==================== design 1
design_1/logic_types.png
Drawn at 3 px/micron.
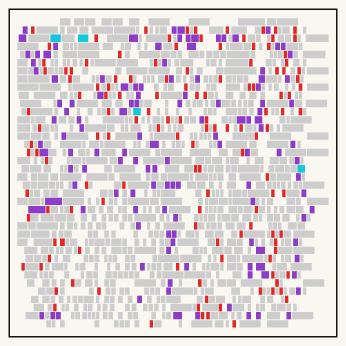
design_1/metal_density.png
Drawn at 3 px/micron. 22 x 22 tiles, from white (low) to dark blue (high), scaled to the fullest tile. Values are wire area over tile area, all layers added.
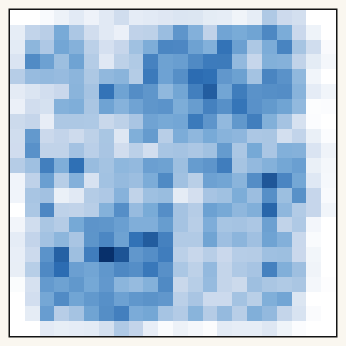
### config.mk
export PLATFORM = sky130hd
export DESIGN_NAME = music_player
export DESIGN_NICKNAME = d
export VERILOG_FILES = /design/src/rtl/music_player.sv
export SDC_FILE = /design/constraint.sdc
export NUM_CORES = 1
export LEC_CHECK = 0
export ABC_AREA = 1
export CAP_MARGIN = 10
export CORE_MARGIN = 2
export CORE_UTILIZATION = 59
export DETAILED_ROUTE_END_ITERATION = 10
export PLACE_DENSITY = 0.77
export SKIP_CTS_REPAIR_TIMING = 1
export SLEW_MARGIN = 25
export SYNTH_ARGS = -nofsm -noshare
export SYNTH_HDL_FRONTEND = slang
export SYNTH_SLANG_ARGS = --single-unit
export TNS_END_PERCENT = 30
### constraint.sdc
create_clock -name clk -period 2.5 [get_ports clk]
set_input_delay 0.5 -clock clk [delete_from_list [all_inputs] [get_ports clk]]
set_output_delay 0.5 -clock clk [all_outputs]
set_load 0.005 [all_outputs]
### src/rtl/music_player.sv
// music_player: steps the note ROM address at a fixed tempo, captures the
// returned note and turns it into a square wave on the speaker output.
module music_player #(
  parameter int unsigned BEAT_CYCLES = 25000000,
  parameter int unsigned GAP_CYCLES  = 2500000,
  parameter int unsigned SONG_LEN    = 32,
  parameter int unsigned TONE_SHIFT  = 0
) (
  input  logic       clk,
  input  logic       reset,
  input  logic       enable,
  input  logic       track_sel,
  output logic       music_sel,
  output logic [7:0] address,
  input  logic [7:0] note,
  output logic       speaker,
  output logic       beat,
  output logic       playing
);

  localparam int unsigned BW = $clog2(BEAT_CYCLES);

  // Last PLAY count of a slot; the two LOAD cycles complete BEAT_CYCLES.
  localparam logic [BW-1:0] BEAT_LAST = BW'(BEAT_CYCLES - 3);
  // First PLAY count of the silent articulation gap.
  localparam logic [BW-1:0] GAP_START = BW'(BEAT_CYCLES - 2 - GAP_CYCLES);
  localparam logic [7:0]    ADDR_LAST = 8'(SONG_LEN - 1);

  typedef enum logic [1:0] {
    IDLE,
    LOAD,
    PLAY
  } state_e;

  // Octave-0 half-periods for C..B.
  function automatic logic [19:0] hp_base(input logic [3:0] s);
    logic [19:0] hp;
    case (s)
      4'd0:    hp = 20'd764409;
      4'd1:    hp = 20'd721500;
      4'd2:    hp = 20'd681013;
      4'd3:    hp = 20'd642797;
      4'd4:    hp = 20'd606722;
      4'd5:    hp = 20'd572672;
      4'd6:    hp = 20'd540532;
      4'd7:    hp = 20'd510197;
      4'd8:    hp = 20'd481566;
      4'd9:    hp = 20'd454545;
      4'd10:   hp = 20'd429033;
      default: hp = 20'd404953;
    endcase
    return hp;
  endfunction

  // Note 0 and anything above the table range are rests.
  function automatic logic is_audible(input logic [7:0] n);
    return (n != 8'd0) && (n < 8'd96);
  endfunction

  state_e      state_q,       state_d;
  logic        load_cnt_q,    load_cnt_d;
  logic [BW-1:0] beat_cnt_q,  beat_cnt_d;
  logic [19:0] tone_cnt_q,    tone_cnt_d;
  logic        tone_q,        tone_d;
  logic [19:0] half_period_q, half_period_d;
  logic [7:0]  note_q,        note_d;
  logic [7:0]  address_q,     address_d;
  logic        music_sel_q,   music_sel_d;
  logic        speaker_q,     speaker_d;
  logic        beat_q,        beat_d;
  logic        playing_q,     playing_d;

  logic [3:0]  semi;
  logic [2:0]  octave;
  logic [19:0] hp_shifted;
  logic [19:0] hp_calc;

  // Half-period for the note currently presented by the ROM.
  always_comb begin
    semi       = 4'(note % 8'd12);
    octave     = 3'(note / 8'd12);
    hp_shifted = hp_base(semi) >> (32'(octave) + TONE_SHIFT);
    hp_calc    = (hp_shifted == '0) ? 20'd1 : hp_shifted;
  end

  // Next-state logic for sequencer FSM, counters and registered outputs.
  always_comb begin
    state_d       = state_q;
    load_cnt_d    = load_cnt_q;
    beat_cnt_d    = beat_cnt_q;
    tone_cnt_d    = tone_cnt_q;
    tone_d        = tone_q;
    half_period_d = half_period_q;
    note_d        = note_q;
    address_d     = address_q;
    music_sel_d   = music_sel_q;
    beat_d        = 1'b0;

    // Stop takes priority over everything else, including a slot end.
    if ((state_q != IDLE) && !enable) begin
      state_d    = IDLE;
      load_cnt_d = 1'b0;
      beat_cnt_d = '0;
      tone_cnt_d = '0;
      tone_d     = 1'b0;
      address_d  = '0;
    end else begin
      unique case (state_q)
        IDLE: begin
          address_d  = '0;
          load_cnt_d = 1'b0;
          beat_cnt_d = '0;
          tone_cnt_d = '0;
          tone_d     = 1'b0;
          if (enable) begin
            music_sel_d = track_sel;
            state_d     = LOAD;
          end
        end

        LOAD: begin
          if (!load_cnt_q) begin
            load_cnt_d = 1'b1;
          end else begin
            note_d        = note;
            half_period_d = hp_calc;
            tone_cnt_d    = '0;
            tone_d        = 1'b0;
            beat_cnt_d    = '0;
            load_cnt_d    = 1'b0;
            state_d       = PLAY;
          end
        end

        PLAY: begin
          beat_cnt_d = beat_cnt_q + 1'b1;
          if (tone_cnt_q == (half_period_q - 20'd1)) begin
            tone_cnt_d = '0;
            tone_d     = ~tone_q;
          end else begin
            tone_cnt_d = tone_cnt_q + 20'd1;
          end
          if (beat_cnt_q == BEAT_LAST) begin
            beat_d     = 1'b1;
            address_d  = (address_q == ADDR_LAST) ? '0 : address_q + 8'd1;
            load_cnt_d = 1'b0;
            state_d    = LOAD;
          end
        end

        default: state_d = IDLE;
      endcase
    end

    // Speaker is registered from next-state values so it lines up with
    // the tone/gap state of the cycle it is visible in.
    speaker_d = (state_d == PLAY) && tone_d && (beat_cnt_d < GAP_START) &&
                is_audible(note_d);
    playing_d = (state_d != IDLE);
  end

  // State and output registers with synchronous reset.
  always_ff @(posedge clk) begin
    if (reset) begin
      state_q       <= IDLE;
      load_cnt_q    <= 1'b0;
      beat_cnt_q    <= '0;
      tone_cnt_q    <= '0;
      tone_q        <= 1'b0;
      half_period_q <= '0;
      note_q        <= '0;
      address_q     <= '0;
      music_sel_q   <= 1'b0;
      speaker_q     <= 1'b0;
      beat_q        <= 1'b0;
      playing_q     <= 1'b0;
    end else begin
      state_q       <= state_d;
      load_cnt_q    <= load_cnt_d;
      beat_cnt_q    <= beat_cnt_d;
      tone_cnt_q    <= tone_cnt_d;
      tone_q        <= tone_d;
      half_period_q <= half_period_d;
      note_q        <= note_d;
      address_q     <= address_d;
      music_sel_q   <= music_sel_d;
      speaker_q     <= speaker_d;
      beat_q        <= beat_d;
      playing_q     <= playing_d;
    end
  end

  assign music_sel = music_sel_q;
  assign address   = address_q;
  assign speaker   = speaker_q;
  assign beat      = beat_q;
  assign playing   = playing_q;

endmodule

==> reports/metrics.cfg <==
[outcome]
status=completed

[route]
routed.top_layer=met4
initialDrtViolationCount=547
routed_wl_microns=15920

[power_and_ir_drop]
clock_power_share_pct=30.0
intPower_uw=2247
p_per_area_nw_per_um2=442.5

[finish]
area_growth_pct=18.09
drive_gt1_share_pct=15.62
final_cell_mix=199 x nand2_1, 167 x nand3_1, 116 x inv_1

[global_routing]
grt_pass1_wl_microns=26870
gr-usage-met2_pct=43.13
grt_usage_pct=28.02
antenna_found_initial=0

[clocking]
root_buffer=clkbuf_8
clkSlewWorstSetupHoldPaths_ns=0.09

[critical_path]
r2r_slack_ns=0.13
r2r-end=tone_cnt_q[14]$_SDFFE_PP0P_

[floorplanning]
pin_count=24

[sta]
tightest_slew_ns=0.4827

[run]
warnings=32

## Picture notes: design_1/logic_types.png
inv cells: in red, cells 131, where all over the die. non-inverting ao/oa cells: in cyan, cells 4. aoi and oai cells: in purple, cells 126, where all over the die.

## Picture notes: design_1/metal_density.png
The mean over all tiles is 0.21. 5.6% of the tiles are nearly empty. 30% of the tiles are over half the peak. The emptiest ninth of the die: bottom right. The densest ninth of the die: top middle. The fullest tile reaches 0.58.

-- critical path, cell delays in order (launching register included) --
cell,delay (ns)
dfxtp_1,0.36
nor2_2,0.11
nand3_1,0.12
nor2_2,0.18
nand4_1,0.19
or2_2,0.33
or2_2,0.27
nand3_1,0.10
nor2_2,0.05
nand3_2,0.08
buf_4,0.23
nand3_1,0.11
a21oi_1,0.15
-- layout make-up --
class / count / area share [%]
timing repair buffer: 87 / 10.42
clock buffer: 9 / 1.622
inverter: 131 / 6.456
clock inverter: 6 / 0.9012
sequential: 89 / 23.40
tap: 140 / 2.294
multi-input combinational: 779 / 54.91
-- kinds of logic after synthesis --
kind of cell	share of synthesized area, %
buffers and inverters	10.29
xor gates and xnor gates	6.231
adders and majority gates	1.935
DFF	27.55
AOI/OAI and AO/OA	11.16
and+or+nand+nor	42.82
-- stage by stage --
step                      hold slack [ns]  total power, uW  cell area [sq um]
final                              0.4795             3379               7636
after global routing               0.5215             3558               7636
after CTS                          0.4814             3341               7372
after detailed placement           0.4684             2343               7179
after global placement             0.4520             2339               7179
after floorplan                    0.4453             2086               6466

==================== design 2
File: config.mk
export PLATFORM = sky130hd
export DESIGN_NAME = vram_oam_arbiter
export DESIGN_NICKNAME = d
export VERILOG_FILES = /design/src/rtl/cpu_defs.sv /design/src/rtl/vram_oam_decode.sv /design/src/rtl/vram_oam_arbiter.sv
export SDC_FILE = /design/constraint.sdc
export NUM_CORES = 1
export LEC_CHECK = 0
export ABC_CLOCK_PERIOD_IN_PS = 2200
export CORE_ASPECT_RATIO = 1.75
export CORE_UTILIZATION = 31
export DETAILED_ROUTE_END_ITERATION = 8
export GPL_TIMING_DRIVEN = 0
export HOLD_SLACK_MARGIN = 0.12
export PLACE_DENSITY_LB_ADDON = 0.25
export SETUP_SLACK_MARGIN = 0.15
export SLEW_MARGIN = 10
export SYNTH_ARGS = -nofsm -noshare
export SYNTH_HDL_FRONTEND = slang
export SYNTH_SLANG_ARGS = --single-unit
export TNS_END_PERCENT = 50
File: constraint.sdc
create_clock -name clk_4mhz -period 2.2 [get_ports clk_4mhz]
set_input_delay 0.44 -clock clk_4mhz [delete_from_list [all_inputs] [get_ports clk_4mhz]]
set_output_delay 0.44 -clock clk_4mhz [all_outputs]
set_load 0.05 [all_outputs]
File: src/rtl/cpu_defs.sv
// cpu_defs: shared definitions for the VRAM/OAM busmaster arbiter.
//   arb_state_e : arbiter FSM states
//   ppu_mode_e  : PPU mode as reported by the LCD controller
//   region_e    : decoded target memory of a bus address
//   *_BASE/*_END: address windows of the two video memories
package cpu_defs;

    typedef enum logic [1:0] {
        ST_IDLE    = 2'd0,
        ST_ISSUE   = 2'd1,
        ST_WAIT    = 2'd2,
        ST_BLOCKED = 2'd3
    } arb_state_e;

    typedef enum logic [1:0] {
        MODE_HBL  = 2'd0,
        MODE_VBL  = 2'd1,
        MODE_OAM  = 2'd2,
        MODE_DRAW = 2'd3
    } ppu_mode_e;

    typedef enum logic [1:0] {
        RGN_NONE = 2'd0,
        RGN_VRAM = 2'd1,
        RGN_OAM  = 2'd2
    } region_e;

    localparam logic [15:0] VRAM_BASE = 16'h8000;
    localparam logic [15:0] VRAM_END  = 16'h9FFF;
    localparam logic [15:0] OAM_BASE  = 16'hFE00;
    localparam logic [15:0] OAM_END   = 16'hFE9F;

endpackage

File: src/rtl/vram_oam_decode.sv
// vram_oam_decode: combinational address decode and access-lock evaluation.
//   addr_i       : 16-bit bus address of the candidate winner
//   is_dma_i     : candidate is the DMA master (never locked)
//   lcd_on_i     : LCDC bit 7
//   ppu_mode_i   : current PPU mode
//   dma_active_i : OAM DMA transfer in progress
//   region_o     : VRAM / OAM / unmapped
//   locked_o     : access must be blocked because the PPU owns the memory
//   vram_addr_o  : local VRAM address
//   oam_addr_o   : local OAM address
module vram_oam_decode
    import cpu_defs::*;
(
    input  logic [15:0] addr_i,
    input  logic        is_dma_i,
    input  logic        lcd_on_i,
    input  logic [1:0]  ppu_mode_i,
    input  logic        dma_active_i,
    output region_e     region_o,
    output logic        locked_o,
    output logic [12:0] vram_addr_o,
    output logic [7:0]  oam_addr_o
);

    ppu_mode_e mode;
    assign mode = ppu_mode_e'(ppu_mode_i);

    always_comb begin
        region_o = RGN_NONE;
        if (addr_i >= VRAM_BASE && addr_i <= VRAM_END) begin
            region_o = RGN_VRAM;
        end else if (addr_i >= OAM_BASE && addr_i <= OAM_END) begin
            region_o = RGN_OAM;
        end
    end

    // Unmapped accesses are blocked by region alone, so lock only matters
    // for mapped CPU accesses.
    always_comb begin
        locked_o = 1'b0;
        if (!is_dma_i && region_o != RGN_NONE) begin
            if (dma_active_i) begin
                locked_o = 1'b1;
            end else if (lcd_on_i && mode == MODE_DRAW) begin
                locked_o = 1'b1;
            end else if (lcd_on_i && mode == MODE_OAM && region_o == RGN_OAM) begin
                locked_o = 1'b1;
            end
        end
    end

    assign vram_addr_o = addr_i[12:0];
    assign oam_addr_o  = addr_i[7:0];

endmodule

File: src/rtl/vram_oam_arbiter.sv
// vram_oam_arbiter: arbitrates CPU and OAM-DMA busmasters onto VRAM and OAM,
// enforcing PPU access locks.
//   clk_4mhz, rst                     : clock, synchronous active-high reset
//   cpu_req/we/addr/wdata, ack/rdata  : CPU master (request held until ack)
//   dma_req/we/addr/wdata, ack/rdata  : DMA master (request held until ack)
//   dma_active, lcd_on, ppu_mode      : lock context, sampled at grant only
//   vram_en/we/addr/wdata, vram_rdata : VRAM port, 1-cycle read latency
//   oam_en/we/addr/wdata, oam_rdata   : OAM port, 1-cycle read latency
// Normal access: grant, ISSUE, WAIT(ack). Blocked/unmapped: grant, BLOCKED(ack).
module vram_oam_arbiter
    import cpu_defs::*;
#(
    parameter logic [7:0] OPEN_BUS = 8'hFF
) (
    input  logic        clk_4mhz,
    input  logic        rst,
    input  logic        cpu_req,
    input  logic        cpu_we,
    input  logic [15:0] cpu_addr,
    input  logic [7:0]  cpu_wdata,
    output logic        cpu_ack,
    output logic [7:0]  cpu_rdata,
    input  logic        dma_req,
    input  logic        dma_we,
    input  logic [15:0] dma_addr,
    input  logic [7:0]  dma_wdata,
    output logic        dma_ack,
    output logic [7:0]  dma_rdata,
    input  logic        dma_active,
    input  logic        lcd_on,
    input  logic [1:0]  ppu_mode,
    output logic        vram_en,
    output logic        vram_we,
    output logic [12:0] vram_addr,
    output logic [7:0]  vram_wdata,
    input  logic [7:0]  vram_rdata,
    output logic        oam_en,
    output logic        oam_we,
    output logic [7:0]  oam_addr,
    output logic [7:0]  oam_wdata,
    input  logic [7:0]  oam_rdata
);

    arb_state_e  state_q, state_d;
    logic        own_dma_q, own_dma_d;
    logic        we_q, we_d;
    region_e     region_q, region_d;
    logic [12:0] vaddr_q, vaddr_d;
    logic [7:0]  oaddr_q, oaddr_d;
    logic [7:0]  wdata_q, wdata_d;
    logic [7:0]  cpu_rdata_q, cpu_rdata_d;
    logic [7:0]  dma_rdata_q, dma_rdata_d;

    // DMA has fixed priority over the CPU.
    logic        grant_any;
    logic [15:0] cand_addr;
    region_e     dec_region;
    logic        dec_locked;
    logic [12:0] dec_vaddr;
    logic [7:0]  dec_oaddr;

    assign grant_any = dma_req | cpu_req;
    assign cand_addr = dma_req ? dma_addr : cpu_addr;

    vram_oam_decode u_decode (
        .addr_i       (cand_addr),
        .is_dma_i     (dma_req),
        .lcd_on_i     (lcd_on),
        .ppu_mode_i   (ppu_mode),
        .dma_active_i (dma_active),
        .region_o     (dec_region),
        .locked_o     (dec_locked),
        .vram_addr_o  (dec_vaddr),
        .oam_addr_o   (dec_oaddr)
    );

    logic       ack_now;
    logic [7:0] rd_now;

    always_comb begin
        state_d     = state_q;
        own_dma_d   = own_dma_q;
        we_d        = we_q;
        region_d    = region_q;
        vaddr_d     = vaddr_q;
        oaddr_d     = oaddr_q;
        wdata_d     = wdata_q;
        cpu_rdata_d = cpu_rdata_q;
        dma_rdata_d = dma_rdata_q;
        ack_now     = 1'b0;
        rd_now      = OPEN_BUS;

        case (state_q)
            ST_IDLE: begin
                if (grant_any) begin
                    own_dma_d = dma_req;
                    we_d      = dma_req ? dma_we : cpu_we;
                    wdata_d   = dma_req ? dma_wdata : cpu_wdata;
                    region_d  = dec_region;
                    vaddr_d   = dec_vaddr;
                    oaddr_d   = dec_oaddr;
                    // Lock is frozen here; later mode changes cannot affect this access.
                    if (dec_region == RGN_NONE || dec_locked) begin
                        state_d = ST_BLOCKED;
                    end else begin
                        state_d = ST_ISSUE;
                    end
                end
            end
            ST_ISSUE: begin
                state_d = ST_WAIT;
            end
            ST_WAIT: begin
                ack_now = 1'b1;
                rd_now  = (region_q == RGN_VRAM) ? vram_rdata : oam_rdata;
                state_d = ST_IDLE;
            end
            ST_BLOCKED: begin
                ack_now = 1'b1;
                rd_now  = OPEN_BUS;
                state_d = ST_IDLE;
            end
            default: begin
                state_d = ST_IDLE;
            end
        endcase

        // Captured so rdata holds between acks.
        if (ack_now) begin
            if (own_dma_q) begin
                dma_rdata_d = rd_now;
            end else begin
                cpu_rdata_d = rd_now;
            end
        end
    end

    always_ff @(posedge clk_4mhz) begin
        if (rst) begin
            state_q     <= ST_IDLE;
            own_dma_q   <= 1'b0;
            we_q        <= 1'b0;
            region_q    <= RGN_NONE;
            vaddr_q     <= '0;
            oaddr_q     <= '0;
            wdata_q     <= '0;
            cpu_rdata_q <= OPEN_BUS;
            dma_rdata_q <= OPEN_BUS;
        end else begin
            state_q     <= state_d;
            own_dma_q   <= own_dma_d;
            we_q        <= we_d;
            region_q    <= region_d;
            vaddr_q     <= vaddr_d;
            oaddr_q     <= oaddr_d;
            wdata_q     <= wdata_d;
            cpu_rdata_q <= cpu_rdata_d;
            dma_rdata_q <= dma_rdata_d;
        end
    end

    // Outputs are gated by rst so a reset landing on ISSUE/WAIT aborts the
    // memory strobe and the ack in that same cycle.
    logic issue;
    logic ack_ok;

    assign issue  = !rst && (state_q == ST_ISSUE);
    assign ack_ok = !rst && ack_now;

    assign cpu_ack   = ack_ok && !own_dma_q;
    assign dma_ack   = ack_ok && own_dma_q;
    assign cpu_rdata = rst ? OPEN_BUS : (cpu_ack ? rd_now : cpu_rdata_q);
    assign dma_rdata = rst ? OPEN_BUS : (dma_ack ? rd_now : dma_rdata_q);

    assign vram_en    = issue && (region_q == RGN_VRAM);
    assign vram_we    = vram_en && we_q;
    assign vram_addr  = rst ? 13'd0 : vaddr_q;
    assign vram_wdata = rst ? 8'd0 : wdata_q;

    assign oam_en    = issue && (region_q == RGN_OAM);
    assign oam_we    = oam_en && we_q;
    assign oam_addr  = rst ? 8'd0 : oaddr_q;
    assign oam_wdata = rst ? 8'd0 : wdata_q;

endmodule

==> reports/metrics.cfg <==
[finish]
logic_area_sq_um=1514
utilization_pct=59.44

[global_routing]
antenna_found_initial=0
grt.overflow.total=0

[placement]
port_buffers=132

[power_and_ir_drop]
p_sw_share_pct=36.82
intPower_uw=2044
clk-power_uw=685

[logic_synthesis]
synth_cells=259

[clocking]
htree_levels=2

[sta]
worst_slack_ns=-0.05414
tightest_slew_ns=0.4983
setup_viol=3

[outcome]
violations=negative setup slack
status=finished, violations left

[critical_path]
crit_arrival_ns=1.81
slowest_stage=dfxtp_4

[route]
wl_per_cell_microns=15.50

==> registers in the layout, indices dropped and copies added, names as in the netlist <==
signal / flops
vaddr_q: 13
cpu_rdata_q: 8
dma_rdata_q: 8
wdata_q: 8
region_q: 2
state_q: 2
own_dma_q: 1
we_q: 1
==> how the worst min path moves through the flow <==
| stage | start | end | slack [ns] |
|---|---|---|---|
| floorplan | cpu_rdata_q[7]$_SDFFE_PP1P_ | cpu_rdata_q[7]$_SDFFE_PP1P_ | 0.44 |
| global placement | dma_rdata_q[1]$_SDFFE_PP1P_ | dma_rdata_q[1]$_SDFFE_PP1P_ | 0.44 |
| detailed placement | dma_rdata_q[5]$_SDFFE_PP1P_ | dma_rdata_q[5]$_SDFFE_PP1P_ | 0.45 |
| CTS | dma_rdata_q[5]$_SDFFE_PP1P_ | dma_rdata_q[5]$_SDFFE_PP1P_ | 0.47 |
| global route | dma_rdata_q[0]$_SDFFE_PP1P_ | dma_rdata_q[0]$_SDFFE_PP1P_ | 0.47 |
| finish | cpu_rdata_q[0]$_SDFFE_PP1P_ | cpu_rdata_q[0]$_SDFFE_PP1P_ | 0.46 |
design_2/logic_types.png
Drawn at 4 px/micron.
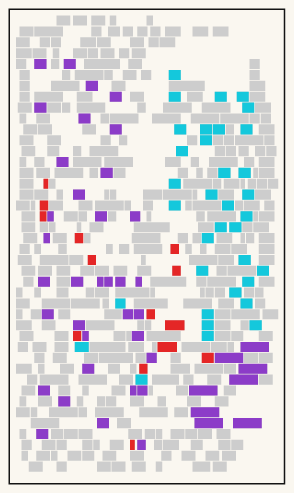
aoi and oai cells: in purple, cells 43, where all over the die. nand cells: in red, cells 14. non-inverting ao/oa cells: in cyan, cells 35.

design_2/metal_density.png
Drawn at 4 px/micron. 14 x 24 tiles, from white (low) to dark blue (high), scaled to the fullest tile. Values are wire area over tile area, all layers added.
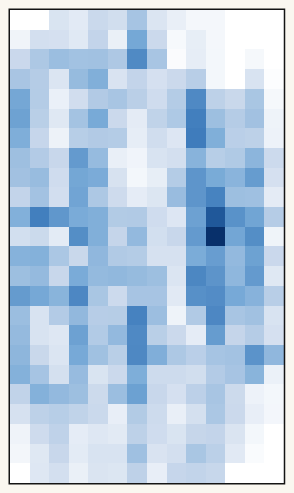
The mean over all tiles is 0.16. The fullest tile reaches 0.55. 14% of the tiles are over half the peak. The emptiest ninth of the die: top right. The densest ninth of the die: right middle.

design_2/io_fan.png
Drawn at 4 px/micron.
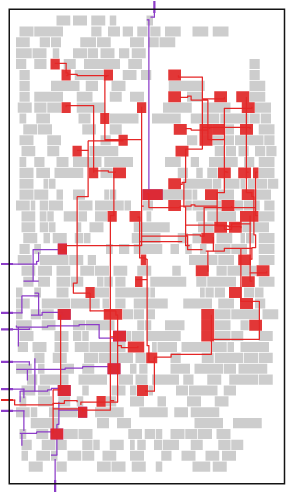
rst: in red, direction input, edge left, end cells 62, buffers 7, wire 826 microns. oam_addr: in purple, direction output, edge 6 left, 1 bottom, 1 top, end cells 8, buffers 8, wire 250 microns.


==================== design 3
design_3/io_fan.png
Drawn at 3 px/micron.
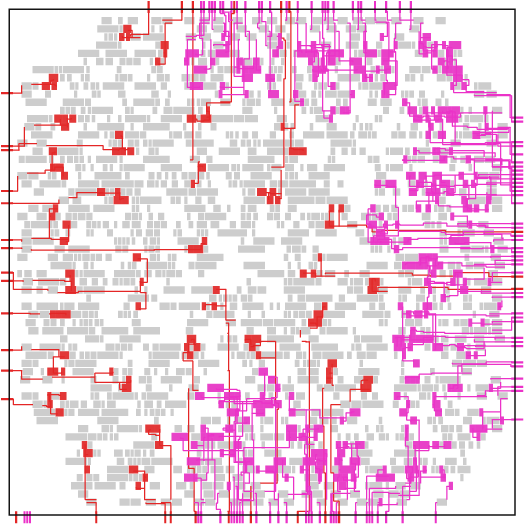
design_3/logic_types.png
Drawn at 2 px/micron.
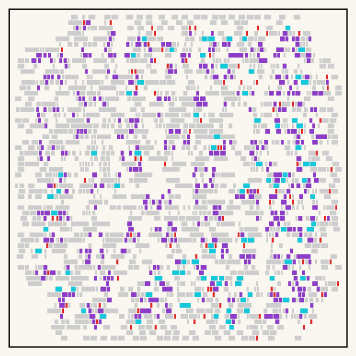
design_3/congestion.png
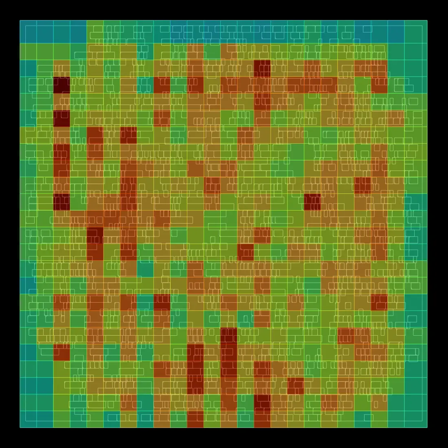
File: src/rtl/plic_irq_scheduler.sv
// PLIC-style interrupt gateway and priority scheduler: per-source level/edge capture,
// highest-priority arbitration above a hart threshold, and the claim/complete handshake.
module plic_irq_scheduler #(
  parameter int NUM_SOURCES = 32,
  parameter int PRIO_WIDTH  = 3,
  parameter int ID_WIDTH    = $clog2(NUM_SOURCES)
) (
  input  logic                              clock_i,
  input  logic                              reset_ni,
  input  logic [NUM_SOURCES-1:0]            irq_src_i,
  input  logic [NUM_SOURCES-1:0]            edge_sel_i,
  input  logic [NUM_SOURCES-1:0]            enable_i,
  input  logic [NUM_SOURCES*PRIO_WIDTH-1:0] prio_i,
  input  logic [PRIO_WIDTH-1:0]             threshold_i,
  input  logic                              claim_i,
  output logic [ID_WIDTH-1:0]               claim_id_o,
  input  logic                              complete_i,
  input  logic [ID_WIDTH-1:0]               complete_id_i,
  output logic                              ext_irq_o
);

  localparam logic [1:0] GW_IDLE      = 2'd0;
  localparam logic [1:0] GW_PENDING   = 2'd1;
  localparam logic [1:0] GW_INSERVICE = 2'd2;

  // Line 0 is reserved, so per-source state only exists for lines 1..NUM_SOURCES-1.
  logic [1:0]             gw_state_q [NUM_SOURCES-1:1];
  logic [1:0]             gw_state_d [NUM_SOURCES-1:1];
  logic [NUM_SOURCES-1:1] prev_q;
  logic [NUM_SOURCES-1:1] edge_seen_q;
  logic [NUM_SOURCES-1:1] edge_seen_d;
  logic [NUM_SOURCES-1:1] rise;
  logic [NUM_SOURCES-1:1] trigger;

  logic [ID_WIDTH-1:0]    best_id_q;
  logic                   ext_irq_q;
  logic [ID_WIDTH-1:0]    arb_id;
  logic [PRIO_WIDTH-1:0]  arb_prio;
  logic [ID_WIDTH-1:0]    best_id_d;
  logic                   claim_valid;
  logic                   unused_line0;

  assign unused_line0 = ^{irq_src_i[0], edge_sel_i[0], enable_i[0], prio_i[PRIO_WIDTH-1:0]};

  assign claim_valid = claim_i && (best_id_q != '0);

  always_comb begin
    rise    = '0;
    trigger = '0;
    for (int k = 1; k < NUM_SOURCES; k++) begin
      rise[k]    = irq_src_i[k] & ~prev_q[k];
      trigger[k] = edge_sel_i[k] ? rise[k] : irq_src_i[k];
    end
  end

  always_comb begin
    for (int k = 1; k < NUM_SOURCES; k++) begin
      gw_state_d[k]  = gw_state_q[k];
      edge_seen_d[k] = edge_seen_q[k];
      case (gw_state_q[k])
        GW_IDLE: begin
          if (trigger[k]) gw_state_d[k] = GW_PENDING;
        end
        GW_PENDING: begin
          // Further edges while pending are merged into the one outstanding request.
          if (claim_valid && (best_id_q == ID_WIDTH'(k))) gw_state_d[k] = GW_INSERVICE;
        end
        GW_INSERVICE: begin
          if (complete_i && (complete_id_i == ID_WIDTH'(k))) begin
            gw_state_d[k]  = (edge_sel_i[k] && (edge_seen_q[k] || rise[k])) ? GW_PENDING : GW_IDLE;
            edge_seen_d[k] = 1'b0;
          end else if (edge_sel_i[k] && rise[k]) begin
            edge_seen_d[k] = 1'b1;
          end
        end
        default: gw_state_d[k] = GW_IDLE;
      endcase
    end
  end

  // Strict '>' on an ascending scan gives ties to the lowest ID; starting at the
  // threshold makes prio <= threshold (and thus prio 0) ineligible.
  always_comb begin
    arb_id   = '0;
    arb_prio = threshold_i;
    for (int k = 1; k < NUM_SOURCES; k++) begin
      if ((gw_state_q[k] == GW_PENDING) && enable_i[k] &&
          (prio_i[k*PRIO_WIDTH +: PRIO_WIDTH] > arb_prio)) begin
        arb_prio = prio_i[k*PRIO_WIDTH +: PRIO_WIDTH];
        arb_id   = ID_WIDTH'(k);
      end
    end
  end

  assign best_id_d = claim_valid ? '0 : arb_id;

  always_ff @(posedge clock_i) begin
    if (!reset_ni) begin
      for (int k = 1; k < NUM_SOURCES; k++) gw_state_q[k] <= GW_IDLE;
      prev_q      <= '0;
      edge_seen_q <= '0;
      best_id_q   <= '0;
      ext_irq_q   <= 1'b0;
    end else begin
      for (int k = 1; k < NUM_SOURCES; k++) gw_state_q[k] <= gw_state_d[k];
      prev_q      <= irq_src_i[NUM_SOURCES-1:1];
      edge_seen_q <= edge_seen_d;
      best_id_q   <= best_id_d;
      ext_irq_q   <= (best_id_d != '0);
    end
  end

  assign claim_id_o = best_id_q;
  assign ext_irq_o  = ext_irq_q;

endmodule

File: config.mk
export PLATFORM = sky130hd
export DESIGN_NAME = plic_irq_scheduler
export DESIGN_NICKNAME = d
export VERILOG_FILES = /design/src/rtl/plic_irq_scheduler.sv
export SDC_FILE = /design/constraint.sdc
export NUM_CORES = 1
export LEC_CHECK = 0
export CAP_MARGIN = 40
export CORE_MARGIN = 2
export CORE_UTILIZATION = 40
export CTS_CLUSTER_DIAMETER = 80
export CTS_CLUSTER_SIZE = 28
export DETAILED_ROUTE_END_ITERATION = 6
export HOLD_SLACK_MARGIN = 0.03
export SLEW_MARGIN = 20
export SYNTH_ARGS = -nofsm -noshare
export SYNTH_HDL_FRONTEND = slang
export SYNTH_SLANG_ARGS = --single-unit
File: constraint.sdc
create_clock -name clock_i -period 60.9 [get_ports clock_i]
set_input_delay 9.135 -clock clock_i [delete_from_list [all_inputs] [get_ports clock_i]]
set_output_delay 9.135 -clock clock_i [all_outputs]
set_load 0.02 [all_outputs]
==> reports/metrics.cfg <==
[outcome]
status=completed

[sta]
rsz0062_at_grt=false
setup_viol=0
worst_hold_slack_ns=0.4851
period_used_pct=85.25

[critical_path]
crit_cells=212
r2r_slack_ns=18.27
r2r_cells=209
end_kind=register

[clocking]
clk_path_buf_depth=2

[route]
drc=0
initialDrtViolationCount=1167

[power_and_ir_drop]
seqPwrFrac_pct=28.6
total_power_uw=338.8

[finish]
signal_buffers=213
dominant_cells=logic gates
seqAreaFraction_pct=18.92
num-fill-cells=2689
clockBufferCount=19
flop-count=130

[logic_synthesis]
synth_cells=1544
synth_top_cell_by_count=nor2_1

[floorplanning]
core_sq_um=26730
chipArea_sq_um=28260
fp.dieW_microns=168.1

[placement]
place_hpwl_microns=27890

[global_routing]
grt.overflow.total=0

Notes on design_3/io_fan.png above:
edge_sel_i: in red, direction input, edge 13 left, 10 bottom, 6 top, 3 right, end cells 103, buffers 31, wire 1550 microns. prio_i: in magenta, direction input, edge 39 right, 30 bottom, 27 top, end cells 284, buffers 93, wire 3720 microns.

Notes on design_3/logic_types.png above:
inv cells: in red, cells 95, where all over the die. non-inverting ao/oa cells: in cyan, cells 85, where all over the die. aoi and oai cells: in purple, cells 419, where all over the die.

Notes on design_3/congestion.png above:
GR Util met1: 34.37%
met3 Resource Use GR: 3.315%
wire length per cell: 16.82 microns

==> tightest hold or removal path: cells and delay by family, from the launching register on <==
kind | cells | cell delay, ns
flops | 1 | 0.32
simple gates | 1 | 0.08
compound gates | 1 | 0.04
==> cell families after synthesis <==
group	count (synthesis)
and+or+nand+nor	723
AOI/OAI and AO/OA	504
buffers and inverters	132
DFF	130
adders and majority gates	45
muxes	10
==> cells in the final DEF, fill, tap and decap left out, drive strengths merged, types with 20 or more instances in the layout <==
cell / instances
and3: 34
nand2b: 28
a31oi: 21
dfxtp: 130
nor2: 213
ha: 37
and2: 48
nor2b: 51
a21oi: 160
o22ai: 20
nand2: 181
a41oi: 25
nand3: 52
clkdlybuf4s50: 202
nor3: 36
inv: 99
o21ai: 100
==> state kept, by name, summed over array words and instances, names as in the netlist <==
register	count
edge_seen_q	31
gw_state_q	62
prev_q	31
claim_id_o	5
ext_irq_o	1
==> per-layer routing <==
| layer | wire, microns | vias up | global-route usage [%] |
|---|---|---|---|
| met2 | 15350 | 406 | 38.63 |
| li1 | - | 6052 | - |
| met5 | 0 | - | 0 |
| met4 | 695 | 0 | 7.421 |
| met3 | 2181 | 45 | 3.315 |
| met1 | 17020 | 5467 | 34.37 |

==================== design 4
design_4/congestion.png
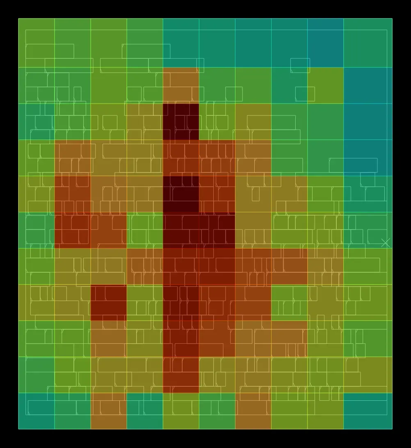
design_4/logic_types.png
Drawn at 4 px/micron.
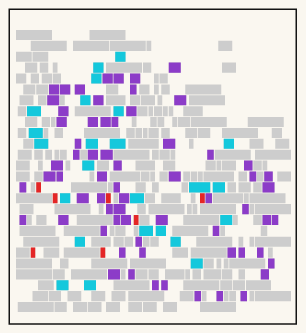
design_4/metal_density.png
Drawn at 4 px/micron. 14 x 16 tiles, from white (low) to dark blue (high), scaled to the fullest tile. Values are wire area over tile area, all layers added.
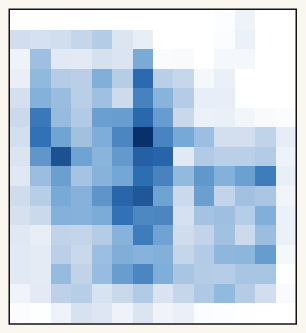
<file path="config.mk">
export PLATFORM = sky130hd
export DESIGN_NAME = ui_redraw_scheduler
export DESIGN_NICKNAME = d
export VERILOG_FILES = /design/src/rtl/ui_redraw_scheduler.sv
export SDC_FILE = /design/constraint.sdc
export NUM_CORES = 1
export LEC_CHECK = 0
export ABC_CLOCK_PERIOD_IN_PS = 3400
export CAP_MARGIN = 25
export CORE_ASPECT_RATIO = 1.1
export CORE_MARGIN = 1
export CORE_UTILIZATION = 50
export DETAILED_ROUTE_END_ITERATION = 7
export PLACE_DENSITY = 0.79
export SKIP_LAST_GASP = 1
export SYNTH_ARGS = -nofsm -noshare
export SYNTH_HDL_FRONTEND = slang
export SYNTH_SLANG_ARGS = --single-unit
</file>
<file path="constraint.sdc">
create_clock -name clk -period 3.4 [get_ports clk]
set_clock_uncertainty 0.05 [all_clocks]
set_input_delay 1.02 -clock clk [delete_from_list [all_inputs] [get_ports clk]]
set_output_delay 1.02 -clock clk [all_outputs]
set_load 0.01 [all_outputs]
</file>
<file path="src/rtl/ui_redraw_scheduler.sv">
// ui_redraw_scheduler
//
// Schedules LCD redraw jobs for the on-screen menu. It watches the cursor index
// and the active-period count, and it keeps a bitmap of stale menu cells plus one
// bit for the waveform area. Jobs go to the TFT draw engine one at a time over a
// req/ack handshake. A job that is not acked within ACK_TIMEOUT cycles is retried.
//
// Ports:
//   clk                  system clock
//   rst                  asynchronous active-high reset
//   en                   scheduler enable (menu screen active)
//   iCursor_Index        current cursor index from the button adapter
//   iActive_Periods_Num  current SIN period count (0..4 = 1..5 periods)
//   oDraw_Req            draw job request, held until acked or timed out
//   oDraw_Region         cell index 0..NUM_CELLS-1, or WAVE_REGION for the wave job
//   oDraw_Highlight      draw the cell in the cursor colour
//   oDraw_Periods        period count to render (wave jobs only, else 0)
//   iDraw_Ack            one-cycle completion pulse from the draw engine
//   oBusy                a job is pending or in flight
//   oTimeout_Err         sticky ack-timeout flag, cleared only by rst

module ui_redraw_scheduler #(
    parameter int unsigned NUM_CELLS   = 11,
    parameter int unsigned ACK_TIMEOUT = 4096,
    parameter int unsigned WAVE_REGION = 15
) (
    input  logic       clk,
    input  logic       rst,
    input  logic       en,
    input  logic [3:0] iCursor_Index,
    input  logic [2:0] iActive_Periods_Num,
    output logic       oDraw_Req,
    output logic [3:0] oDraw_Region,
    output logic       oDraw_Highlight,
    output logic [2:0] oDraw_Periods,
    input  logic       iDraw_Ack,
    output logic       oBusy,
    output logic       oTimeout_Err
);

    localparam int unsigned CntW = $clog2(ACK_TIMEOUT) + 1;
    localparam logic [CntW-1:0] CntLast = CntW'(ACK_TIMEOUT - 1);
    localparam logic [3:0] WaveRegion = 4'(WAVE_REGION);

    typedef enum logic [0:0] {StIdle, StWait} state_e;

    state_e                 state_q, state_d;
    logic [NUM_CELLS-1:0]   cell_pend_q, cell_pend_d;
    logic                   wave_pend_q, wave_pend_d;
    logic [3:0]             prev_cursor_q, prev_cursor_d;
    logic [2:0]             prev_periods_q, prev_periods_d;
    logic                   en_q;
    logic [CntW-1:0]        cnt_q, cnt_d;
    logic                   req_q, req_d;
    logic [3:0]             region_q, region_d;
    logic                   hl_q, hl_d;
    logic [2:0]             periods_q, periods_d;
    logic                   job_wave_q, job_wave_d;
    logic                   err_q, err_d;

    // Capture-side set masks, FSM-side clear and retry masks.
    logic [NUM_CELLS-1:0]   cell_set, cell_clr, cell_retry, pick_mask, retry_mask;
    logic                   wave_set, wave_clr, wave_retry;
    logic                   cell_found;
    logic [3:0]             pick_idx;

    // ------------------------------------------------------------------
    // Change capture: mark stale cells / waveform.
    // ------------------------------------------------------------------
    always_comb begin
        cell_set = '0;
        wave_set = 1'b0;
        if (en) begin
            if (!en_q) begin
                // Entering the menu screen: everything is stale.
                cell_set = '1;
                wave_set = 1'b1;
            end else begin
                if (iCursor_Index != prev_cursor_q) begin
                    // Old and new cursor cells both change colour; out-of-range
                    // indices simply match no bit.
                    for (int i = 0; i < NUM_CELLS; i++) begin
                        if (prev_cursor_q == 4'(i) || iCursor_Index == 4'(i)) begin
                            cell_set[i] = 1'b1;
                        end
                    end
                end
                if (iActive_Periods_Num != prev_periods_q) begin
                    wave_set = 1'b1;
                end
            end
        end
    end

    // prev_* track inputs only while enabled; the rising edge of en reloads them.
    always_comb begin
        prev_cursor_d  = en ? iCursor_Index       : prev_cursor_q;
        prev_periods_d = en ? iActive_Periods_Num : prev_periods_q;
    end

    // ------------------------------------------------------------------
    // Job selection: lowest set cell bit wins, wave only when no cell is pending.
    // ------------------------------------------------------------------
    always_comb begin
        pick_mask  = '0;
        pick_idx   = 4'd0;
        cell_found = 1'b0;
        for (int i = NUM_CELLS - 1; i >= 0; i--) begin
            if (cell_pend_q[i]) begin
                pick_mask    = '0;
                pick_mask[i] = 1'b1;
                pick_idx     = 4'(i);
                cell_found   = 1'b1;
            end
        end
    end

    // One-hot of the cell currently in flight, used to re-arm it on timeout.
    always_comb begin
        retry_mask = '0;
        for (int i = 0; i < NUM_CELLS; i++) begin
            if (region_q == 4'(i)) begin
                retry_mask[i] = 1'b1;
            end
        end
    end

    // ------------------------------------------------------------------
    // Handshake FSM.
    // ------------------------------------------------------------------
    always_comb begin
        state_d    = state_q;
        cnt_d      = cnt_q;
        req_d      = req_q;
        region_d   = region_q;
        hl_d       = hl_q;
        periods_d  = periods_q;
        job_wave_d = job_wave_q;
        err_d      = err_q;
        cell_clr   = '0;
        wave_clr   = 1'b0;
        cell_retry = '0;
        wave_retry = 1'b0;

        unique case (state_q)
            StIdle: begin
                if (en && (cell_found || wave_pend_q)) begin
                    state_d = StWait;
                    req_d   = 1'b1;
                    cnt_d   = '0;
                    if (cell_found) begin
                        region_d   = pick_idx;
                        hl_d       = (pick_idx == iCursor_Index);
                        periods_d  = 3'd0;
                        job_wave_d = 1'b0;
                        cell_clr   = pick_mask;
                    end else begin
                        region_d   = WaveRegion;
                        hl_d       = 1'b0;
                        periods_d  = iActive_Periods_Num;
                        job_wave_d = 1'b1;
                        wave_clr   = 1'b1;
                    end
                end
            end

            StWait: begin
                if (iDraw_Ack || cnt_q == CntLast) begin
                    state_d    = StIdle;
                    cnt_d      = '0;
                    req_d      = 1'b0;
                    region_d   = 4'd0;
                    hl_d       = 1'b0;
                    periods_d  = 3'd0;
                    job_wave_d = 1'b0;
                    if (!iDraw_Ack) begin
                        // Timed out: flag it and put the job back in the bitmap.
                        err_d = 1'b1;
                        if (job_wave_q) begin
                            wave_retry = 1'b1;
                        end else begin
                            cell_retry = retry_mask;
                        end
                    end
                end else begin
                    cnt_d = cnt_q + 1'b1;
                end
            end

            default: state_d = StIdle;
        endcase
    end

    // Pending bitmap: set wins over clear; en=0 wipes everything, retries included.
    always_comb begin
        if (en) begin
            cell_pend_d = (cell_pend_q & ~cell_clr) | cell_set | cell_retry;
            wave_pend_d = (wave_pend_q & ~wave_clr) | wave_set | wave_retry;
        end else begin
            cell_pend_d = '0;
            wave_pend_d = 1'b0;
        end
    end

    always_ff @(posedge clk or posedge rst) begin
        if (rst) begin
            state_q        <= StIdle;
            cell_pend_q    <= '0;
            wave_pend_q    <= 1'b0;
            prev_cursor_q  <= 4'd0;
            prev_periods_q <= 3'd0;
            en_q           <= 1'b0;
            cnt_q          <= '0;
            req_q          <= 1'b0;
            region_q       <= 4'd0;
            hl_q           <= 1'b0;
            periods_q      <= 3'd0;
            job_wave_q     <= 1'b0;
            err_q          <= 1'b0;
        end else begin
            state_q        <= state_d;
            cell_pend_q    <= cell_pend_d;
            wave_pend_q    <= wave_pend_d;
            prev_cursor_q  <= prev_cursor_d;
            prev_periods_q <= prev_periods_d;
            en_q           <= en;
            cnt_q          <= cnt_d;
            req_q          <= req_d;
            region_q       <= region_d;
            hl_q           <= hl_d;
            periods_q      <= periods_d;
            job_wave_q     <= job_wave_d;
            err_q          <= err_d;
        end
    end

    assign oDraw_Req       = req_q;
    assign oDraw_Region    = region_q;
    assign oDraw_Highlight = hl_q;
    assign oDraw_Periods   = periods_q;
    assign oTimeout_Err    = err_q;
    assign oBusy           = (state_q == StWait) | (|cell_pend_q) | wave_pend_q;

endmodule
</file>
==> reports/metrics.cfg <==
[outcome]
violations=design-rule violations
status=finished, violations left

[global_routing]
grt_usage_pct=25.61

[finish]
clk_share_pct=3.239
final_nets=322
stdcell_count=369
largest_reg_flops=13

[clocking]
numCtsBuffers=5
clkSlewWorstSetupHoldPaths_ns=0.08

[sta]
slew_violations=0

[min_path]
min_path_cells=1

[critical_path]
worstSetupStartpoint=cell_pend_q[6]$_DFF_PP0_

[route]
drc=1

[logic_synthesis]
flop_cell=dfrtp_1
yosysWarningCount=0

[run]
warnings=26
drv_cap=0

[power_and_ir_drop]
total_power_uw=1256

## Picture notes: design_4/congestion.png
M2 GR Usage: 42.00%
wire length per cell: 17.59 microns

## Picture notes: design_4/logic_types.png
non-inverting ao/oa cells: in cyan, cells 24. inv cells: in red, cells 7. aoi and oai cells: in purple, cells 66.

## Picture notes: design_4/metal_density.png
The densest ninth of the die: middle. 16% of the tiles are nearly empty. 18% of the tiles are over half the peak.

logic make-up (layout without fill, tap and decap cells):
| logic type | Yosys count | count (layout) | synth area share [%] |
|---|---|---|---|
| AND/OR/NAND/NOR | 111 | 111 | 24.61 |
| AND-OR/OR-AND | 90 | 90 | 24.28 |
| flip-flops | 45 | 45 | 42.51 |
| buffers and inverters | 16 | 48 | 2.362 |
| XOR/XNOR | 11 | 11 | 3.637 |
| multiplexers | 5 | 5 | 2.125 |
| adder cells (fa/ha/maj) | 1 | 1 | 0.4723 |
report_power, final:
group          internal [uW]  total, uW  leakage [uW]  switching (uW)
Combinational            116        253      0.000588             137
Sequential               574        639      0.000585            64.9
Clock                    169        365     0.0000518             196
routing by layer:
layer,vias to the layer above,part of all wire (%),global-route usage [%]
li1,1107,-,-
met1,1114,43,32.37
met2,57,50,42.00
met3,15,4.0,4.750
met4,0,3.0,12.40
met5,-,0,0
worst register-to-register path, delay by kind of cell, from the launching register on:
family	cells	cell delay [ns]
simple gates	3	0.72
fa+ha+maj	1	0.23
compound gates	2	0.60
flops	1	0.42

==================== design 5
design_5/io_fan.png
Drawn at 4 px/micron.
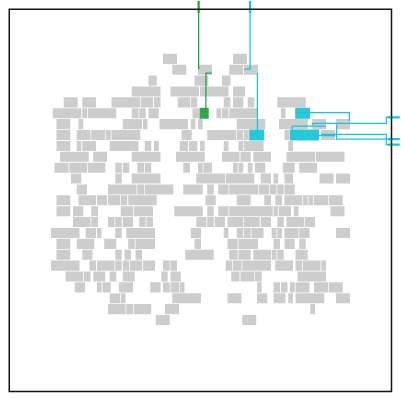
<file path="src/rtl/abc_pkg.sv">
// abc_pkg: shared constants, FSM state types and the position update
// function for the abc position tracker.
//   V_W        : velocity sample width (signed)
//   P_W        : position width (signed)
//   state_t    : consumer-side FSM states
//   ch_state_t : per-converter handshake states
//   pos_update : adds a velocity to a position with overflow handling.
// Build option: ABC_CLAMP_EN. When it is defined, an overflowing coordinate
// saturates to +127 or -128. When it is undefined, the coordinate keeps its
// previous value.
package abc_pkg;

  localparam int V_W = 4;
  localparam int P_W = 8;

  typedef enum logic [2:0] {
    IDLE,
    START,
    WAIT,
    UPDATE,
    DONE
  } state_t;

  typedef enum logic [1:0] {
    CH_IDLE,
    CH_SOC,
    CH_WAIT
  } ch_state_t;

  // The sum is formed one bit wider than the position.
  // It fits in P_W bits exactly when its top two bits agree.
  function automatic logic signed [P_W-1:0] pos_update(
    input logic signed [P_W-1:0] pos,
    input logic signed [V_W-1:0] v
  );
    logic signed [P_W:0] sum;
    sum = {pos[P_W-1], pos} + {{(P_W + 1 - V_W){v[V_W-1]}}, v};
    if (sum[P_W] == sum[P_W-1]) begin
      return sum[P_W-1:0];
    end
`ifdef ABC_CLAMP_EN
    return sum[P_W] ? {1'b1, {(P_W - 1){1'b0}}} : {1'b0, {(P_W - 1){1'b1}}};
`else
    return pos;
`endif
  endfunction

endpackage

</file>
<file path="src/rtl/abc_if.sv">
// abc_if: bundles the converter handshakes and the consumer handshake of abc.
//   vx/vy         : signed velocity samples from the converters
//   soc_vx/soc_vy : start-of-conversion to the converters
//   eoc_vx/eoc_vy : end-of-conversion from the converters (1 = idle/done)
//   x/y           : signed position presented to the consumer
//   soc_p         : consumer request
//   eoc_p         : position ready (1 = idle, x/y valid)
// The slave modport is the abc side. The master modport is the environment
// side, covering the converters and the consumer.
interface abc_if;
  import abc_pkg::*;

  logic signed [V_W-1:0] vx;
  logic                  soc_vx;
  logic                  eoc_vx;
  logic signed [V_W-1:0] vy;
  logic                  soc_vy;
  logic                  eoc_vy;
  logic signed [P_W-1:0] x;
  logic signed [P_W-1:0] y;
  logic                  soc_p;
  logic                  eoc_p;

  modport slave (
    input  vx, eoc_vx, vy, eoc_vy, soc_p,
    output soc_vx, soc_vy, x, y, eoc_p
  );

  modport master (
    output vx, eoc_vx, vy, eoc_vy, soc_p,
    input  soc_vx, soc_vy, x, y, eoc_p
  );
endinterface

</file>
<file path="src/rtl/abc_adc_ctrl.sv">
// abc_adc_ctrl: runs the soc/eoc handshake for one velocity converter.
//   clock, reset : system clock, synchronous active-high reset
//   start        : one-cycle pulse that launches a conversion
//   eoc, v       : end-of-conversion and sample from the converter
//   soc          : start-of-conversion to the converter
//   sample, done : captured sample, and a flag that is set until the next start
module abc_adc_ctrl
  import abc_pkg::*;
(
  input  logic                  clock,
  input  logic                  reset,
  input  logic                  start,
  input  logic                  eoc,
  input  logic signed [V_W-1:0] v,
  output logic                  soc,
  output logic signed [V_W-1:0] sample,
  output logic                  done
);

  ch_state_t             ch_reg, ch_next;
  logic signed [V_W-1:0] sample_reg;
  logic                  done_reg;

  always_ff @(posedge clock) begin
    if (reset) begin
      ch_reg     <= CH_IDLE;
      sample_reg <= '0;
      done_reg   <= 1'b0;
    end else begin
      ch_reg <= ch_next;
      if (start) begin
        done_reg <= 1'b0;
      end
      // The converter has finished once eoc returns high after soc was dropped.
      if (ch_reg == CH_WAIT && eoc) begin
        sample_reg <= v;
        done_reg   <= 1'b1;
      end
    end
  end

  always_comb begin
    ch_next = ch_reg;
    case (ch_reg)
      CH_IDLE: if (start) ch_next = CH_SOC;
      CH_SOC:  if (!eoc)  ch_next = CH_WAIT;
      CH_WAIT: if (eoc)   ch_next = CH_IDLE;
      default:            ch_next = CH_IDLE;
    endcase
  end

  assign soc    = (ch_reg == CH_SOC);
  assign sample = sample_reg;
  assign done   = done_reg;

endmodule

</file>
<file path="src/rtl/abc.sv">
// abc: position tracker. Each consumer request runs one conversion on the X
// converter and one on the Y converter in parallel. The two signed samples
// are added to the 8-bit x/y position, and the result is presented through
// the soc_p/eoc_p handshake.
//   clock, reset : system clock, synchronous active-high reset
//   bus          : abc_if.slave, which carries the converter and consumer signals
// Build option: ABC_CLAMP_EN (see abc_pkg) selects saturation on overflow.
// Without it, an overflowing coordinate keeps its previous value.
module abc
  import abc_pkg::*;
(
  input  logic  clock,
  input  logic  reset,
  abc_if.slave  bus
);

  state_t                state_reg, state_next;
  logic                  start;
  logic                  eoc_p_c;
  logic [1:0]            eoc_ch;
  logic [1:0]            soc_ch;
  logic [1:0]            done_ch;
  logic signed [V_W-1:0] v_ch      [2];
  logic signed [V_W-1:0] sample_ch [2];
  logic signed [P_W-1:0] x_reg, y_reg;

  // Index 0 is the X channel and index 1 is the Y channel.
  assign eoc_ch  = {bus.eoc_vy, bus.eoc_vx};
  assign v_ch[0] = bus.vx;
  assign v_ch[1] = bus.vy;

  genvar gi;
  generate
    for (gi = 0; gi < 2; gi++) begin : g_ch
      abc_adc_ctrl u_ctrl (
        .clock  (clock),
        .reset  (reset),
        .start  (start),
        .eoc    (eoc_ch[gi]),
        .v      (v_ch[gi]),
        .soc    (soc_ch[gi]),
        .sample (sample_ch[gi]),
        .done   (done_ch[gi])
      );
    end
  endgenerate

  always_ff @(posedge clock) begin
    if (reset) begin
      state_reg <= IDLE;
    end else begin
      state_reg <= state_next;
    end
  end

  // The START pulse is generated on the IDLE->START transition. As a result,
  // both soc outputs rise on the same edge on which eoc_p falls.
  always_comb begin
    state_next = state_reg;
    start      = 1'b0;
    eoc_p_c    = 1'b0;
    case (state_reg)
      IDLE: begin
        eoc_p_c = 1'b1;
        if (bus.soc_p) begin
          state_next = START;
          start      = 1'b1;
        end
      end
      START:  state_next = WAIT;
      WAIT:   if (&done_ch) state_next = UPDATE;
      UPDATE: state_next = DONE;
      DONE:   if (!bus.soc_p) state_next = IDLE;
      default: state_next = IDLE;
    endcase
  end

  // The position registers load only while eoc_p is low.
  // Each axis handles overflow on its own.
  always_ff @(posedge clock) begin
    if (reset) begin
      x_reg <= '0;
      y_reg <= '0;
    end else if (state_reg == UPDATE) begin
      x_reg <= pos_update(x_reg, sample_ch[0]);
      y_reg <= pos_update(y_reg, sample_ch[1]);
    end
  end

  assign bus.soc_vx = soc_ch[0];
  assign bus.soc_vy = soc_ch[1];
  assign bus.eoc_p  = eoc_p_c;
  assign bus.x      = x_reg;
  assign bus.y      = y_reg;

endmodule

</file>
<file path="src/flat_wrapper.sv">
// flat-port wrapper written by rule: the top's interface ports become plain ports
module abc_flat import abc_pkg::*;
  (clock, reset, bus_vx, bus_eoc_vx, bus_vy, bus_eoc_vy, bus_soc_p, bus_soc_vx, bus_soc_vy, bus_x, bus_y, bus_eoc_p);
  abc_if bus_i ();
  input  logic clock;
  input  logic reset;
  input wire logic [$bits(bus_i.vx)-1:0] bus_vx;
  input wire logic [$bits(bus_i.eoc_vx)-1:0] bus_eoc_vx;
  input wire logic [$bits(bus_i.vy)-1:0] bus_vy;
  input wire logic [$bits(bus_i.eoc_vy)-1:0] bus_eoc_vy;
  input wire logic [$bits(bus_i.soc_p)-1:0] bus_soc_p;
  output wire logic [$bits(bus_i.soc_vx)-1:0] bus_soc_vx;
  output wire logic [$bits(bus_i.soc_vy)-1:0] bus_soc_vy;
  output wire logic [$bits(bus_i.x)-1:0] bus_x;
  output wire logic [$bits(bus_i.y)-1:0] bus_y;
  output wire logic [$bits(bus_i.eoc_p)-1:0] bus_eoc_p;
  assign bus_i.vx = bus_vx;
  assign bus_i.eoc_vx = bus_eoc_vx;
  assign bus_i.vy = bus_vy;
  assign bus_i.eoc_vy = bus_eoc_vy;
  assign bus_i.soc_p = bus_soc_p;
  assign bus_soc_vx = bus_i.soc_vx;
  assign bus_soc_vy = bus_i.soc_vy;
  assign bus_x = bus_i.x;
  assign bus_y = bus_i.y;
  assign bus_eoc_p = bus_i.eoc_p;
  abc u_core (.clock(clock), .reset(reset), .bus(bus_i));
endmodule
</file>
<file path="config.mk">
export PLATFORM = sky130hd
export DESIGN_NAME = abc_flat
export DESIGN_NICKNAME = d
export VERILOG_FILES = /design/src/rtl/abc_pkg.sv /design/src/rtl/abc_if.sv /design/src/rtl/abc_adc_ctrl.sv /design/src/rtl/abc.sv /design/src/flat_wrapper.sv
export SDC_FILE = /design/constraint.sdc
export NUM_CORES = 1
export LEC_CHECK = 0
export CAP_MARGIN = 5
export CORE_MARGIN = 10
export CORE_UTILIZATION = 35
export DETAILED_ROUTE_END_ITERATION = 16
export PLACE_DENSITY = 0.64
export SYNTH_ARGS = -nofsm -noshare
export SYNTH_HDL_FRONTEND = slang
export SYNTH_SLANG_ARGS = --single-unit
export TNS_END_PERCENT = 10
</file>
<file path="constraint.sdc">
create_clock -name clock -period 4.2 [get_ports clock]
set_clock_uncertainty 0.05 [all_clocks]
set_input_delay 0.84 -clock clock [delete_from_list [all_inputs] [get_ports clock]]
set_output_delay 0.84 -clock clock [all_outputs]
set_load 0.02 [all_outputs]
</file>
==> reports/metrics.cfg <==
[outcome]
status=completed

[sta]
fmax_mhz=375.0
rsz0062_at_grt=false
period_used_pct=63.49
hold_violations=0

[finish]
final_cell_mix=33 x dfxtp_1, 31 x clkdlybuf4s50_1, 24 x a21oi_1
diodes=0
drive_gt1_share_pct=5.725
num-fill-cells=553

[clocking]
cts_tree=yes

[logic_synthesis]
top_cell_area_share_pct=33.40
yosysSeqAreaShare_pct=33.40

[placement]
place_hpwl_microns=3409

[route]
vias=1778

[power_and_ir_drop]
p_switching_uw=156.6
total_power_uw=703.3

[critical_path]
r2r_cells=8
end_kind=register
r2r_slack_ns=1.53

[min_path]
min_path_cells=2

About design_5/io_fan.png:
bus_soc_p: in green, direction input, edge top, end cells 1, buffers 1, wire 26.7 microns. bus_vx: in cyan, direction input, edge 3 right, 1 top, end cells 4, buffers 4, wire 124 microns.

## final cells by class
| type | count | share of cell area [%] |
|---|---|---|
| Timing Repair Buffer | 32 | 12.82 |
| Sequential cell | 33 | 26.64 |
| Clock inverter | 1 | 1.211 |
| Inverter | 7 | 1.060 |
| Multi-Input combinational cell | 182 | 51.16 |
| Tap cell | 72 | 3.633 |
| Clock buffer | 7 | 3.481 |
## routing by layer
layer	up-vias	global-route usage, %	part of all wire (%)
met1	820	13.67	49
met5	-	0	0
li1	916	-	-
met3	8	3.692	7.2
met4	0	3.990	1.5
met2	34	15.80	43
## logic make-up after synthesis
logic type | share of synthesized area (%)
XOR/XNOR | 5.313
AND-OR/OR-AND | 23.72
flip-flops | 33.40
AND/OR/NAND/NOR | 16.89
multiplexers | 6.072
adder cells (fa/ha/maj) | 12.14
buffers and inverters | 2.466
## worst min-delay path: stages (launching register included)
cell     delay [ns]
dfxtp_1        0.31
nand2_1        0.05
a21oi_1        0.05

==================== design 6
<file path="src/rtl/node_ctrl_sched_pkg.sv">
// Shared types for the EER-RL node controller: packet types, TX FSM states, decode pulses.
package node_ctrl_pkg;

  typedef enum logic [2:0] {
    HB          = 3'd0,
    CH_ANNOUNCE = 3'd1,
    INVITE      = 3'd2,
    DATA        = 3'd3,
    ACK         = 3'd4,
    SLOT_ASSIGN = 3'd5
  } pkt_type_e;

  typedef enum logic [2:0] {
    IDLE      = 3'd0,
    WAIT_SLOT = 3'd1,
    CCA       = 3'd2,
    BACKOFF   = 3'd3,
    SEND      = 3'd4
  } tx_state_e;

  typedef struct packed {
    logic kch;
    logic mni;
    logic qtu_fmb;
    logic nbr;
    logic reward;
    logic dest;
  } dec_out_t;

  // Truncated to WORD_WIDTH at the point of use.
  localparam logic [63:0] BROADCAST_ID = '1;

endpackage

</file>
<file path="src/rtl/node_ctrl_sched_if.sv">
// Packet-filter / radio / table-block signal bundle for node_ctrl_sched.
interface node_ctrl_sched_if #(
  parameter int unsigned WORD_WIDTH = 16,
  parameter int unsigned NUM_SLOTS  = 8
);
  localparam int unsigned IW = $clog2(NUM_SLOTS);

  logic                  pkt_valid;
  logic [2:0]            fPacketType;
  logic [WORD_WIDTH-1:0] fHopsFromCH;
  logic [WORD_WIDTH-1:0] fChosenCH;
  logic [WORD_WIDTH-1:0] fTimeslot;
  logic [WORD_WIDTH-1:0] destinationID;
  logic                  channel_clear;
  logic [WORD_WIDTH-1:0] myTimeslot;
  logic [WORD_WIDTH-1:0] myNodeID;
  logic                  role;
  logic                  iHaveData;
  logic [WORD_WIDTH-1:0] chosenCH;
  logic                  tx_done;

  logic                  en_KCH;
  logic                  en_MNI;
  logic                  en_QTU_FMB;
  logic                  en_neighborTable;
  logic                  en_reward;
  logic                  iAmDestination;
  logic                  okToSend;
  logic                  tx_fail;
  logic [IW-1:0]         slot_index;
  logic [2:0]            fsm_state;

  modport master (
    output pkt_valid, fPacketType, fHopsFromCH, fChosenCH, fTimeslot, destinationID,
           channel_clear, myTimeslot, myNodeID, role, iHaveData, chosenCH, tx_done,
    input  en_KCH, en_MNI, en_QTU_FMB, en_neighborTable, en_reward, iAmDestination,
           okToSend, tx_fail, slot_index, fsm_state
  );

  modport slave (
    input  pkt_valid, fPacketType, fHopsFromCH, fChosenCH, fTimeslot, destinationID,
           channel_clear, myTimeslot, myNodeID, role, iHaveData, chosenCH, tx_done,
    output en_KCH, en_MNI, en_QTU_FMB, en_neighborTable, en_reward, iAmDestination,
           okToSend, tx_fail, slot_index, fsm_state
  );

endinterface

</file>
<file path="src/rtl/node_ctrl_sched_slot_timer.sv">
// Free-running TDMA frame timer: cycle-within-slot counter and slot index.
module slot_timer #(
  parameter int unsigned NUM_SLOTS   = 8,
  parameter int unsigned SLOT_CYCLES = 64,
  localparam int unsigned IW = $clog2(NUM_SLOTS),
  localparam int unsigned CW = $clog2(SLOT_CYCLES)
) (
  input  logic          clk,
  input  logic          rst,
  output logic [CW-1:0] slot_cnt,
  output logic [IW-1:0] slot_index,
  output logic          slot_start,
  output logic          slot_end
);
  logic [CW-1:0] slot_cnt_d, slot_cnt_q;
  logic [IW-1:0] slot_index_d, slot_index_q;

  always_comb begin
    slot_start   = (slot_cnt_q == '0);
    slot_end     = (slot_cnt_q == CW'(SLOT_CYCLES - 1));
    slot_cnt_d   = slot_cnt_q + 1'b1;
    slot_index_d = slot_index_q;
    if (slot_end) begin
      slot_cnt_d   = '0;
      slot_index_d = (slot_index_q == IW'(NUM_SLOTS - 1)) ? '0 : slot_index_q + 1'b1;
    end
  end

  always_ff @(posedge clk or posedge rst) begin
    if (rst) begin
      slot_cnt_q   <= '0;
      slot_index_q <= '0;
    end else begin
      slot_cnt_q   <= slot_cnt_d;
      slot_index_q <= slot_index_d;
    end
  end

  assign slot_cnt   = slot_cnt_q;
  assign slot_index = slot_index_q;

endmodule

</file>
<file path="src/rtl/node_ctrl_sched.sv">
// EER-RL node controller: packet decode into table-update pulses, plus TDMA slot-gated TX FSM.
module node_ctrl_sched
  import node_ctrl_pkg::*;
#(
  parameter int unsigned WORD_WIDTH     = 16,
  parameter int unsigned NUM_SLOTS      = 8,
  parameter int unsigned SLOT_CYCLES    = 64,
  parameter int unsigned MAX_RETRY      = 3,
  parameter int unsigned BACKOFF_CYCLES = 4
) (
  input logic               clk,
  input logic               rst,
  node_ctrl_sched_if.slave  bus
);
  localparam int unsigned IW = $clog2(NUM_SLOTS);
  localparam int unsigned CW = $clog2(SLOT_CYCLES);
  localparam int unsigned RW = $clog2(MAX_RETRY + 1);
  localparam int unsigned BW = $clog2(BACKOFF_CYCLES + 1);
  localparam logic [WORD_WIDTH-1:0] BCAST = BROADCAST_ID[WORD_WIDTH-1:0];

  logic [CW-1:0] slot_cnt;
  logic [IW-1:0] slot_index;
  logic          slot_start, slot_end;

  slot_timer #(
    .NUM_SLOTS   (NUM_SLOTS),
    .SLOT_CYCLES (SLOT_CYCLES)
  ) u_slot_timer (
    .clk        (clk),
    .rst        (rst),
    .slot_cnt   (slot_cnt),
    .slot_index (slot_index),
    .slot_start (slot_start),
    .slot_end   (slot_end)
  );

  dec_out_t dec_d, dec_q;
  logic     to_me, addressed;

  always_comb begin
    dec_d     = '0;
    to_me     = (bus.destinationID == bus.myNodeID);
    addressed = to_me || (bus.destinationID == BCAST);
    if (bus.pkt_valid) begin
      case (pkt_type_e'(bus.fPacketType))
        HB:          begin dec_d.nbr = 1'b1; dec_d.qtu_fmb = 1'b1; end
        CH_ANNOUNCE: begin dec_d.kch = 1'b1; dec_d.nbr = 1'b1; end
        INVITE:      dec_d.mni = addressed;
        DATA:        begin dec_d.nbr = 1'b1; dec_d.dest = to_me; end
        ACK:         dec_d.reward = to_me;
        SLOT_ASSIGN: dec_d.mni = (bus.fChosenCH == bus.chosenCH);
        default:     dec_d = '0;
      endcase
    end
  end

  tx_state_e     state_d, state_q;
  logic [RW-1:0] retry_d, retry_q, retry_inc;
  logic [BW-1:0] bo_cnt_d, bo_cnt_q;
  logic          tx_fail_d, tx_fail_q;
  logic          own_valid, own_next;
  logic [IW-1:0] own_slot, next_index;

  // CCA is entered on the wrap into the own slot so the CCA cycle is slot_cnt == 0.
  always_comb begin
    own_valid  = bus.role || (bus.myTimeslot < WORD_WIDTH'(NUM_SLOTS));
    own_slot   = bus.role ? '0 : bus.myTimeslot[IW-1:0];
    next_index = (slot_index == IW'(NUM_SLOTS - 1)) ? '0 : slot_index + 1'b1;
    own_next   = own_valid && slot_end && (next_index == own_slot);
  end

  always_comb begin
    state_d   = state_q;
    retry_d   = retry_q;
    bo_cnt_d  = '0;
    tx_fail_d = 1'b0;
    retry_inc = (retry_q == RW'(MAX_RETRY)) ? retry_q : retry_q + 1'b1;
    case (state_q)
      IDLE: begin
        if (bus.iHaveData && own_valid) begin
          state_d = WAIT_SLOT;
          retry_d = '0;
        end
      end
      WAIT_SLOT: begin
        if (!bus.iHaveData)  state_d = IDLE;
        else if (own_next)   state_d = CCA;
      end
      CCA: begin
        if (bus.channel_clear) begin
          state_d = SEND;
        end else begin
          retry_d = retry_inc;
          if (retry_inc == RW'(MAX_RETRY)) begin
            tx_fail_d = 1'b1;
            state_d   = IDLE;
          end else if (slot_end) begin
            state_d = WAIT_SLOT;
          end else begin
            state_d = BACKOFF;
          end
        end
      end
      BACKOFF: begin
        if (slot_end)                                   state_d = WAIT_SLOT;
        else if (bo_cnt_q == BW'(BACKOFF_CYCLES - 1))   state_d = CCA;
        else                                            bo_cnt_d = bo_cnt_q + 1'b1;
      end
      SEND: begin
        if (bus.tx_done) state_d = IDLE;
      end
      default: state_d = IDLE;
    endcase
  end

  always_ff @(posedge clk or posedge rst) begin
    if (rst) begin
      dec_q     <= '0;
      state_q   <= IDLE;
      retry_q   <= '0;
      bo_cnt_q  <= '0;
      tx_fail_q <= 1'b0;
    end else begin
      dec_q     <= dec_d;
      state_q   <= state_d;
      retry_q   <= retry_d;
      bo_cnt_q  <= bo_cnt_d;
      tx_fail_q <= tx_fail_d;
    end
  end

  a_start_is_cnt_zero: assert property (@(posedge clk) disable iff (rst)
    slot_start == (slot_cnt == '0));
  a_cca_on_own_slot: assert property (@(posedge clk) disable iff (rst)
    (state_q == WAIT_SLOT && state_d == CCA) |=> (slot_start && slot_index == own_slot));

  assign bus.en_KCH           = dec_q.kch;
  assign bus.en_MNI           = dec_q.mni;
  assign bus.en_QTU_FMB       = dec_q.qtu_fmb;
  assign bus.en_neighborTable = dec_q.nbr;
  assign bus.en_reward        = dec_q.reward;
  assign bus.iAmDestination   = dec_q.dest;
  assign bus.okToSend         = (state_q == SEND);
  assign bus.tx_fail          = tx_fail_q;
  assign bus.slot_index       = slot_index;
  assign bus.fsm_state        = state_q;

endmodule
</file>
<file path="src/flat_wrapper.sv">
// flat-port wrapper written by rule: the top's interface ports become plain ports
module node_ctrl_sched_flat import node_ctrl_pkg::*;
#(
  parameter int unsigned WORD_WIDTH     = 16,
  parameter int unsigned NUM_SLOTS      = 8,
  parameter int unsigned SLOT_CYCLES    = 64,
  parameter int unsigned MAX_RETRY      = 3,
  parameter int unsigned BACKOFF_CYCLES = 4
)
  (clk, rst, bus_pkt_valid, bus_fPacketType, bus_fHopsFromCH, bus_fChosenCH, bus_fTimeslot, bus_destinationID, bus_channel_clear, bus_myTimeslot, bus_myNodeID, bus_role, bus_iHaveData, bus_chosenCH, bus_tx_done, bus_en_KCH, bus_en_MNI, bus_en_QTU_FMB, bus_en_neighborTable, bus_en_reward, bus_iAmDestination, bus_okToSend, bus_tx_fail, bus_slot_index, bus_fsm_state);
  node_ctrl_sched_if #(.WORD_WIDTH(WORD_WIDTH), .NUM_SLOTS(NUM_SLOTS)) bus_i ();
  input logic clk;
  input logic rst;
  input wire logic [$bits(bus_i.pkt_valid)-1:0] bus_pkt_valid;
  input wire logic [$bits(bus_i.fPacketType)-1:0] bus_fPacketType;
  input wire logic [$bits(bus_i.fHopsFromCH)-1:0] bus_fHopsFromCH;
  input wire logic [$bits(bus_i.fChosenCH)-1:0] bus_fChosenCH;
  input wire logic [$bits(bus_i.fTimeslot)-1:0] bus_fTimeslot;
  input wire logic [$bits(bus_i.destinationID)-1:0] bus_destinationID;
  input wire logic [$bits(bus_i.channel_clear)-1:0] bus_channel_clear;
  input wire logic [$bits(bus_i.myTimeslot)-1:0] bus_myTimeslot;
  input wire logic [$bits(bus_i.myNodeID)-1:0] bus_myNodeID;
  input wire logic [$bits(bus_i.role)-1:0] bus_role;
  input wire logic [$bits(bus_i.iHaveData)-1:0] bus_iHaveData;
  input wire logic [$bits(bus_i.chosenCH)-1:0] bus_chosenCH;
  input wire logic [$bits(bus_i.tx_done)-1:0] bus_tx_done;
  output wire logic [$bits(bus_i.en_KCH)-1:0] bus_en_KCH;
  output wire logic [$bits(bus_i.en_MNI)-1:0] bus_en_MNI;
  output wire logic [$bits(bus_i.en_QTU_FMB)-1:0] bus_en_QTU_FMB;
  output wire logic [$bits(bus_i.en_neighborTable)-1:0] bus_en_neighborTable;
  output wire logic [$bits(bus_i.en_reward)-1:0] bus_en_reward;
  output wire logic [$bits(bus_i.iAmDestination)-1:0] bus_iAmDestination;
  output wire logic [$bits(bus_i.okToSend)-1:0] bus_okToSend;
  output wire logic [$bits(bus_i.tx_fail)-1:0] bus_tx_fail;
  output wire logic [$bits(bus_i.slot_index)-1:0] bus_slot_index;
  output wire logic [$bits(bus_i.fsm_state)-1:0] bus_fsm_state;
  assign bus_i.pkt_valid = bus_pkt_valid;
  assign bus_i.fPacketType = bus_fPacketType;
  assign bus_i.fHopsFromCH = bus_fHopsFromCH;
  assign bus_i.fChosenCH = bus_fChosenCH;
  assign bus_i.fTimeslot = bus_fTimeslot;
  assign bus_i.destinationID = bus_destinationID;
  assign bus_i.channel_clear = bus_channel_clear;
  assign bus_i.myTimeslot = bus_myTimeslot;
  assign bus_i.myNodeID = bus_myNodeID;
  assign bus_i.role = bus_role;
  assign bus_i.iHaveData = bus_iHaveData;
  assign bus_i.chosenCH = bus_chosenCH;
  assign bus_i.tx_done = bus_tx_done;
  assign bus_en_KCH = bus_i.en_KCH;
  assign bus_en_MNI = bus_i.en_MNI;
  assign bus_en_QTU_FMB = bus_i.en_QTU_FMB;
  assign bus_en_neighborTable = bus_i.en_neighborTable;
  assign bus_en_reward = bus_i.en_reward;
  assign bus_iAmDestination = bus_i.iAmDestination;
  assign bus_okToSend = bus_i.okToSend;
  assign bus_tx_fail = bus_i.tx_fail;
  assign bus_slot_index = bus_i.slot_index;
  assign bus_fsm_state = bus_i.fsm_state;
  node_ctrl_sched #(.WORD_WIDTH(WORD_WIDTH), .NUM_SLOTS(NUM_SLOTS), .SLOT_CYCLES(SLOT_CYCLES), .MAX_RETRY(MAX_RETRY), .BACKOFF_CYCLES(BACKOFF_CYCLES)) u_core (.clk(clk), .rst(rst), .bus(bus_i));
endmodule
</file>
<file path="config.mk">
export PLATFORM = sky130hd
export DESIGN_NAME = node_ctrl_sched_flat
export DESIGN_NICKNAME = d
export VERILOG_FILES = /design/src/rtl/node_ctrl_sched_pkg.sv /design/src/rtl/node_ctrl_sched_if.sv /design/src/rtl/node_ctrl_sched_slot_timer.sv /design/src/rtl/node_ctrl_sched.sv /design/src/flat_wrapper.sv
export SDC_FILE = /design/constraint.sdc
export NUM_CORES = 1
export LEC_CHECK = 0
export CORE_UTILIZATION = 25
export CTS_CLUSTER_DIAMETER = 30
export CTS_CLUSTER_SIZE = 10
export DETAILED_ROUTE_END_ITERATION = 7
export PLACE_DENSITY = 0.66
export SYNTH_ARGS = -nofsm -noshare
export SYNTH_HDL_FRONTEND = slang
export SYNTH_SLANG_ARGS = --single-unit
</file>
<file path="constraint.sdc">
create_clock -name clk -period 2.51 [get_ports clk]
set_input_delay 0.3765 -clock clk [delete_from_list [all_inputs] [get_ports clk]]
set_output_delay 0.3765 -clock clk [all_outputs]
set_load 0.01 [all_outputs]
</file>
design_6/logic_types.png
Drawn at 4 px/micron.
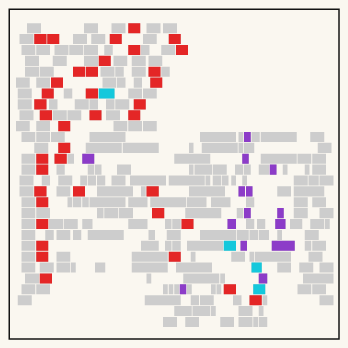
non-inverting ao/oa cells: in cyan, cells 4. aoi and oai cells: in purple, cells 14. xor and xnor cells: in red, cells 38.

design_6/congestion.png
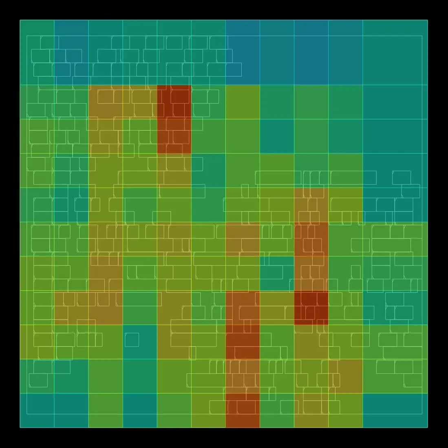
wire length per cell: 11.73 microns
GR peak layer: met2
met3 Resource Use GR: 4.333%
M2 GR Usage: 23.80%
GRT Overall Usage: 12.63%

==> reports/metrics.cfg <==
[outcome]
status=completed

[power_and_ir_drop]
p_seq_uw=423
power.group.top=sequential cells

[critical_path]
worstSetupEndpoint=bus_okToSend
startpoint_type=register

[finish]
num-fill-cells=587
clk_share_pct=1.983
regArea_sq_um=600.6
flop-count=24

[floorplanning]
fp_util_pct=26.45
num_tap_cells=75

[clocking]
clk_path_buf_depth=2

[min_path]
min_path_cells=1

[route]
vias_per_cell=4.599
met2_length_microns=2058
dr_wl_met3_microns=472

[global_routing]
grt.overflow.total=0

[placement]
pre_cts_ws_ns=0.4819

[flip-flops by register name, indices dropped and copies added (netlist names), 2 cells and up]
register	count
u_core.bo_cnt_q	3
u_core.u_slot_timer.slot_cnt	6
u_core.bus.fsm_state	3
u_core.u_slot_timer.slot_index	3
u_core.retry_q	2
[per-stage QoR]
step,instance area [sq um],cells,total power [uW]
2_1_floorplan,1603,169,535.2
3_3_place_gp,2721,345,729.1
3_5_place_dp,2721,345,736.0
4_1_cts,2776,349,992.2
5_1_grt,2776,349,1041
6_report,2776,349,977.6
[worst register-to-register path: stages, from the launching register on]
cell     delay [ns]
dfrtp_1        0.41
ha_1           0.21
ha_1           0.18
nor2_1         0.23
xnor2_1        0.16
a31oi_1        0.10
o21a_1         0.19
a211o_1        0.22
[cell usage after synthesis (2+ instances only)]
cell type,instances
and3_1,3
dfrtp_1,24
inv_1,2
nor3b_1,3
nand4_1,6
nand3b_1,2
xnor2_1,6
nor4_4,2
nand2b_1,8
nor2_1,15
nor3_1,7
xor2_1,32
nand2_1,11
nor4_1,8
nand3_1,6
nor2b_1,3
o21ai_0,5
ha_1,4
a21oi_1,4
a31oi_1,2
buf_2,2

==================== design 7
design_7/metal_density.png
Drawn at 4 px/micron. 17 x 17 tiles, from white (low) to dark blue (high), scaled to the fullest tile. Values are wire area over tile area, all layers added.
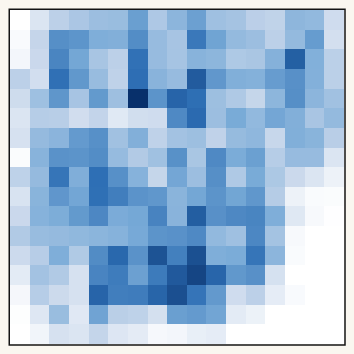
design_7/clk_routes.png
Drawn at 6 px/micron.
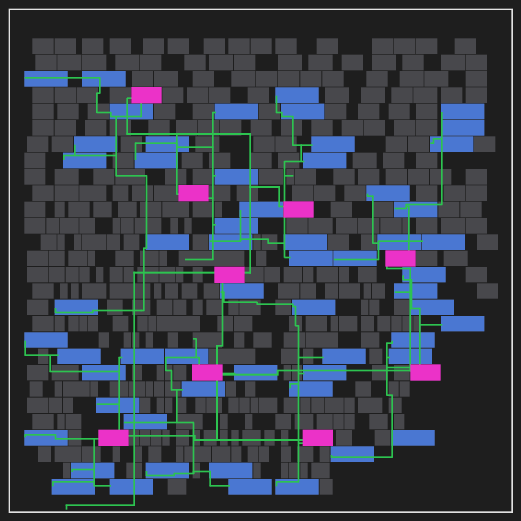
### config.mk
export PLATFORM = sky130hd
export DESIGN_NAME = led_bank_arbiter_flat
export DESIGN_NICKNAME = d
export VERILOG_FILES = /design/src/rtl/led_bank_arbiter_if.sv /design/src/rtl/led_bank_arbiter.sv /design/src/flat_wrapper.sv
export SDC_FILE = /design/constraint.sdc
export NUM_CORES = 1
export LEC_CHECK = 0
export CAP_MARGIN = 5
export CORE_MARGIN = 2
export CORE_UTILIZATION = 49
export CTS_CLUSTER_SIZE = 30
export DETAILED_ROUTE_END_ITERATION = 10
export PLACE_DENSITY = 0.83
export SYNTH_ARGS = -nofsm -noshare
export SYNTH_HDL_FRONTEND = slang
export SYNTH_SLANG_ARGS = --single-unit
export TNS_END_PERCENT = 5
### constraint.sdc
create_clock -name clk_12mhz -period 8.3 [get_ports clk_12mhz]
set_clock_uncertainty 0.05 [all_clocks]
set_input_delay 1.245 -clock clk_12mhz [delete_from_list [all_inputs] [get_ports clk_12mhz]]
set_output_delay 1.245 -clock clk_12mhz [all_outputs]
set_load 0.02 [all_outputs]
### src/rtl/led_bank_arbiter_if.sv
// LED bank arbiter bus: requester requests/patterns, PWM duty, and the
// arbitrated grant/busy/LED outputs. The master side is the fabric (pattern
// sources); the slave side is the arbiter itself.
interface led_bank_arbiter_if #(
   parameter int NUM_REQ    = 3,
   parameter int DATA_WIDTH = 24,
   parameter int DUTY_WIDTH = 3
);
   logic [NUM_REQ-1:0]            req;
   logic [NUM_REQ*DATA_WIDTH-1:0] req_data;
   logic [DUTY_WIDTH-1:0]         duty;
   logic [NUM_REQ-1:0]            grant;
   logic                          busy;
   logic [DATA_WIDTH-1:0]         led;

   modport master (
      output req, req_data, duty,
      input  grant, busy, led
   );

   modport slave (
      input  req, req_data, duty,
      output grant, busy, led
   );
endinterface

### src/rtl/led_bank_arbiter.sv
// led_bank_arbiter: round-robin ownership of the active-low LED bank with a
// minimum hold time per owner, plus a global PWM brightness duty applied to
// the owner's pattern before the registered LED drive.
// Optional build macro LED_ARB_PREEMPT_EN: requester 0 becomes a debug
// override that preempts any other owner and is never handed off on hold
// expiry. Undefined, requester 0 is an ordinary round-robin participant.
module led_bank_arbiter #(
   parameter int NUM_REQ     = 3,
   parameter int DATA_WIDTH  = 24,
   parameter int HOLD_CYCLES = 6000000,
   parameter int DUTY_WIDTH  = 3
) (
   input  logic              clk_12mhz,
   input  logic              rst,
   led_bank_arbiter_if.slave bus
);
   localparam int OWNER_W = $clog2(NUM_REQ);
   localparam int HOLD_W  = $clog2(HOLD_CYCLES);
   localparam logic [HOLD_W-1:0]  HOLD_RELOAD = HOLD_W'(HOLD_CYCLES - 1);
   localparam logic [OWNER_W-1:0] LAST_IDX    = OWNER_W'(NUM_REQ - 1);

   typedef enum logic [1:0] {IDLE, ARB, OWN} state_t;

   state_t                  state_q;
   logic [NUM_REQ-1:0]      grant_q;
   logic                    busy_q;
   logic [DATA_WIDTH-1:0]   led_q;
   logic [OWNER_W-1:0]      last_owner_q;
   logic [HOLD_W-1:0]       hold_cnt_q;
   logic [DUTY_WIDTH-1:0]   pwm_cnt_q;

   logic [DATA_WIDTH-1:0]   data_arr [NUM_REQ];
   logic [OWNER_W-1:0]      rr_cand;
   logic                    rr_found;
   logic [OWNER_W-1:0]      winner_d;
   logic [NUM_REQ-1:0]      winner_onehot_d;
   logic                    owner_req;
   logic                    others_req;
   logic                    pwm_on;

   // Split the flat pattern bus into one word per requester.
   genvar gi;
   generate
      for (gi = 0; gi < NUM_REQ; gi++) begin : g_slice
         assign data_arr[gi] = bus.req_data[gi*DATA_WIDTH +: DATA_WIDTH];
      end
   endgenerate

   // Round-robin pick: first set request after last_owner, the previous
   // owner itself being scanned last.
   always_comb begin
      rr_cand  = last_owner_q;
      rr_found = 1'b0;
      winner_d = last_owner_q;
      for (int k = 1; k <= NUM_REQ; k++) begin
         rr_cand = OWNER_W'((int'(last_owner_q) + k) % NUM_REQ);
         if (!rr_found && bus.req[rr_cand]) begin
            rr_found = 1'b1;
            winner_d = rr_cand;
         end
      end
`ifdef LED_ARB_PREEMPT_EN
      // The debug requester wins arbitration unconditionally.
      if (bus.req[0]) begin
         winner_d = '0;
      end
`endif
   end

   assign winner_onehot_d = NUM_REQ'(1) << winner_d;

   // The owner is always last_owner while a grant is held.
   assign owner_req  = bus.req[last_owner_q];
   assign others_req = |(bus.req & ~grant_q);
   assign pwm_on     = (bus.duty == {DUTY_WIDTH{1'b1}}) | (pwm_cnt_q < bus.duty);

   // Ownership FSM with registered grant/busy and the hold counter.
   always_ff @(posedge clk_12mhz) begin
      if (rst) begin
         state_q      <= IDLE;
         grant_q      <= '0;
         busy_q       <= 1'b0;
         last_owner_q <= LAST_IDX;
         hold_cnt_q   <= '0;
      end else begin
         case (state_q)
            IDLE: begin
               grant_q <= '0;
               busy_q  <= 1'b0;
               if (|bus.req) begin
                  state_q <= ARB;
               end
            end
            ARB: begin
               if (|bus.req) begin
                  grant_q      <= winner_onehot_d;
                  busy_q       <= 1'b1;
                  last_owner_q <= winner_d;
                  hold_cnt_q   <= HOLD_RELOAD;
                  state_q      <= OWN;
               end else begin
                  state_q <= IDLE;
               end
            end
            OWN: begin
               if (!owner_req) begin
                  // Voluntary release ignores the remaining hold time.
                  grant_q <= '0;
                  busy_q  <= 1'b0;
                  state_q <= IDLE;
               end
`ifdef LED_ARB_PREEMPT_EN
               else if (bus.req[0] && !grant_q[0]) begin
                  // Debug override takes the bank away immediately.
                  grant_q <= '0;
                  busy_q  <= 1'b0;
                  state_q <= ARB;
               end else if (grant_q[0]) begin
                  // Debug owner is never handed off; hold just saturates.
                  if (hold_cnt_q != '0) begin
                     hold_cnt_q <= hold_cnt_q - HOLD_W'(1);
                  end
               end
`endif
               else if (hold_cnt_q == '0) begin
                  if (others_req) begin
                     // One-cycle gap, then re-arbitrate past this owner.
                     grant_q <= '0;
                     busy_q  <= 1'b0;
                     state_q <= ARB;
                  end else begin
                     hold_cnt_q <= HOLD_RELOAD;
                  end
               end else begin
                  hold_cnt_q <= hold_cnt_q - HOLD_W'(1);
               end
            end
            default: begin
               state_q <= IDLE;
               grant_q <= '0;
               busy_q  <= 1'b0;
            end
         endcase
      end
   end

   // Free-running PWM frame counter.
   always_ff @(posedge clk_12mhz) begin
      if (rst) begin
         pwm_cnt_q <= '0;
      end else begin
         pwm_cnt_q <= pwm_cnt_q + DUTY_WIDTH'(1);
      end
   end

   // LED drive register: owner pattern during PWM on-time, else all off.
   always_ff @(posedge clk_12mhz) begin
      if (rst) begin
         led_q <= '1;
      end else if ((grant_q != '0) && pwm_on) begin
         led_q <= data_arr[last_owner_q];
      end else begin
         led_q <= '1;
      end
   end

   assign bus.grant = grant_q;
   assign bus.busy  = busy_q;
   assign bus.led   = led_q;
endmodule
### src/flat_wrapper.sv
// flat-port wrapper written by rule: the top's interface ports become plain ports
module led_bank_arbiter_flat 
#(
   parameter int NUM_REQ     = 3,
   parameter int DATA_WIDTH  = 24,
   parameter int HOLD_CYCLES = 6000000,
   parameter int DUTY_WIDTH  = 3
)
  (clk_12mhz, rst, bus_req, bus_req_data, bus_duty, bus_grant, bus_busy, bus_led);
  led_bank_arbiter_if #(.NUM_REQ(NUM_REQ), .DATA_WIDTH(DATA_WIDTH), .DUTY_WIDTH(DUTY_WIDTH)) bus_i ();
  input  logic clk_12mhz;
  input  logic rst;
  input wire logic [$bits(bus_i.req)-1:0] bus_req;
  input wire logic [$bits(bus_i.req_data)-1:0] bus_req_data;
  input wire logic [$bits(bus_i.duty)-1:0] bus_duty;
  output wire logic [$bits(bus_i.grant)-1:0] bus_grant;
  output wire logic [$bits(bus_i.busy)-1:0] bus_busy;
  output wire logic [$bits(bus_i.led)-1:0] bus_led;
  assign bus_i.req = bus_req;
  assign bus_i.req_data = bus_req_data;
  assign bus_i.duty = bus_duty;
  assign bus_grant = bus_i.grant;
  assign bus_busy = bus_i.busy;
  assign bus_led = bus_i.led;
  led_bank_arbiter #(.NUM_REQ(NUM_REQ), .DATA_WIDTH(DATA_WIDTH), .HOLD_CYCLES(HOLD_CYCLES), .DUTY_WIDTH(DUTY_WIDTH)) u_core (.clk_12mhz(clk_12mhz), .rst(rst), .bus(bus_i));
endmodule
==> reports/metrics.cfg <==
[outcome]
status=completed

[logic_synthesis]
logic_family=AND-OR/OR-AND gates
yosysSeqAreaShare_pct=37.43
synth_flop_count=58
ys_types=62
synth.avg_cell_area_sq_um=9.485
area_leaders=dfxtp_1 37%, mux2_2 9.1%, a221o_1 7.7%
adder_share_pct=3.227

[global_routing]
grt_pass1_vias=2868
grt_pass1_wl_microns=13830

[route]
vias=2993
met2_length_microns=4645
vias_per_cell=5.903

[finish]
final_cell_mix=107 x clkdlybuf4s50_1, 58 x dfxtp_1, 25 x mux2_2
drive_gt1_share_pct=15.51
flop-count=58
signal_buffers=110
dominant_cells=logic gates

[clocking]
cts_repair_resize_count=0
clk_path_buf_depth=2

[sta]
relSlewSlack_pct=33.38
worst_hold_slack_ns=0.4002
tightest_slew_ns=0.9961

[floorplanning]
fp_util_pct=51.47

[critical_path]
r2r-end=u_core.hold_cnt_q[15]$_SDFFE_PP0P_
crit_arrival_ns=3.79
end_kind=register

[placement]
placedCellCount=491

[power_and_ir_drop]
irDropWorstVdd_mv=0.1374

## Picture notes: design_7/metal_density.png
32% of the tiles are over half the peak. The fullest tile reaches 0.50. 8.0% of the tiles are nearly empty. The mean over all tiles is 0.20. The emptiest ninth of the die: bottom right.

## Picture notes: design_7/clk_routes.png
clock wires: in green, length 807 microns. flip-flops: in blue, count 58. clock drivers: in magenta, count 9.
Position of the flops: all over the die.

[how the worst max path moves through the flow]
| stage | from | slack, ns | end |
|---|---|---|---|
| finish | bus_req[2] | 4.73 | u_core.hold_cnt_q[15]$_SDFFE_PP0P_ |
| global route | bus_req[2] | 4.55 | u_core.hold_cnt_q[15]$_SDFFE_PP0P_ |
| CTS | bus_req[0] | 4.76 | u_core.hold_cnt_q[15]$_SDFFE_PP0P_ |
| detailed placement | bus_req[0] | 4.39 | u_core.hold_cnt_q[15]$_SDFFE_PP0P_ |
| global placement | bus_req[0] | 4.49 | u_core.hold_cnt_q[15]$_SDFFE_PP0P_ |
| floorplan | bus_req[1] | 5.29 | u_core.hold_cnt_q[15]$_SDFFE_PP0P_ |
[power by group]
part	internal, uW	leakage [uW]	switching [uW]	total [uW]
logic	128	0.00104	138	265
clock network	155	0.000101	110	265
registers	304	0.000474	21.0	325
[state kept, by name, summed over array words and instances (netlist names)]
name,cells
u_core.bus.led,24
u_core.hold_cnt_q,23
u_core.bus.grant,3
u_core.pwm_cnt_q,3
u_core.last_owner_q,2
u_core.state_q,2
u_core.bus.busy,1

==================== design 8
design_8/metal_density.png
Drawn at 3 px/micron. 23 x 23 tiles, from white (low) to dark blue (high), scaled to the fullest tile. Values are wire area over tile area, all layers added.
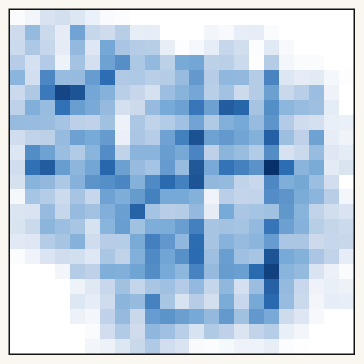
design_8/logic_types.png
Drawn at 3 px/micron.
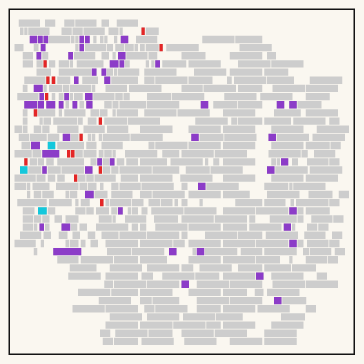
design_8/io_fan.png
Drawn at 4 px/micron.
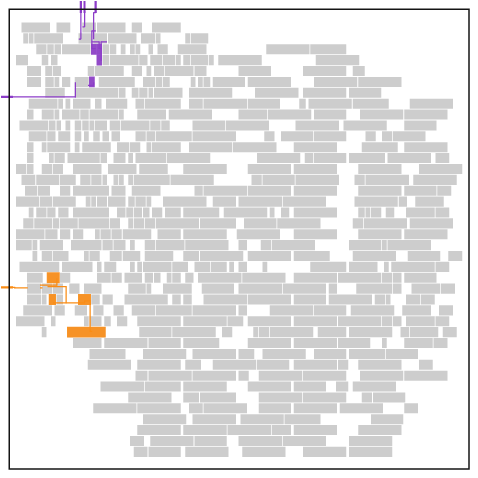
## src/rtl/stream_feeder_pkg.sv

```systemverilog
// Shared types and default sizes for the stream_feeder source block:
// the frame-sequencing state encoding and the default parameter values.
package stream_feeder_pkg;

    localparam int DATA_W_DEF = 8;
    localparam int DEPTH_DEF  = 16;
    localparam int GAP_W_DEF  = 4;

    typedef enum logic [1:0] {
        IDLE,
        SEND,
        GAP,
        FIN
    } state_t;

endpackage

```

## src/rtl/stream_feeder_fifo.sv

```systemverilog
// Single-clock byte FIFO for stream_feeder. Pointers carry an extra wrap bit
// so occupancy is their difference; a write while full and not popping is dropped.
module stream_feeder_fifo
    import stream_feeder_pkg::*;
#(
    parameter int DATA_W = DATA_W_DEF,
    parameter int DEPTH  = DEPTH_DEF
) (
    input  logic                       clk,
    input  logic                       reset,
    input  logic                       push,
    input  logic                       pop,
    input  logic [DATA_W-1:0]          wr_data,
    output logic [DATA_W-1:0]          rd_data,
    output logic                       full,
    output logic                       empty,
    output logic [$clog2(DEPTH):0]     level,
    output logic                       overflow
);

    localparam int AW = $clog2(DEPTH);

    logic [DATA_W-1:0] r_mem [DEPTH];
    logic [AW:0]       r_wrPtr;
    logic [AW:0]       r_rdPtr;
    logic              r_overflow;
    logic              w_full;
    logic              w_empty;
    logic              w_doPop;
    logic              w_doPush;

    assign w_empty  = (r_wrPtr == r_rdPtr);
    assign w_full   = (r_wrPtr[AW] != r_rdPtr[AW]) &&
                      (r_wrPtr[AW-1:0] == r_rdPtr[AW-1:0]);
    // A pop in the same cycle frees a slot, so a push while full still lands.
    assign w_doPop  = pop && !w_empty;
    assign w_doPush = push && (!w_full || w_doPop);

    always_ff @(posedge clk) begin
        if (w_doPush) begin
            r_mem[r_wrPtr[AW-1:0]] <= wr_data;
        end
    end

    always_ff @(posedge clk) begin
        if (reset) begin
            r_wrPtr    <= '0;
            r_rdPtr    <= '0;
            r_overflow <= 1'b0;
        end else begin
            if (w_doPush) begin
                r_wrPtr <= r_wrPtr + (AW+1)'(1);
            end
            if (w_doPop) begin
                r_rdPtr <= r_rdPtr + (AW+1)'(1);
            end
            if (push && w_full && !w_doPop) begin
                r_overflow <= 1'b1;
            end
        end
    end

    assign rd_data  = r_mem[r_rdPtr[AW-1:0]];
    assign full     = w_full;
    assign empty    = w_empty;
    assign level    = r_wrPtr - r_rdPtr;
    assign overflow = r_overflow;

endmodule

```

## src/rtl/stream_feeder.sv

```systemverilog
// Replays buffered bytes as a valid_out/data_out beat stream with a programmable gap.
// Optional STREAM_FEEDER_ZERO_SKIP_EN: zero head bytes are consumed without producing a beat.
module stream_feeder
    import stream_feeder_pkg::*;
#(
    parameter int DATA_W = DATA_W_DEF,
    parameter int DEPTH  = DEPTH_DEF,
    parameter int GAP_W  = GAP_W_DEF
) (
    input  logic                   clk,
    input  logic                   reset,
    input  logic                   wr_en,
    input  logic [DATA_W-1:0]      wr_data,
    output logic                   full,
    output logic                   empty,
    output logic [$clog2(DEPTH):0] level,
    output logic                   overflow,
    input  logic                   start,
    input  logic [GAP_W-1:0]       gap_cfg,
    output logic                   busy,
    output logic                   done,
    output logic                   valid_out,
    output logic [DATA_W-1:0]      data_out
);

    localparam int LW = $clog2(DEPTH) + 1;
`ifdef STREAM_FEEDER_ZERO_SKIP_EN
    localparam bit ZERO_SKIP = 1'b1;
`else
    localparam bit ZERO_SKIP = 1'b0;
`endif

    state_t             r_state;
    state_t             w_nextState;
    logic [LW-1:0]      r_nRem;
    logic [GAP_W-1:0]   r_gap;
    logic [GAP_W-1:0]   r_gapCnt;
    logic               r_valid;
    logic [DATA_W-1:0]  r_data;
    logic               r_done;
    logic               r_busy;
    logic               w_pop;
    logic               w_skip;
    logic               w_beat;
    logic [DATA_W-1:0]  w_head;
    logic [LW-1:0]      w_level;

    stream_feeder_fifo #(
        .DATA_W (DATA_W),
        .DEPTH  (DEPTH)
    ) u_fifo (
        .clk      (clk),
        .reset    (reset),
        .push     (wr_en),
        .pop      (w_pop),
        .wr_data  (wr_data),
        .rd_data  (w_head),
        .full     (full),
        .empty    (empty),
        .level    (w_level),
        .overflow (overflow)
    );

    // The level snapshot taken at start guarantees the FIFO is non-empty in SEND.
    always_comb begin
        w_nextState = r_state;
        w_pop       = 1'b0;
        w_skip      = ZERO_SKIP && (w_head == '0);
        w_beat      = 1'b0;
        case (r_state)
            IDLE: begin
                if (start) begin
                    w_nextState = (w_level == '0) ? FIN : SEND;
                end
            end
            SEND: begin
                w_pop  = 1'b1;
                w_beat = !w_skip;
                if (r_nRem == LW'(1)) begin
                    w_nextState = FIN;
                end else if ((r_gap == '0) || w_skip) begin
                    w_nextState = SEND;
                end else begin
                    w_nextState = GAP;
                end
            end
            GAP: begin
                if (r_gapCnt <= GAP_W'(1)) begin
                    w_nextState = SEND;
                end
            end
            FIN: begin
                w_nextState = IDLE;
            end
            default: begin
                w_nextState = IDLE;
            end
        endcase
    end

    always_ff @(posedge clk) begin
        if (reset) begin
            r_state  <= IDLE;
            r_nRem   <= '0;
            r_gap    <= '0;
            r_gapCnt <= '0;
            r_valid  <= 1'b0;
            r_data   <= '0;
            r_done   <= 1'b0;
            r_busy   <= 1'b0;
        end else begin
            r_state <= w_nextState;
            r_valid <= w_beat;
            r_data  <= w_beat ? w_head : '0;
            r_done  <= (r_state == FIN);
            r_busy  <= (w_nextState != IDLE);

            if ((r_state == IDLE) && start) begin
                r_nRem <= w_level;
                r_gap  <= gap_cfg;
            end else if (w_pop) begin
                r_nRem <= r_nRem - LW'(1);
            end

            if ((r_state == SEND) && (w_nextState == GAP)) begin
                r_gapCnt <= r_gap;
            end else if (r_state == GAP) begin
                r_gapCnt <= r_gapCnt - GAP_W'(1);
            end
        end
    end

    assign level     = w_level;
    assign valid_out = r_valid;
    assign data_out  = r_data;
    assign done      = r_done;
    assign busy      = r_busy;

endmodule

```

## config.mk

```make
export PLATFORM = sky130hd
export DESIGN_NAME = stream_feeder
export DESIGN_NICKNAME = d
export VERILOG_FILES = /design/src/rtl/stream_feeder_pkg.sv /design/src/rtl/stream_feeder_fifo.sv /design/src/rtl/stream_feeder.sv
export SDC_FILE = /design/constraint.sdc
export NUM_CORES = 1
export LEC_CHECK = 0
export CAP_MARGIN = 20
export CORE_MARGIN = 1
export CORE_UTILIZATION = 54
export CTS_CLUSTER_DIAMETER = 60
export DETAILED_ROUTE_END_ITERATION = 10
export HOLD_SLACK_MARGIN = 0.05
export PLACE_DENSITY = 0.76
export SLEW_MARGIN = 30
export SYNTH_ARGS = -nofsm -noshare
export SYNTH_HDL_FRONTEND = slang
export SYNTH_HIERARCHICAL = 1
export SYNTH_SLANG_ARGS = --single-unit
```

## constraint.sdc

```tcl
create_clock -name clk -period 2.2 [get_ports clk]
set_input_delay 0.44 -clock clk [delete_from_list [all_inputs] [get_ports clk]]
set_output_delay 0.44 -clock clk [all_outputs]
set_load 0.01 [all_outputs]
```

==> reports/metrics.cfg <==
[outcome]
status=finished, violations left
violations=negative setup slack

[logic_synthesis]
synth_flop_count=169
synth_cells=433
flop_cell=edfxtp_1

[critical_path]
worstSetupEndpoint=level[4]
slowest_stage=fa_2
startpoint_type=register

[finish]
drive_gt1_share_pct=28.29
seqAreaFraction_pct=55.38

[min_path]
min_path_cells=2

[floorplanning]
floorplan.rows=40
core_sq_um=12160

[clocking]
holdBufCountCts=0

[global_routing]
grt_pass1_vias=4058
antenna_found_initial=0

[sta]
worst_slack_ns=-0.1819
worst_hold_slack_ns=0.4771
setup_viol=4

Notes on design_8/metal_density.png above:
The mean over all tiles is 0.17. The fullest tile reaches 0.55. The emptiest ninth of the die: bottom left. 13% of the tiles are nearly empty. The densest ninth of the die: middle.

Notes on design_8/logic_types.png above:
inv cells: in red, cells 15. aoi and oai cells: in purple, cells 56. non-inverting ao/oa cells: in cyan, cells 3.

Notes on design_8/io_fan.png above:
wr_en: in orange, direction input, edge left, end cells 4, buffers 2, wire 37.1 microns. gap_cfg: in purple, direction input, edge 3 top, 1 left, end cells 4, buffers 4, wire 57.4 microns.

-- routing by layer --
metal  track usage (%)  vias to the layer above
met5                 0                        -
met4             11.34                        0
met3             4.817                       27
met2             38.06                      158
met1             30.41                     1969
li1                  -                     1794
-- kinds of logic after synthesis --
group / Yosys count / share of synthesized area, %
AND/OR/NAND/NOR: 108 / 7.757
multiplexers: 36 / 11.12
XOR/XNOR: 13 / 2.049
adder cells (fa/ha/maj): 14 / 2.671
flip-flops: 169 / 68.20
AND-OR/OR-AND: 59 / 6.001
buffers and inverters: 34 / 2.195
-- report_power, final --
| group | total [uW] | internal, uW | switching [uW] |
|---|---|---|---|
| sequential | 3740 | 3620 | 122 |
| clock | 3130 | 1920 | 1220 |
| combinational | 1740 | 859 | 886 |
| total | 8620 | 6390 | 2230 |
-- repair_timing --
item	CTS	global route
setup endpoints to repair	103	94
pin swaps	9	6
resized	53	13
buffers inserted	4	3
-- through the flow --
step | util [%] | instance area, sq um
3_3_place_gp | 62.30 | 7577
4_1_cts | 68.63 | 8347
2_1_floorplan | - | 6854
6_report | 69.33 | 8432
3_5_place_dp | 62.30 | 7577
5_1_grt | 69.33 | 8432

==================== design 9
$ cat config.mk
export PLATFORM = sky130hd
export DESIGN_NAME = ov2640_sccb_config
export DESIGN_NICKNAME = d
export VERILOG_FILES = /design/src/rtl/ov2640_sccb_config.sv
export SDC_FILE = /design/constraint.sdc
export NUM_CORES = 1
export LEC_CHECK = 0
export CAP_MARGIN = 15
export CORE_MARGIN = 5
export CORE_UTILIZATION = 35
export CTS_CLUSTER_SIZE = 10
export DETAILED_ROUTE_END_ITERATION = 8
export HOLD_SLACK_MARGIN = 0.08
export PLACE_DENSITY_LB_ADDON = 0.08
export SYNTH_ARGS = -nofsm -noshare
export SYNTH_HDL_FRONTEND = slang
export SYNTH_SLANG_ARGS = --single-unit
$ cat constraint.sdc
create_clock -name clk -period 2.6 [get_ports clk]
set_input_delay 0.52 -clock clk [delete_from_list [all_inputs] [get_ports clk]]
set_output_delay 0.52 -clock clk [all_outputs]
set_load 0.05 [all_outputs]
$ cat src/rtl/ov2640_sccb_config.sv
// OV2640 configuration sequencer: walks the register LUT and sends each {reg,data}
// command as a 3-phase SCCB write (device ID, register, data) on sio_c/sio_d.
module ov2640_sccb_config #(
    parameter logic [7:0] DEV_ID    = 8'h60,
    parameter int         CLK_DIV   = 250,
    parameter int         RST_DELAY = 250000
) (
    input  logic        clk,
    input  logic        rst_n,
    input  logic        start,
    input  logic [15:0] cfg_cmd,
    input  logic        cfg_finished,
    output logic        cfg_resend,
    output logic        cfg_advance,
    output logic        sio_c,
    output logic        sio_d_out,
    output logic        sio_d_oe,
    output logic        busy,
    output logic        done,
    output logic [8:0]  cmd_count
);

    localparam int QW = (CLK_DIV > 1) ? $clog2(CLK_DIV) : 1;
    localparam int DW = (RST_DELAY > 1) ? $clog2(RST_DELAY) : 1;
    localparam logic [QW-1:0] QDIV_LAST = QW'(CLK_DIV - 1);
    localparam logic [DW-1:0] DLY_LAST  = DW'(RST_DELAY - 1);
    localparam logic [15:0]   CMD_SOFT_RESET = 16'h1280;

    typedef enum logic [3:0] {
        S_IDLE, S_RESEND, S_WAIT_LUT, S_CHECK, S_START, S_BITS,
        S_STOP, S_POST, S_DELAY, S_ADV, S_DONE
    } state_t;

    state_t          state_q;
    logic [QW-1:0]   qdiv_q;
    logic [1:0]      quarter_q;
    logic [4:0]      bit_q;
    logic [26:0]     frame_q;
    logic [15:0]     cmd_q;
    logic            wait_q;
    logic [DW-1:0]   delay_q;
    logic            cfg_resend_q, cfg_advance_q;
    logic            sio_c_q, sio_d_out_q, sio_d_oe_q;
    logic            busy_q, done_q;
    logic [8:0]      cmd_count_q;

    logic            tick;
    logic [26:0]     frame_d;

    // The 9th bit of each phase is the slave ACK slot: line released.
    assign frame_d = {DEV_ID, 1'b1, cfg_cmd[15:8], 1'b1, cfg_cmd[7:0], 1'b1};
    assign tick    = (qdiv_q == QDIV_LAST);

    function automatic logic is_ack(input logic [4:0] b);
        return (b == 5'd8) || (b == 5'd17) || (b == 5'd26);
    endfunction

    always_ff @(posedge clk or negedge rst_n) begin
        if (!rst_n) begin
            state_q       <= S_IDLE;
            qdiv_q        <= '0;
            quarter_q     <= 2'd0;
            bit_q         <= 5'd0;
            frame_q       <= '0;
            cmd_q         <= 16'd0;
            wait_q        <= 1'b0;
            delay_q       <= '0;
            cfg_resend_q  <= 1'b0;
            cfg_advance_q <= 1'b0;
            sio_c_q       <= 1'b1;
            sio_d_out_q   <= 1'b1;
            sio_d_oe_q    <= 1'b0;
            busy_q        <= 1'b0;
            done_q        <= 1'b0;
            cmd_count_q   <= 9'd0;
        end else if (start) begin
            // Abort whatever is in flight without a STOP and rewind the LUT.
            state_q       <= S_RESEND;
            qdiv_q        <= '0;
            cfg_resend_q  <= 1'b1;
            cfg_advance_q <= 1'b0;
            sio_c_q       <= 1'b1;
            sio_d_out_q   <= 1'b1;
            sio_d_oe_q    <= 1'b0;
            busy_q        <= 1'b1;
            done_q        <= 1'b0;
            cmd_count_q   <= 9'd0;
        end else begin
            cfg_resend_q  <= 1'b0;
            cfg_advance_q <= 1'b0;
            case (state_q)
                S_IDLE: ;
                S_RESEND: begin
                    state_q <= S_WAIT_LUT;
                    wait_q  <= 1'b0;
                end
                S_WAIT_LUT: begin
                    wait_q <= 1'b1;
                    if (wait_q) state_q <= S_CHECK;
                end
                S_CHECK: begin
                    if (cfg_finished) begin
                        state_q <= S_DONE;
                        done_q  <= 1'b1;
                        busy_q  <= 1'b0;
                    end else begin
                        cmd_q       <= cfg_cmd;
                        frame_q     <= frame_d;
                        state_q     <= S_START;
                        quarter_q   <= 2'd0;
                        qdiv_q      <= '0;
                        sio_c_q     <= 1'b1;
                        sio_d_oe_q  <= 1'b1;
                        sio_d_out_q <= 1'b0;
                    end
                end
                S_START: begin
                    if (tick) begin
                        qdiv_q <= '0;
                        if (quarter_q == 2'd0) begin
                            quarter_q <= 2'd1;
                            sio_c_q   <= 1'b0;
                        end else begin
                            state_q     <= S_BITS;
                            quarter_q   <= 2'd0;
                            bit_q       <= 5'd0;
                            sio_d_out_q <= frame_q[26];
                            sio_d_oe_q  <= 1'b1;
                            frame_q     <= {frame_q[25:0], 1'b0};
                        end
                    end else begin
                        qdiv_q <= qdiv_q + 1'b1;
                    end
                end
                S_BITS: begin
                    if (tick) begin
                        qdiv_q    <= '0;
                        quarter_q <= quarter_q + 2'd1;
                        case (quarter_q)
                            2'd1: sio_c_q <= 1'b1;
                            2'd3: begin
                                // Data only moves together with the falling SCL edge.
                                sio_c_q <= 1'b0;
                                if (bit_q == 5'd26) begin
                                    state_q     <= S_STOP;
                                    sio_d_oe_q  <= 1'b1;
                                    sio_d_out_q <= 1'b0;
                                end else begin
                                    bit_q       <= bit_q + 5'd1;
                                    sio_d_out_q <= frame_q[26];
                                    sio_d_oe_q  <= !is_ack(bit_q + 5'd1);
                                    frame_q     <= {frame_q[25:0], 1'b0};
                                end
                            end
                            default: ;
                        endcase
                    end else begin
                        qdiv_q <= qdiv_q + 1'b1;
                    end
                end
                S_STOP: begin
                    if (tick) begin
                        qdiv_q <= '0;
                        case (quarter_q)
                            2'd0: begin
                                quarter_q <= 2'd1;
                                sio_c_q   <= 1'b1;
                            end
                            2'd1: begin
                                quarter_q   <= 2'd2;
                                sio_d_oe_q  <= 1'b0;
                                sio_d_out_q <= 1'b1;
                            end
                            default: state_q <= S_POST;
                        endcase
                    end else begin
                        qdiv_q <= qdiv_q + 1'b1;
                    end
                end
                S_POST: begin
                    if (cmd_q == CMD_SOFT_RESET) begin
                        state_q <= S_DELAY;
                        delay_q <= '0;
                    end else begin
                        state_q       <= S_ADV;
                        cfg_advance_q <= 1'b1;
                        if (cmd_count_q != 9'h1FF) cmd_count_q <= cmd_count_q + 9'd1;
                    end
                end
                S_DELAY: begin
                    // Sensor needs time to come out of its soft reset.
                    if (delay_q == DLY_LAST) begin
                        state_q       <= S_ADV;
                        cfg_advance_q <= 1'b1;
                        if (cmd_count_q != 9'h1FF) cmd_count_q <= cmd_count_q + 9'd1;
                    end else begin
                        delay_q <= delay_q + 1'b1;
                    end
                end
                S_ADV: begin
                    state_q <= S_WAIT_LUT;
                    wait_q  <= 1'b0;
                end
                S_DONE: ;
                default: state_q <= S_IDLE;
            endcase
        end
    end

    assign cfg_resend  = cfg_resend_q;
    assign cfg_advance = cfg_advance_q;
    assign sio_c       = sio_c_q;
    assign sio_d_out   = sio_d_out_q;
    assign sio_d_oe    = sio_d_oe_q;
    assign busy        = busy_q;
    assign done        = done_q;
    assign cmd_count   = cmd_count_q;

endmodule

design_9/clk_routes.png
Drawn at 4 px/micron.
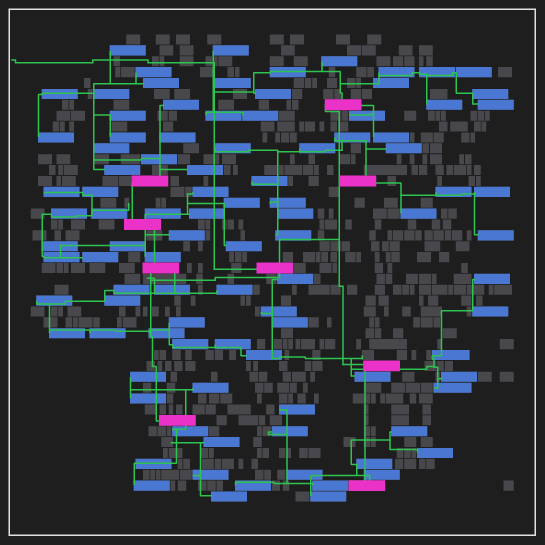
clock wires: in green, length 1340 microns. flip-flops: in blue, count 97. clock drivers: in magenta, count 9.
Position of the flops: all over the die.

==> reports/metrics.cfg <==
[outcome]
status=completed

[logic_synthesis]
yosysCellCount=534
synth.avg_cell_area_sq_um=9.618
netlist_area_sq_um=5136
simple_gate_area_share_pct=19.76
ys_sh_mux_pct=7.820
synth_flop_count=97

[power_and_ir_drop]
total_power_uw=4850
irDropWorstVdd_mv=0.3904

[critical_path]
critical_path_class=register to register
r2r_cells=6
cp.required_ns=2.86

[finish]
final_cell_mix=95 x dfrtp_1, 77 x nand2_1, 51 x o21ai_0

[route]
vias=4030
vias_per_cell=5.296
ant_nets=0

[placement]
pre_cts_ws_ns=0.1901
place_hpwl_microns=8568

[sta]
slew_violations=0
period_used_pct=85.29

[floorplanning]
die_h_microns=131.1
fp_util_pct=35.47

[clocking]
cts_tree=yes

[run]
drv_cap=0

## power breakdown
| group | switching (uW) | internal [uW] | total (uW) |
|---|---|---|---|
| Sequential | 236 | 1870 | 2110 |
| Clock | 593 | 879 | 1470 |
| Combinational | 723 | 546 | 1270 |
| Total | 1550 | 3300 | 4850 |
## flip-flops by register name, summed over array words and instances, names as in the netlist, 2 cells and up
name and flops:
frame_q 27, delay_q 18, cmd_q 16, state_q 4, quarter_q 2, bit_q 5, qdiv_q 8, cmd_count 9
## worst reg2reg max path, delay by kind of cell (launching register included)
family | cells | cell delay (ns)
AND/OR/NAND/NOR | 3 | 0.90
flip-flops | 1 | 0.51
buffers and inverters | 1 | 0.30
multiplexers | 1 | 0.25
AND-OR/OR-AND | 1 | 0.16
## per-layer routing
metal,vias up,share of wire [%]
met4,0,1.6
met2,62,46
met5,-,0
li1,2014,-
met1,1942,49
met3,12,2.8
## area by class of cell
cell class,instances,area (sq um),share of cell area (%)
repair buffers,57,513.0,8.428
flip-flops and latches,97,2430,39.92
multi-input cells,393,2532,41.60
well taps,184,230.2,3.782
inverters,14,52.55,0.8633
clock inverters,5,86.33,1.418
clock buffers,11,242.7,3.988

==================== design 10
design_10/logic_types.png
Drawn at 4 px/micron.
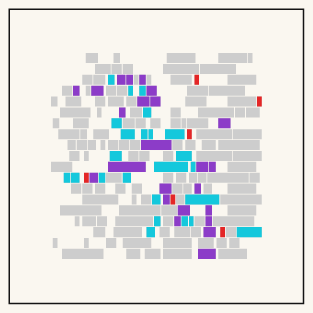
design_10/clk_routes.png
Drawn at 6 px/micron.
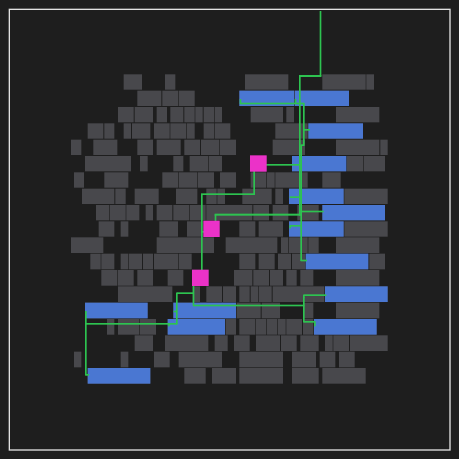
--- src/rtl/johnson_decoder.sv ---
// Johnson code decoder with registered phase, error pulses and a saturating error counter.
// Define JOHNSON_DECODER_SEQ_CHECK_EN to build the sequence tracker (locked, skip_err).
module johnson_decoder #(
  parameter int unsigned SIZE = 7,
  parameter int unsigned PW   = 4
) (
  input  logic          clk,
  input  logic          r,
  input  logic [0:SIZE] jc,
  input  logic          en,
  input  logic          clr_cnt,
  output logic [PW-1:0] phase,
  output logic          valid,
  output logic          illegal,
  output logic          skip_err,
  output logic          locked,
  output logic [7:0]    err_cnt
);

  localparam int unsigned NumStates = 2 * (SIZE + 1);

  // Code word for phase p: a growing run of ones from bit 0, then a growing run of zeros.
  function automatic logic [0:SIZE] johnson_word(int unsigned p);
    logic [0:SIZE] w;
    for (int unsigned i = 0; i <= SIZE; i++) begin
      if (p <= SIZE + 1) w[i] = (i < p);
      else               w[i] = (i + SIZE + 2 > p);
    end
    return w;
  endfunction

  logic          dec_legal;
  logic [PW-1:0] dec_phase;

  always_comb begin
    dec_legal = 1'b0;
    dec_phase = '0;
    for (int unsigned p = 0; p < NumStates; p++) begin
      if (jc == johnson_word(p)) begin
        dec_legal = 1'b1;
        dec_phase = PW'(p);
      end
    end
  end

  logic          valid_d;
  logic          illegal_d;
  logic          err_event;
  logic [PW-1:0] phase_d;
  logic [7:0]    err_cnt_d;

`ifdef JOHNSON_DECODER_SEQ_CHECK_EN
  typedef enum logic [0:0] {StUnlocked, StLocked} track_e;

  localparam logic [PW-1:0] LastPhase = PW'(NumStates - 1);

  track_e        state_q, state_d;
  logic          has_prev_q, has_prev_d;
  logic          skip_d;
  logic          is_succ;
  logic [PW-1:0] succ_phase;

  // phase always holds the last legal sample, so it doubles as the previous phase.
  assign succ_phase = (phase == LastPhase) ? '0 : phase + 1'b1;
  assign is_succ    = has_prev_q && (dec_phase == succ_phase);
  assign err_event  = illegal_d | skip_d;
`else
  assign err_event  = illegal_d;
`endif

  always_comb begin
    valid_d    = 1'b0;
    illegal_d  = 1'b0;
    phase_d    = phase;
`ifdef JOHNSON_DECODER_SEQ_CHECK_EN
    state_d    = state_q;
    has_prev_d = has_prev_q;
    skip_d     = 1'b0;
`endif
    if (en) begin
      if (dec_legal) begin
        valid_d = 1'b1;
        phase_d = dec_phase;
`ifdef JOHNSON_DECODER_SEQ_CHECK_EN
        has_prev_d = 1'b1;
        if (is_succ) begin
          state_d = StLocked;
        end else begin
          state_d = StUnlocked;
          skip_d  = (state_q == StLocked);
        end
`endif
      end else begin
        illegal_d = 1'b1;
`ifdef JOHNSON_DECODER_SEQ_CHECK_EN
        state_d    = StUnlocked;
        has_prev_d = 1'b0;
`endif
      end
    end
  end

  always_comb begin
    err_cnt_d = err_cnt;
    if (clr_cnt) begin
      err_cnt_d = '0;
    end else if (err_event && (err_cnt != 8'hFF)) begin
      err_cnt_d = err_cnt + 8'd1;
    end
  end

  always_ff @(posedge clk or posedge r) begin
    if (r) begin
      phase   <= '0;
      valid   <= 1'b0;
      illegal <= 1'b0;
      err_cnt <= '0;
    end else begin
      phase   <= phase_d;
      valid   <= valid_d;
      illegal <= illegal_d;
      err_cnt <= err_cnt_d;
    end
  end

`ifdef JOHNSON_DECODER_SEQ_CHECK_EN
  always_ff @(posedge clk or posedge r) begin
    if (r) begin
      state_q    <= StUnlocked;
      has_prev_q <= 1'b0;
      skip_err   <= 1'b0;
    end else begin
      state_q    <= state_d;
      has_prev_q <= has_prev_d;
      skip_err   <= skip_d;
    end
  end

  assign locked = (state_q == StLocked);
`else
  assign locked   = 1'b0;
  assign skip_err = 1'b0;
`endif

endmodule

--- config.mk ---
export PLATFORM = sky130hd
export DESIGN_NAME = johnson_decoder
export DESIGN_NICKNAME = d
export VERILOG_FILES = /design/src/rtl/johnson_decoder.sv
export SDC_FILE = /design/constraint.sdc
export NUM_CORES = 1
export LEC_CHECK = 0
export ABC_CLOCK_PERIOD_IN_PS = 1450
export CAP_MARGIN = 25
export CORE_MARGIN = 10
export CORE_UTILIZATION = 35
export CTS_BUF_LIST = sky130_fd_sc_hd__clkbuf_4
export CTS_CLUSTER_DIAMETER = 80
export DETAILED_ROUTE_END_ITERATION = 8
export SYNTH_ARGS = -nofsm -noshare
export SYNTH_HDL_FRONTEND = slang
export SYNTH_SLANG_ARGS = --single-unit
--- constraint.sdc ---
create_clock -name clk -period 1.45 [get_ports clk]
set_input_delay 0.2175 -clock clk [delete_from_list [all_inputs] [get_ports clk]]
set_output_delay 0.2175 -clock clk [all_outputs]
set_load 0.1 [all_outputs]
==> reports/metrics.cfg <==
[logic_synthesis]
yosys_area_sq_um=991.0
synth_cells=110
ys_types=42

[critical_path]
max_stage_delay_ns=0.50
end_kind=register
critical_path_class=register to register
path_max_fanout=5
worstSetupEndpoint=err_cnt[6]$_DFFE_PP0P_

[clocking]
htree_levels=1
cts_tree=yes

[sta]
worst_slack_ns=-0.1888
setup_viol=12

[floorplanning]
fp_util_pct=36.25
chipArea_sq_um=5360

[route]
ant_nets=0
vias_per_cell=5.361

[outcome]
violations=negative setup slack
status=finished, violations left

[global_routing]
grt_pass1_wl_microns=5195

[placement]
placedCellCount=195

[finish]
area_growth_pct=89.02

[power_and_ir_drop]
clk-power_uw=227
total_power_uw=1187

## Picture notes: design_10/logic_types.png
nand cells: in cyan, cells 24. inv cells: in red, cells 6. aoi and oai cells: in purple, cells 24.

## Picture notes: design_10/clk_routes.png
clock drivers: in magenta, count 3. clock wires: in green, length 209 microns. flip-flops: in blue, count 14.
There are 4 routed clock nets.

==> worst max-delay path: cells and delay by family, from the launching register on <==
kind	cells	cell delay, ns
simple gates	5	0.94
compound gates	1	0.13
flops	1	0.50
==> kinds of logic (layout without fill, tap and decap cells) <==
group / count (synthesis) / count (layout) / share of synthesized area, %
adders and majority gates: 1 / 1 / 1.262
AOI/OAI and AO/OA: 26 / 26 / 17.68
DFF: 14 / 14 / 35.35
and+or+nand+nor: 48 / 49 / 29.29
other: 1 / 2 / 0.3784
muxes: 5 / 5 / 7.071
buffers and inverters: 14 / 76 / 8.079
xor gates and xnor gates: 1 / 1 / 0.8840
==> area by class of cell <==
type | instances | area share, %
Clock buffer | 3 | 1.202
Timing Repair Buffer | 66 | 37.14
Tap cell | 31 | 2.071
Inverter | 6 | 1.202
Sequential cell | 14 | 20.17
Clock inverter | 1 | 0.2004
Multi-Input combinational cell | 84 | 38.01
==> registers in the layout (all words and copies together), names as in the netlist <==
register / flops
err_cnt: 8
phase: 4
illegal: 1
valid: 1
==> cells in the mapped netlist (all sizes together) (4+ instances only) <==
master and instances:
a21oi 8, buf 7, o21ai 7, mux2 4
nand2 5, nand4 5, inv 6, or3 5
nand3 9, nor2 12, dfrtp 14

==================== design 11
design_11/congestion.png
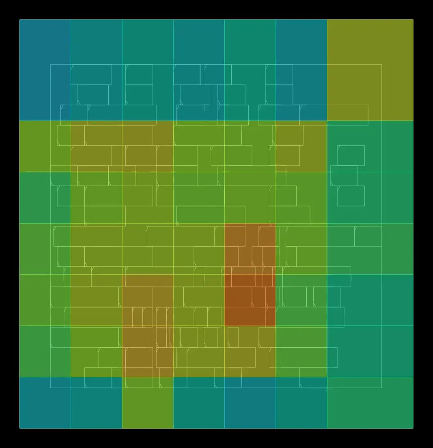
design_11/logic_types.png
Drawn at 6 px/micron.
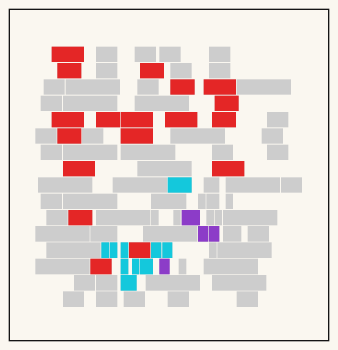
design_11/metal_density.png
Drawn at 6 px/micron. 11 x 11 tiles, from white (low) to dark blue (high), scaled to the fullest tile. Values are wire area over tile area, all layers added.
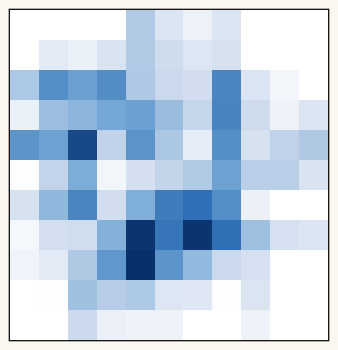
### config.mk
export PLATFORM = sky130hd
export DESIGN_NAME = i2c_shift_register_param
export DESIGN_NICKNAME = d
export VERILOG_FILES = /design/src/rtl/i2c_shift_register_param.sv
export SDC_FILE = /design/constraint.sdc
export NUM_CORES = 1
export LEC_CHECK = 0
export CAP_MARGIN = 20
export CORE_AREA = 4 4 49 51
export CTS_BUF_LIST = sky130_fd_sc_hd__clkbuf_16
export DETAILED_ROUTE_END_ITERATION = 7
export DIE_AREA = 0 0 53 55
export GPL_ROUTABILITY_DRIVEN = 0
export PLACE_DENSITY_LB_ADDON = 0.2
export SETUP_SLACK_MARGIN = 0.02
export SYNTH_ARGS = -nofsm -noshare
export SYNTH_HDL_FRONTEND = slang
export SYNTH_SLANG_ARGS = --single-unit
### constraint.sdc
create_clock -name CLK -period 3.3 [get_ports CLK]
set_input_delay 0.66 -clock CLK [delete_from_list [all_inputs] [get_ports CLK]]
set_output_delay 0.66 -clock CLK [all_outputs]
set_load 0.01 [all_outputs]
### src/rtl/i2c_shift_register_param.sv
// Parametrised I2C serial shifter: parallel load, SCL-synchronised shift, bit count and done pulse.
// Optional ACK phase (extra AckOut port, ACK state) enabled by defining I2C_SR_ACK_EN.
module i2c_shift_register_param #(
  parameter int unsigned      WIDTH      = 8,
  parameter bit               MSB_FIRST  = 1'b1,
  parameter bit               SHIFT_EDGE = 1'b0,
  parameter logic [WIDTH-1:0] INIT_VALUE = '0
) (
  input  logic                         CLK,
  input  logic                         RESET_N,
  input  logic [WIDTH-1:0]             DataIn,
  input  logic                         Load,
  input  logic                         Start,
  input  logic                         ShiftCLK,
  input  logic                         ShiftIn,
  output logic [WIDTH-1:0]             DataOut,
  output logic                         ShiftOut,
  output logic                         Busy,
  output logic                         Done,
`ifdef I2C_SR_ACK_EN
  output logic                         AckOut,
`endif
  output logic [$clog2(WIDTH+1)-1:0]   BitCount
);

  localparam int unsigned CW = $clog2(WIDTH+1);

  typedef enum logic [1:0] {
    ST_IDLE,
    ST_SHIFT,
    ST_ACK,
    ST_DONE
  } state_t;

  state_t           state_q;
  logic [WIDTH-1:0] sr_q;
  logic [CW-1:0]    cnt_q;
  logic             busy_q;
  logic             done_q;
  logic             scl_meta_q;
  logic             scl_sync_q;
  logic             scl_hist_q;
`ifdef I2C_SR_ACK_EN
  logic             ack_q;
`endif

  logic             strobe;
  logic [WIDTH-1:0] shifted;

  // Edge seen between the second sync stage and the history flop: the register
  // therefore moves on the third CLK edge after an SCL transition.
  always_comb begin
    strobe = SHIFT_EDGE ? (scl_sync_q & ~scl_hist_q) : (~scl_sync_q & scl_hist_q);
  end

  always_comb begin
    shifted = MSB_FIRST ? {sr_q[WIDTH-2:0], ShiftIn} : {ShiftIn, sr_q[WIDTH-1:1]};
  end

  always_ff @(posedge CLK or negedge RESET_N) begin
    if (!RESET_N) begin
      state_q    <= ST_IDLE;
      sr_q       <= INIT_VALUE;
      cnt_q      <= '0;
      busy_q     <= 1'b0;
      done_q     <= 1'b0;
      scl_meta_q <= 1'b0;
      scl_sync_q <= 1'b0;
      scl_hist_q <= 1'b0;
`ifdef I2C_SR_ACK_EN
      ack_q      <= 1'b1;
`endif
    end else begin
      scl_meta_q <= ShiftCLK;
      scl_sync_q <= scl_meta_q;
      scl_hist_q <= scl_sync_q;
      done_q     <= 1'b0;
      case (state_q)
        ST_IDLE: begin
          if (Load) sr_q <= DataIn;
          if (Start) begin
            cnt_q   <= '0;
            busy_q  <= 1'b1;
            state_q <= ST_SHIFT;
`ifdef I2C_SR_ACK_EN
            ack_q   <= 1'b1;
`endif
          end
        end
        ST_SHIFT: begin
          if (strobe) begin
            sr_q  <= shifted;
            cnt_q <= cnt_q + CW'(1);
            if (cnt_q == CW'(WIDTH - 1)) begin
`ifdef I2C_SR_ACK_EN
              state_q <= ST_ACK;
`else
              state_q <= ST_DONE;
              busy_q  <= 1'b0;
              done_q  <= 1'b1;
`endif
            end
          end
        end
`ifdef I2C_SR_ACK_EN
        ST_ACK: begin
          if (strobe) begin
            ack_q   <= ShiftIn;
            state_q <= ST_DONE;
            busy_q  <= 1'b0;
            done_q  <= 1'b1;
          end
        end
`endif
        ST_DONE: state_q <= ST_IDLE;
        default: state_q <= ST_IDLE;
      endcase
    end
  end

  assign DataOut  = sr_q;
  assign Busy     = busy_q;
  assign Done     = done_q;
  assign BitCount = cnt_q;

`ifdef I2C_SR_ACK_EN
  assign AckOut   = ack_q;
  // SDA is released while the slave drives the acknowledge bit.
  assign ShiftOut = (state_q == ST_ACK) ? 1'b1 : (MSB_FIRST ? sr_q[WIDTH-1] : sr_q[0]);
`else
  assign ShiftOut = MSB_FIRST ? sr_q[WIDTH-1] : sr_q[0];
`endif

endmodule

==> reports/metrics.cfg <==
[critical_path]
cp.buffers_inverters=1
critical_path_class=register to output pin
startpoint_type=register

[logic_synthesis]
async_flop_share_pct=100.0
simple_gate_area_share_pct=11.74
area_leaders=dfrtp_1 54%, mux2_4 14%, mux2_2 10%
synth_top_cell_by_count=dfrtp_1

[sta]
tightest_slew_ns=0.8219

[outcome]
status=completed

[min_path]
worstHoldStart=scl_meta_q$_DFF_PN0_

[floorplanning]
fp.dieW_microns=53

[finish]
clk_share_pct=6.287
multi_input_comb_cells=42
stdcell_count=122
logic_area_sq_um=377.9

[clocking]
cts_setup_buffers=0

[placement]
placedCellCount=118

Notes on design_11/congestion.png above:
GR Util met1: 16.33%
met3 Resource Use GR: 7.239%

Notes on design_11/logic_types.png above:
nand cells: in cyan, cells 10, where bottom middle. aoi and oai cells: in purple, cells 4. mux cells: in red, cells 18.

Notes on design_11/metal_density.png above:
23% of the tiles are nearly empty. The fullest tile reaches 0.35. The densest ninth of the die: middle. The mean over all tiles is 0.092. 20% of the tiles are over half the peak.

==> cells in the final DEF, fill, tap and decap left out, drive strengths merged <==
master | synthesis | final
dfrtp | 19 | 19
nand4 | 1 | 1
nand3b | 1 | 1
a21o | 1 | 1
nor2 | 5 | 5
clkbuf | 0 | 3
and4bb | 1 | 1
a21oi | 1 | 1
inv | 2 | 3
nand3 | 2 | 2
ha | 1 | 1
or3b | 1 | 1
o41ai | 1 | 1
clkdlybuf4s50 | 0 | 28
mux2 | 16 | 16
o21ai | 2 | 2
nand2 | 5 | 5
mux2i | 2 | 2
nand4bb | 1 | 1
nor2b | 1 | 1
==> power by group <==
group / internal (uW) / switching [uW] / total (uW) / leakage (uW)
Combinational: 278 / 137 / 415 / 0.000290
Sequential: 313 / 70.7 / 383 / 0.000225
Clock: 161 / 84.5 / 246 / 0.0000423
Total: 752 / 292 / 1040 / 0.000558
==> routing by layer <==
metal / share of wire [%] / global-route usage (%)
met5: 0 / 0
met4: 0.48 / 3.830
met3: 8.1 / 7.239
met2: 47 / 18.80
met1: 44 / 16.33


==> gallery <==
Logic cells by family.
panel A
Drawn at 3 px/micron.
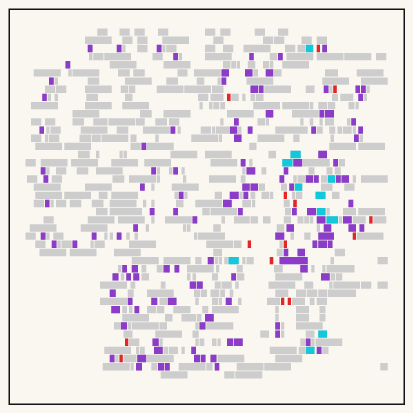
panel B
Drawn at 4 px/micron.
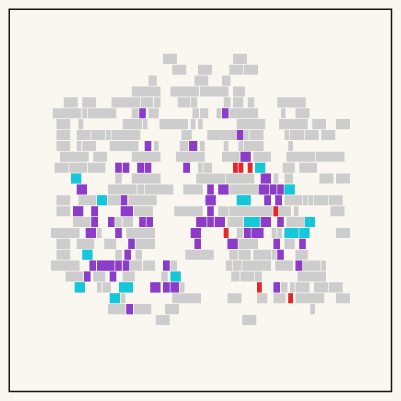
panel C
Drawn at 4 px/micron.
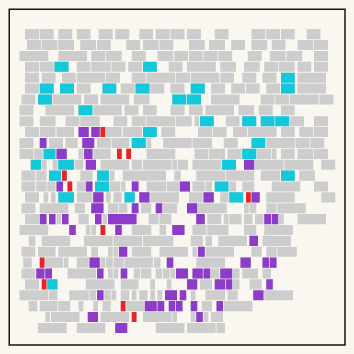
- most cells: panel A
design 7 -> panel C
design 9 -> panel A
design 5 -> panel B

Key to panel B:
aoi and oai cells: in purple, cells 60. inv cells: in red, cells 7. non-inverting ao/oa cells: in cyan, cells 14.


==> layout pictures side by side <==
Routing congestion.
image #1
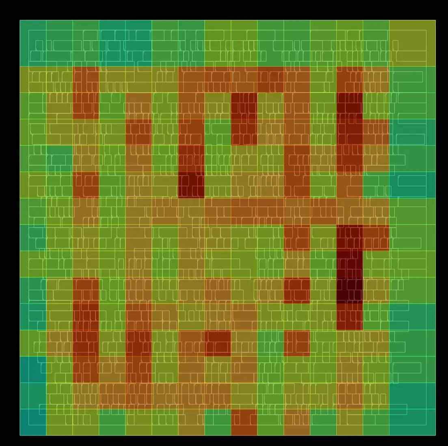
image #2
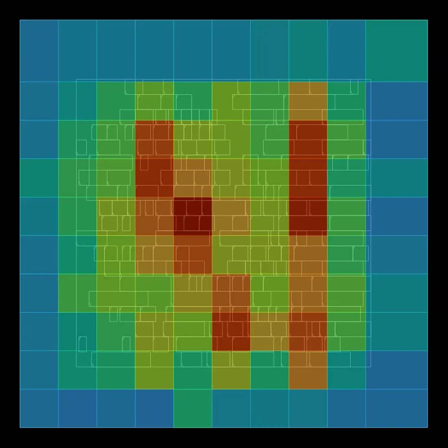
image #3
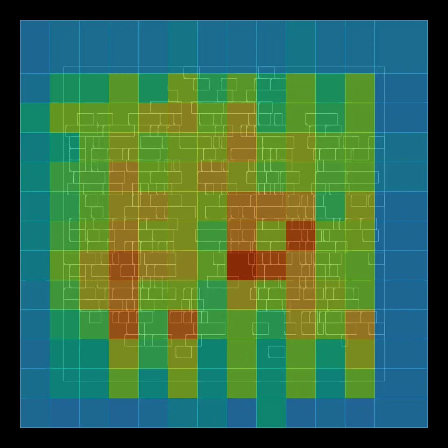
image #4
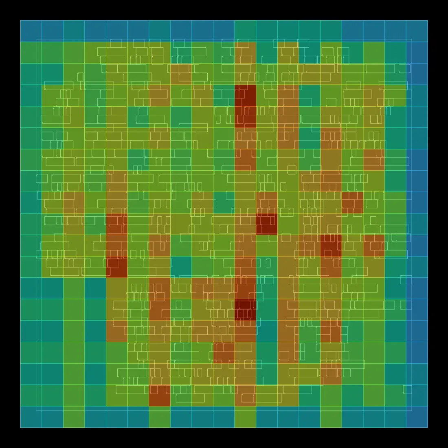
image #5
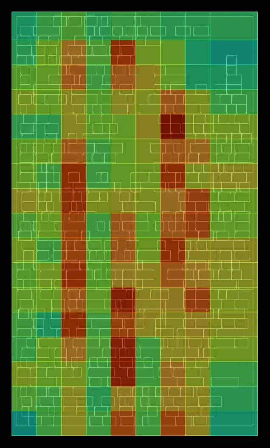
image #6
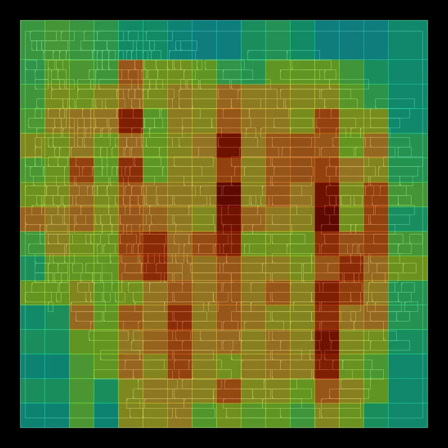
design 5: image #3
design 1: image #1
design 2: image #5
design 8: image #6
design 10: image #2
design 9: image #4
The one with the most wire per cell is image #6.
The one with the highest track usage is image #1.

No activity file was given, so power comes from the tool's default toggle rates.
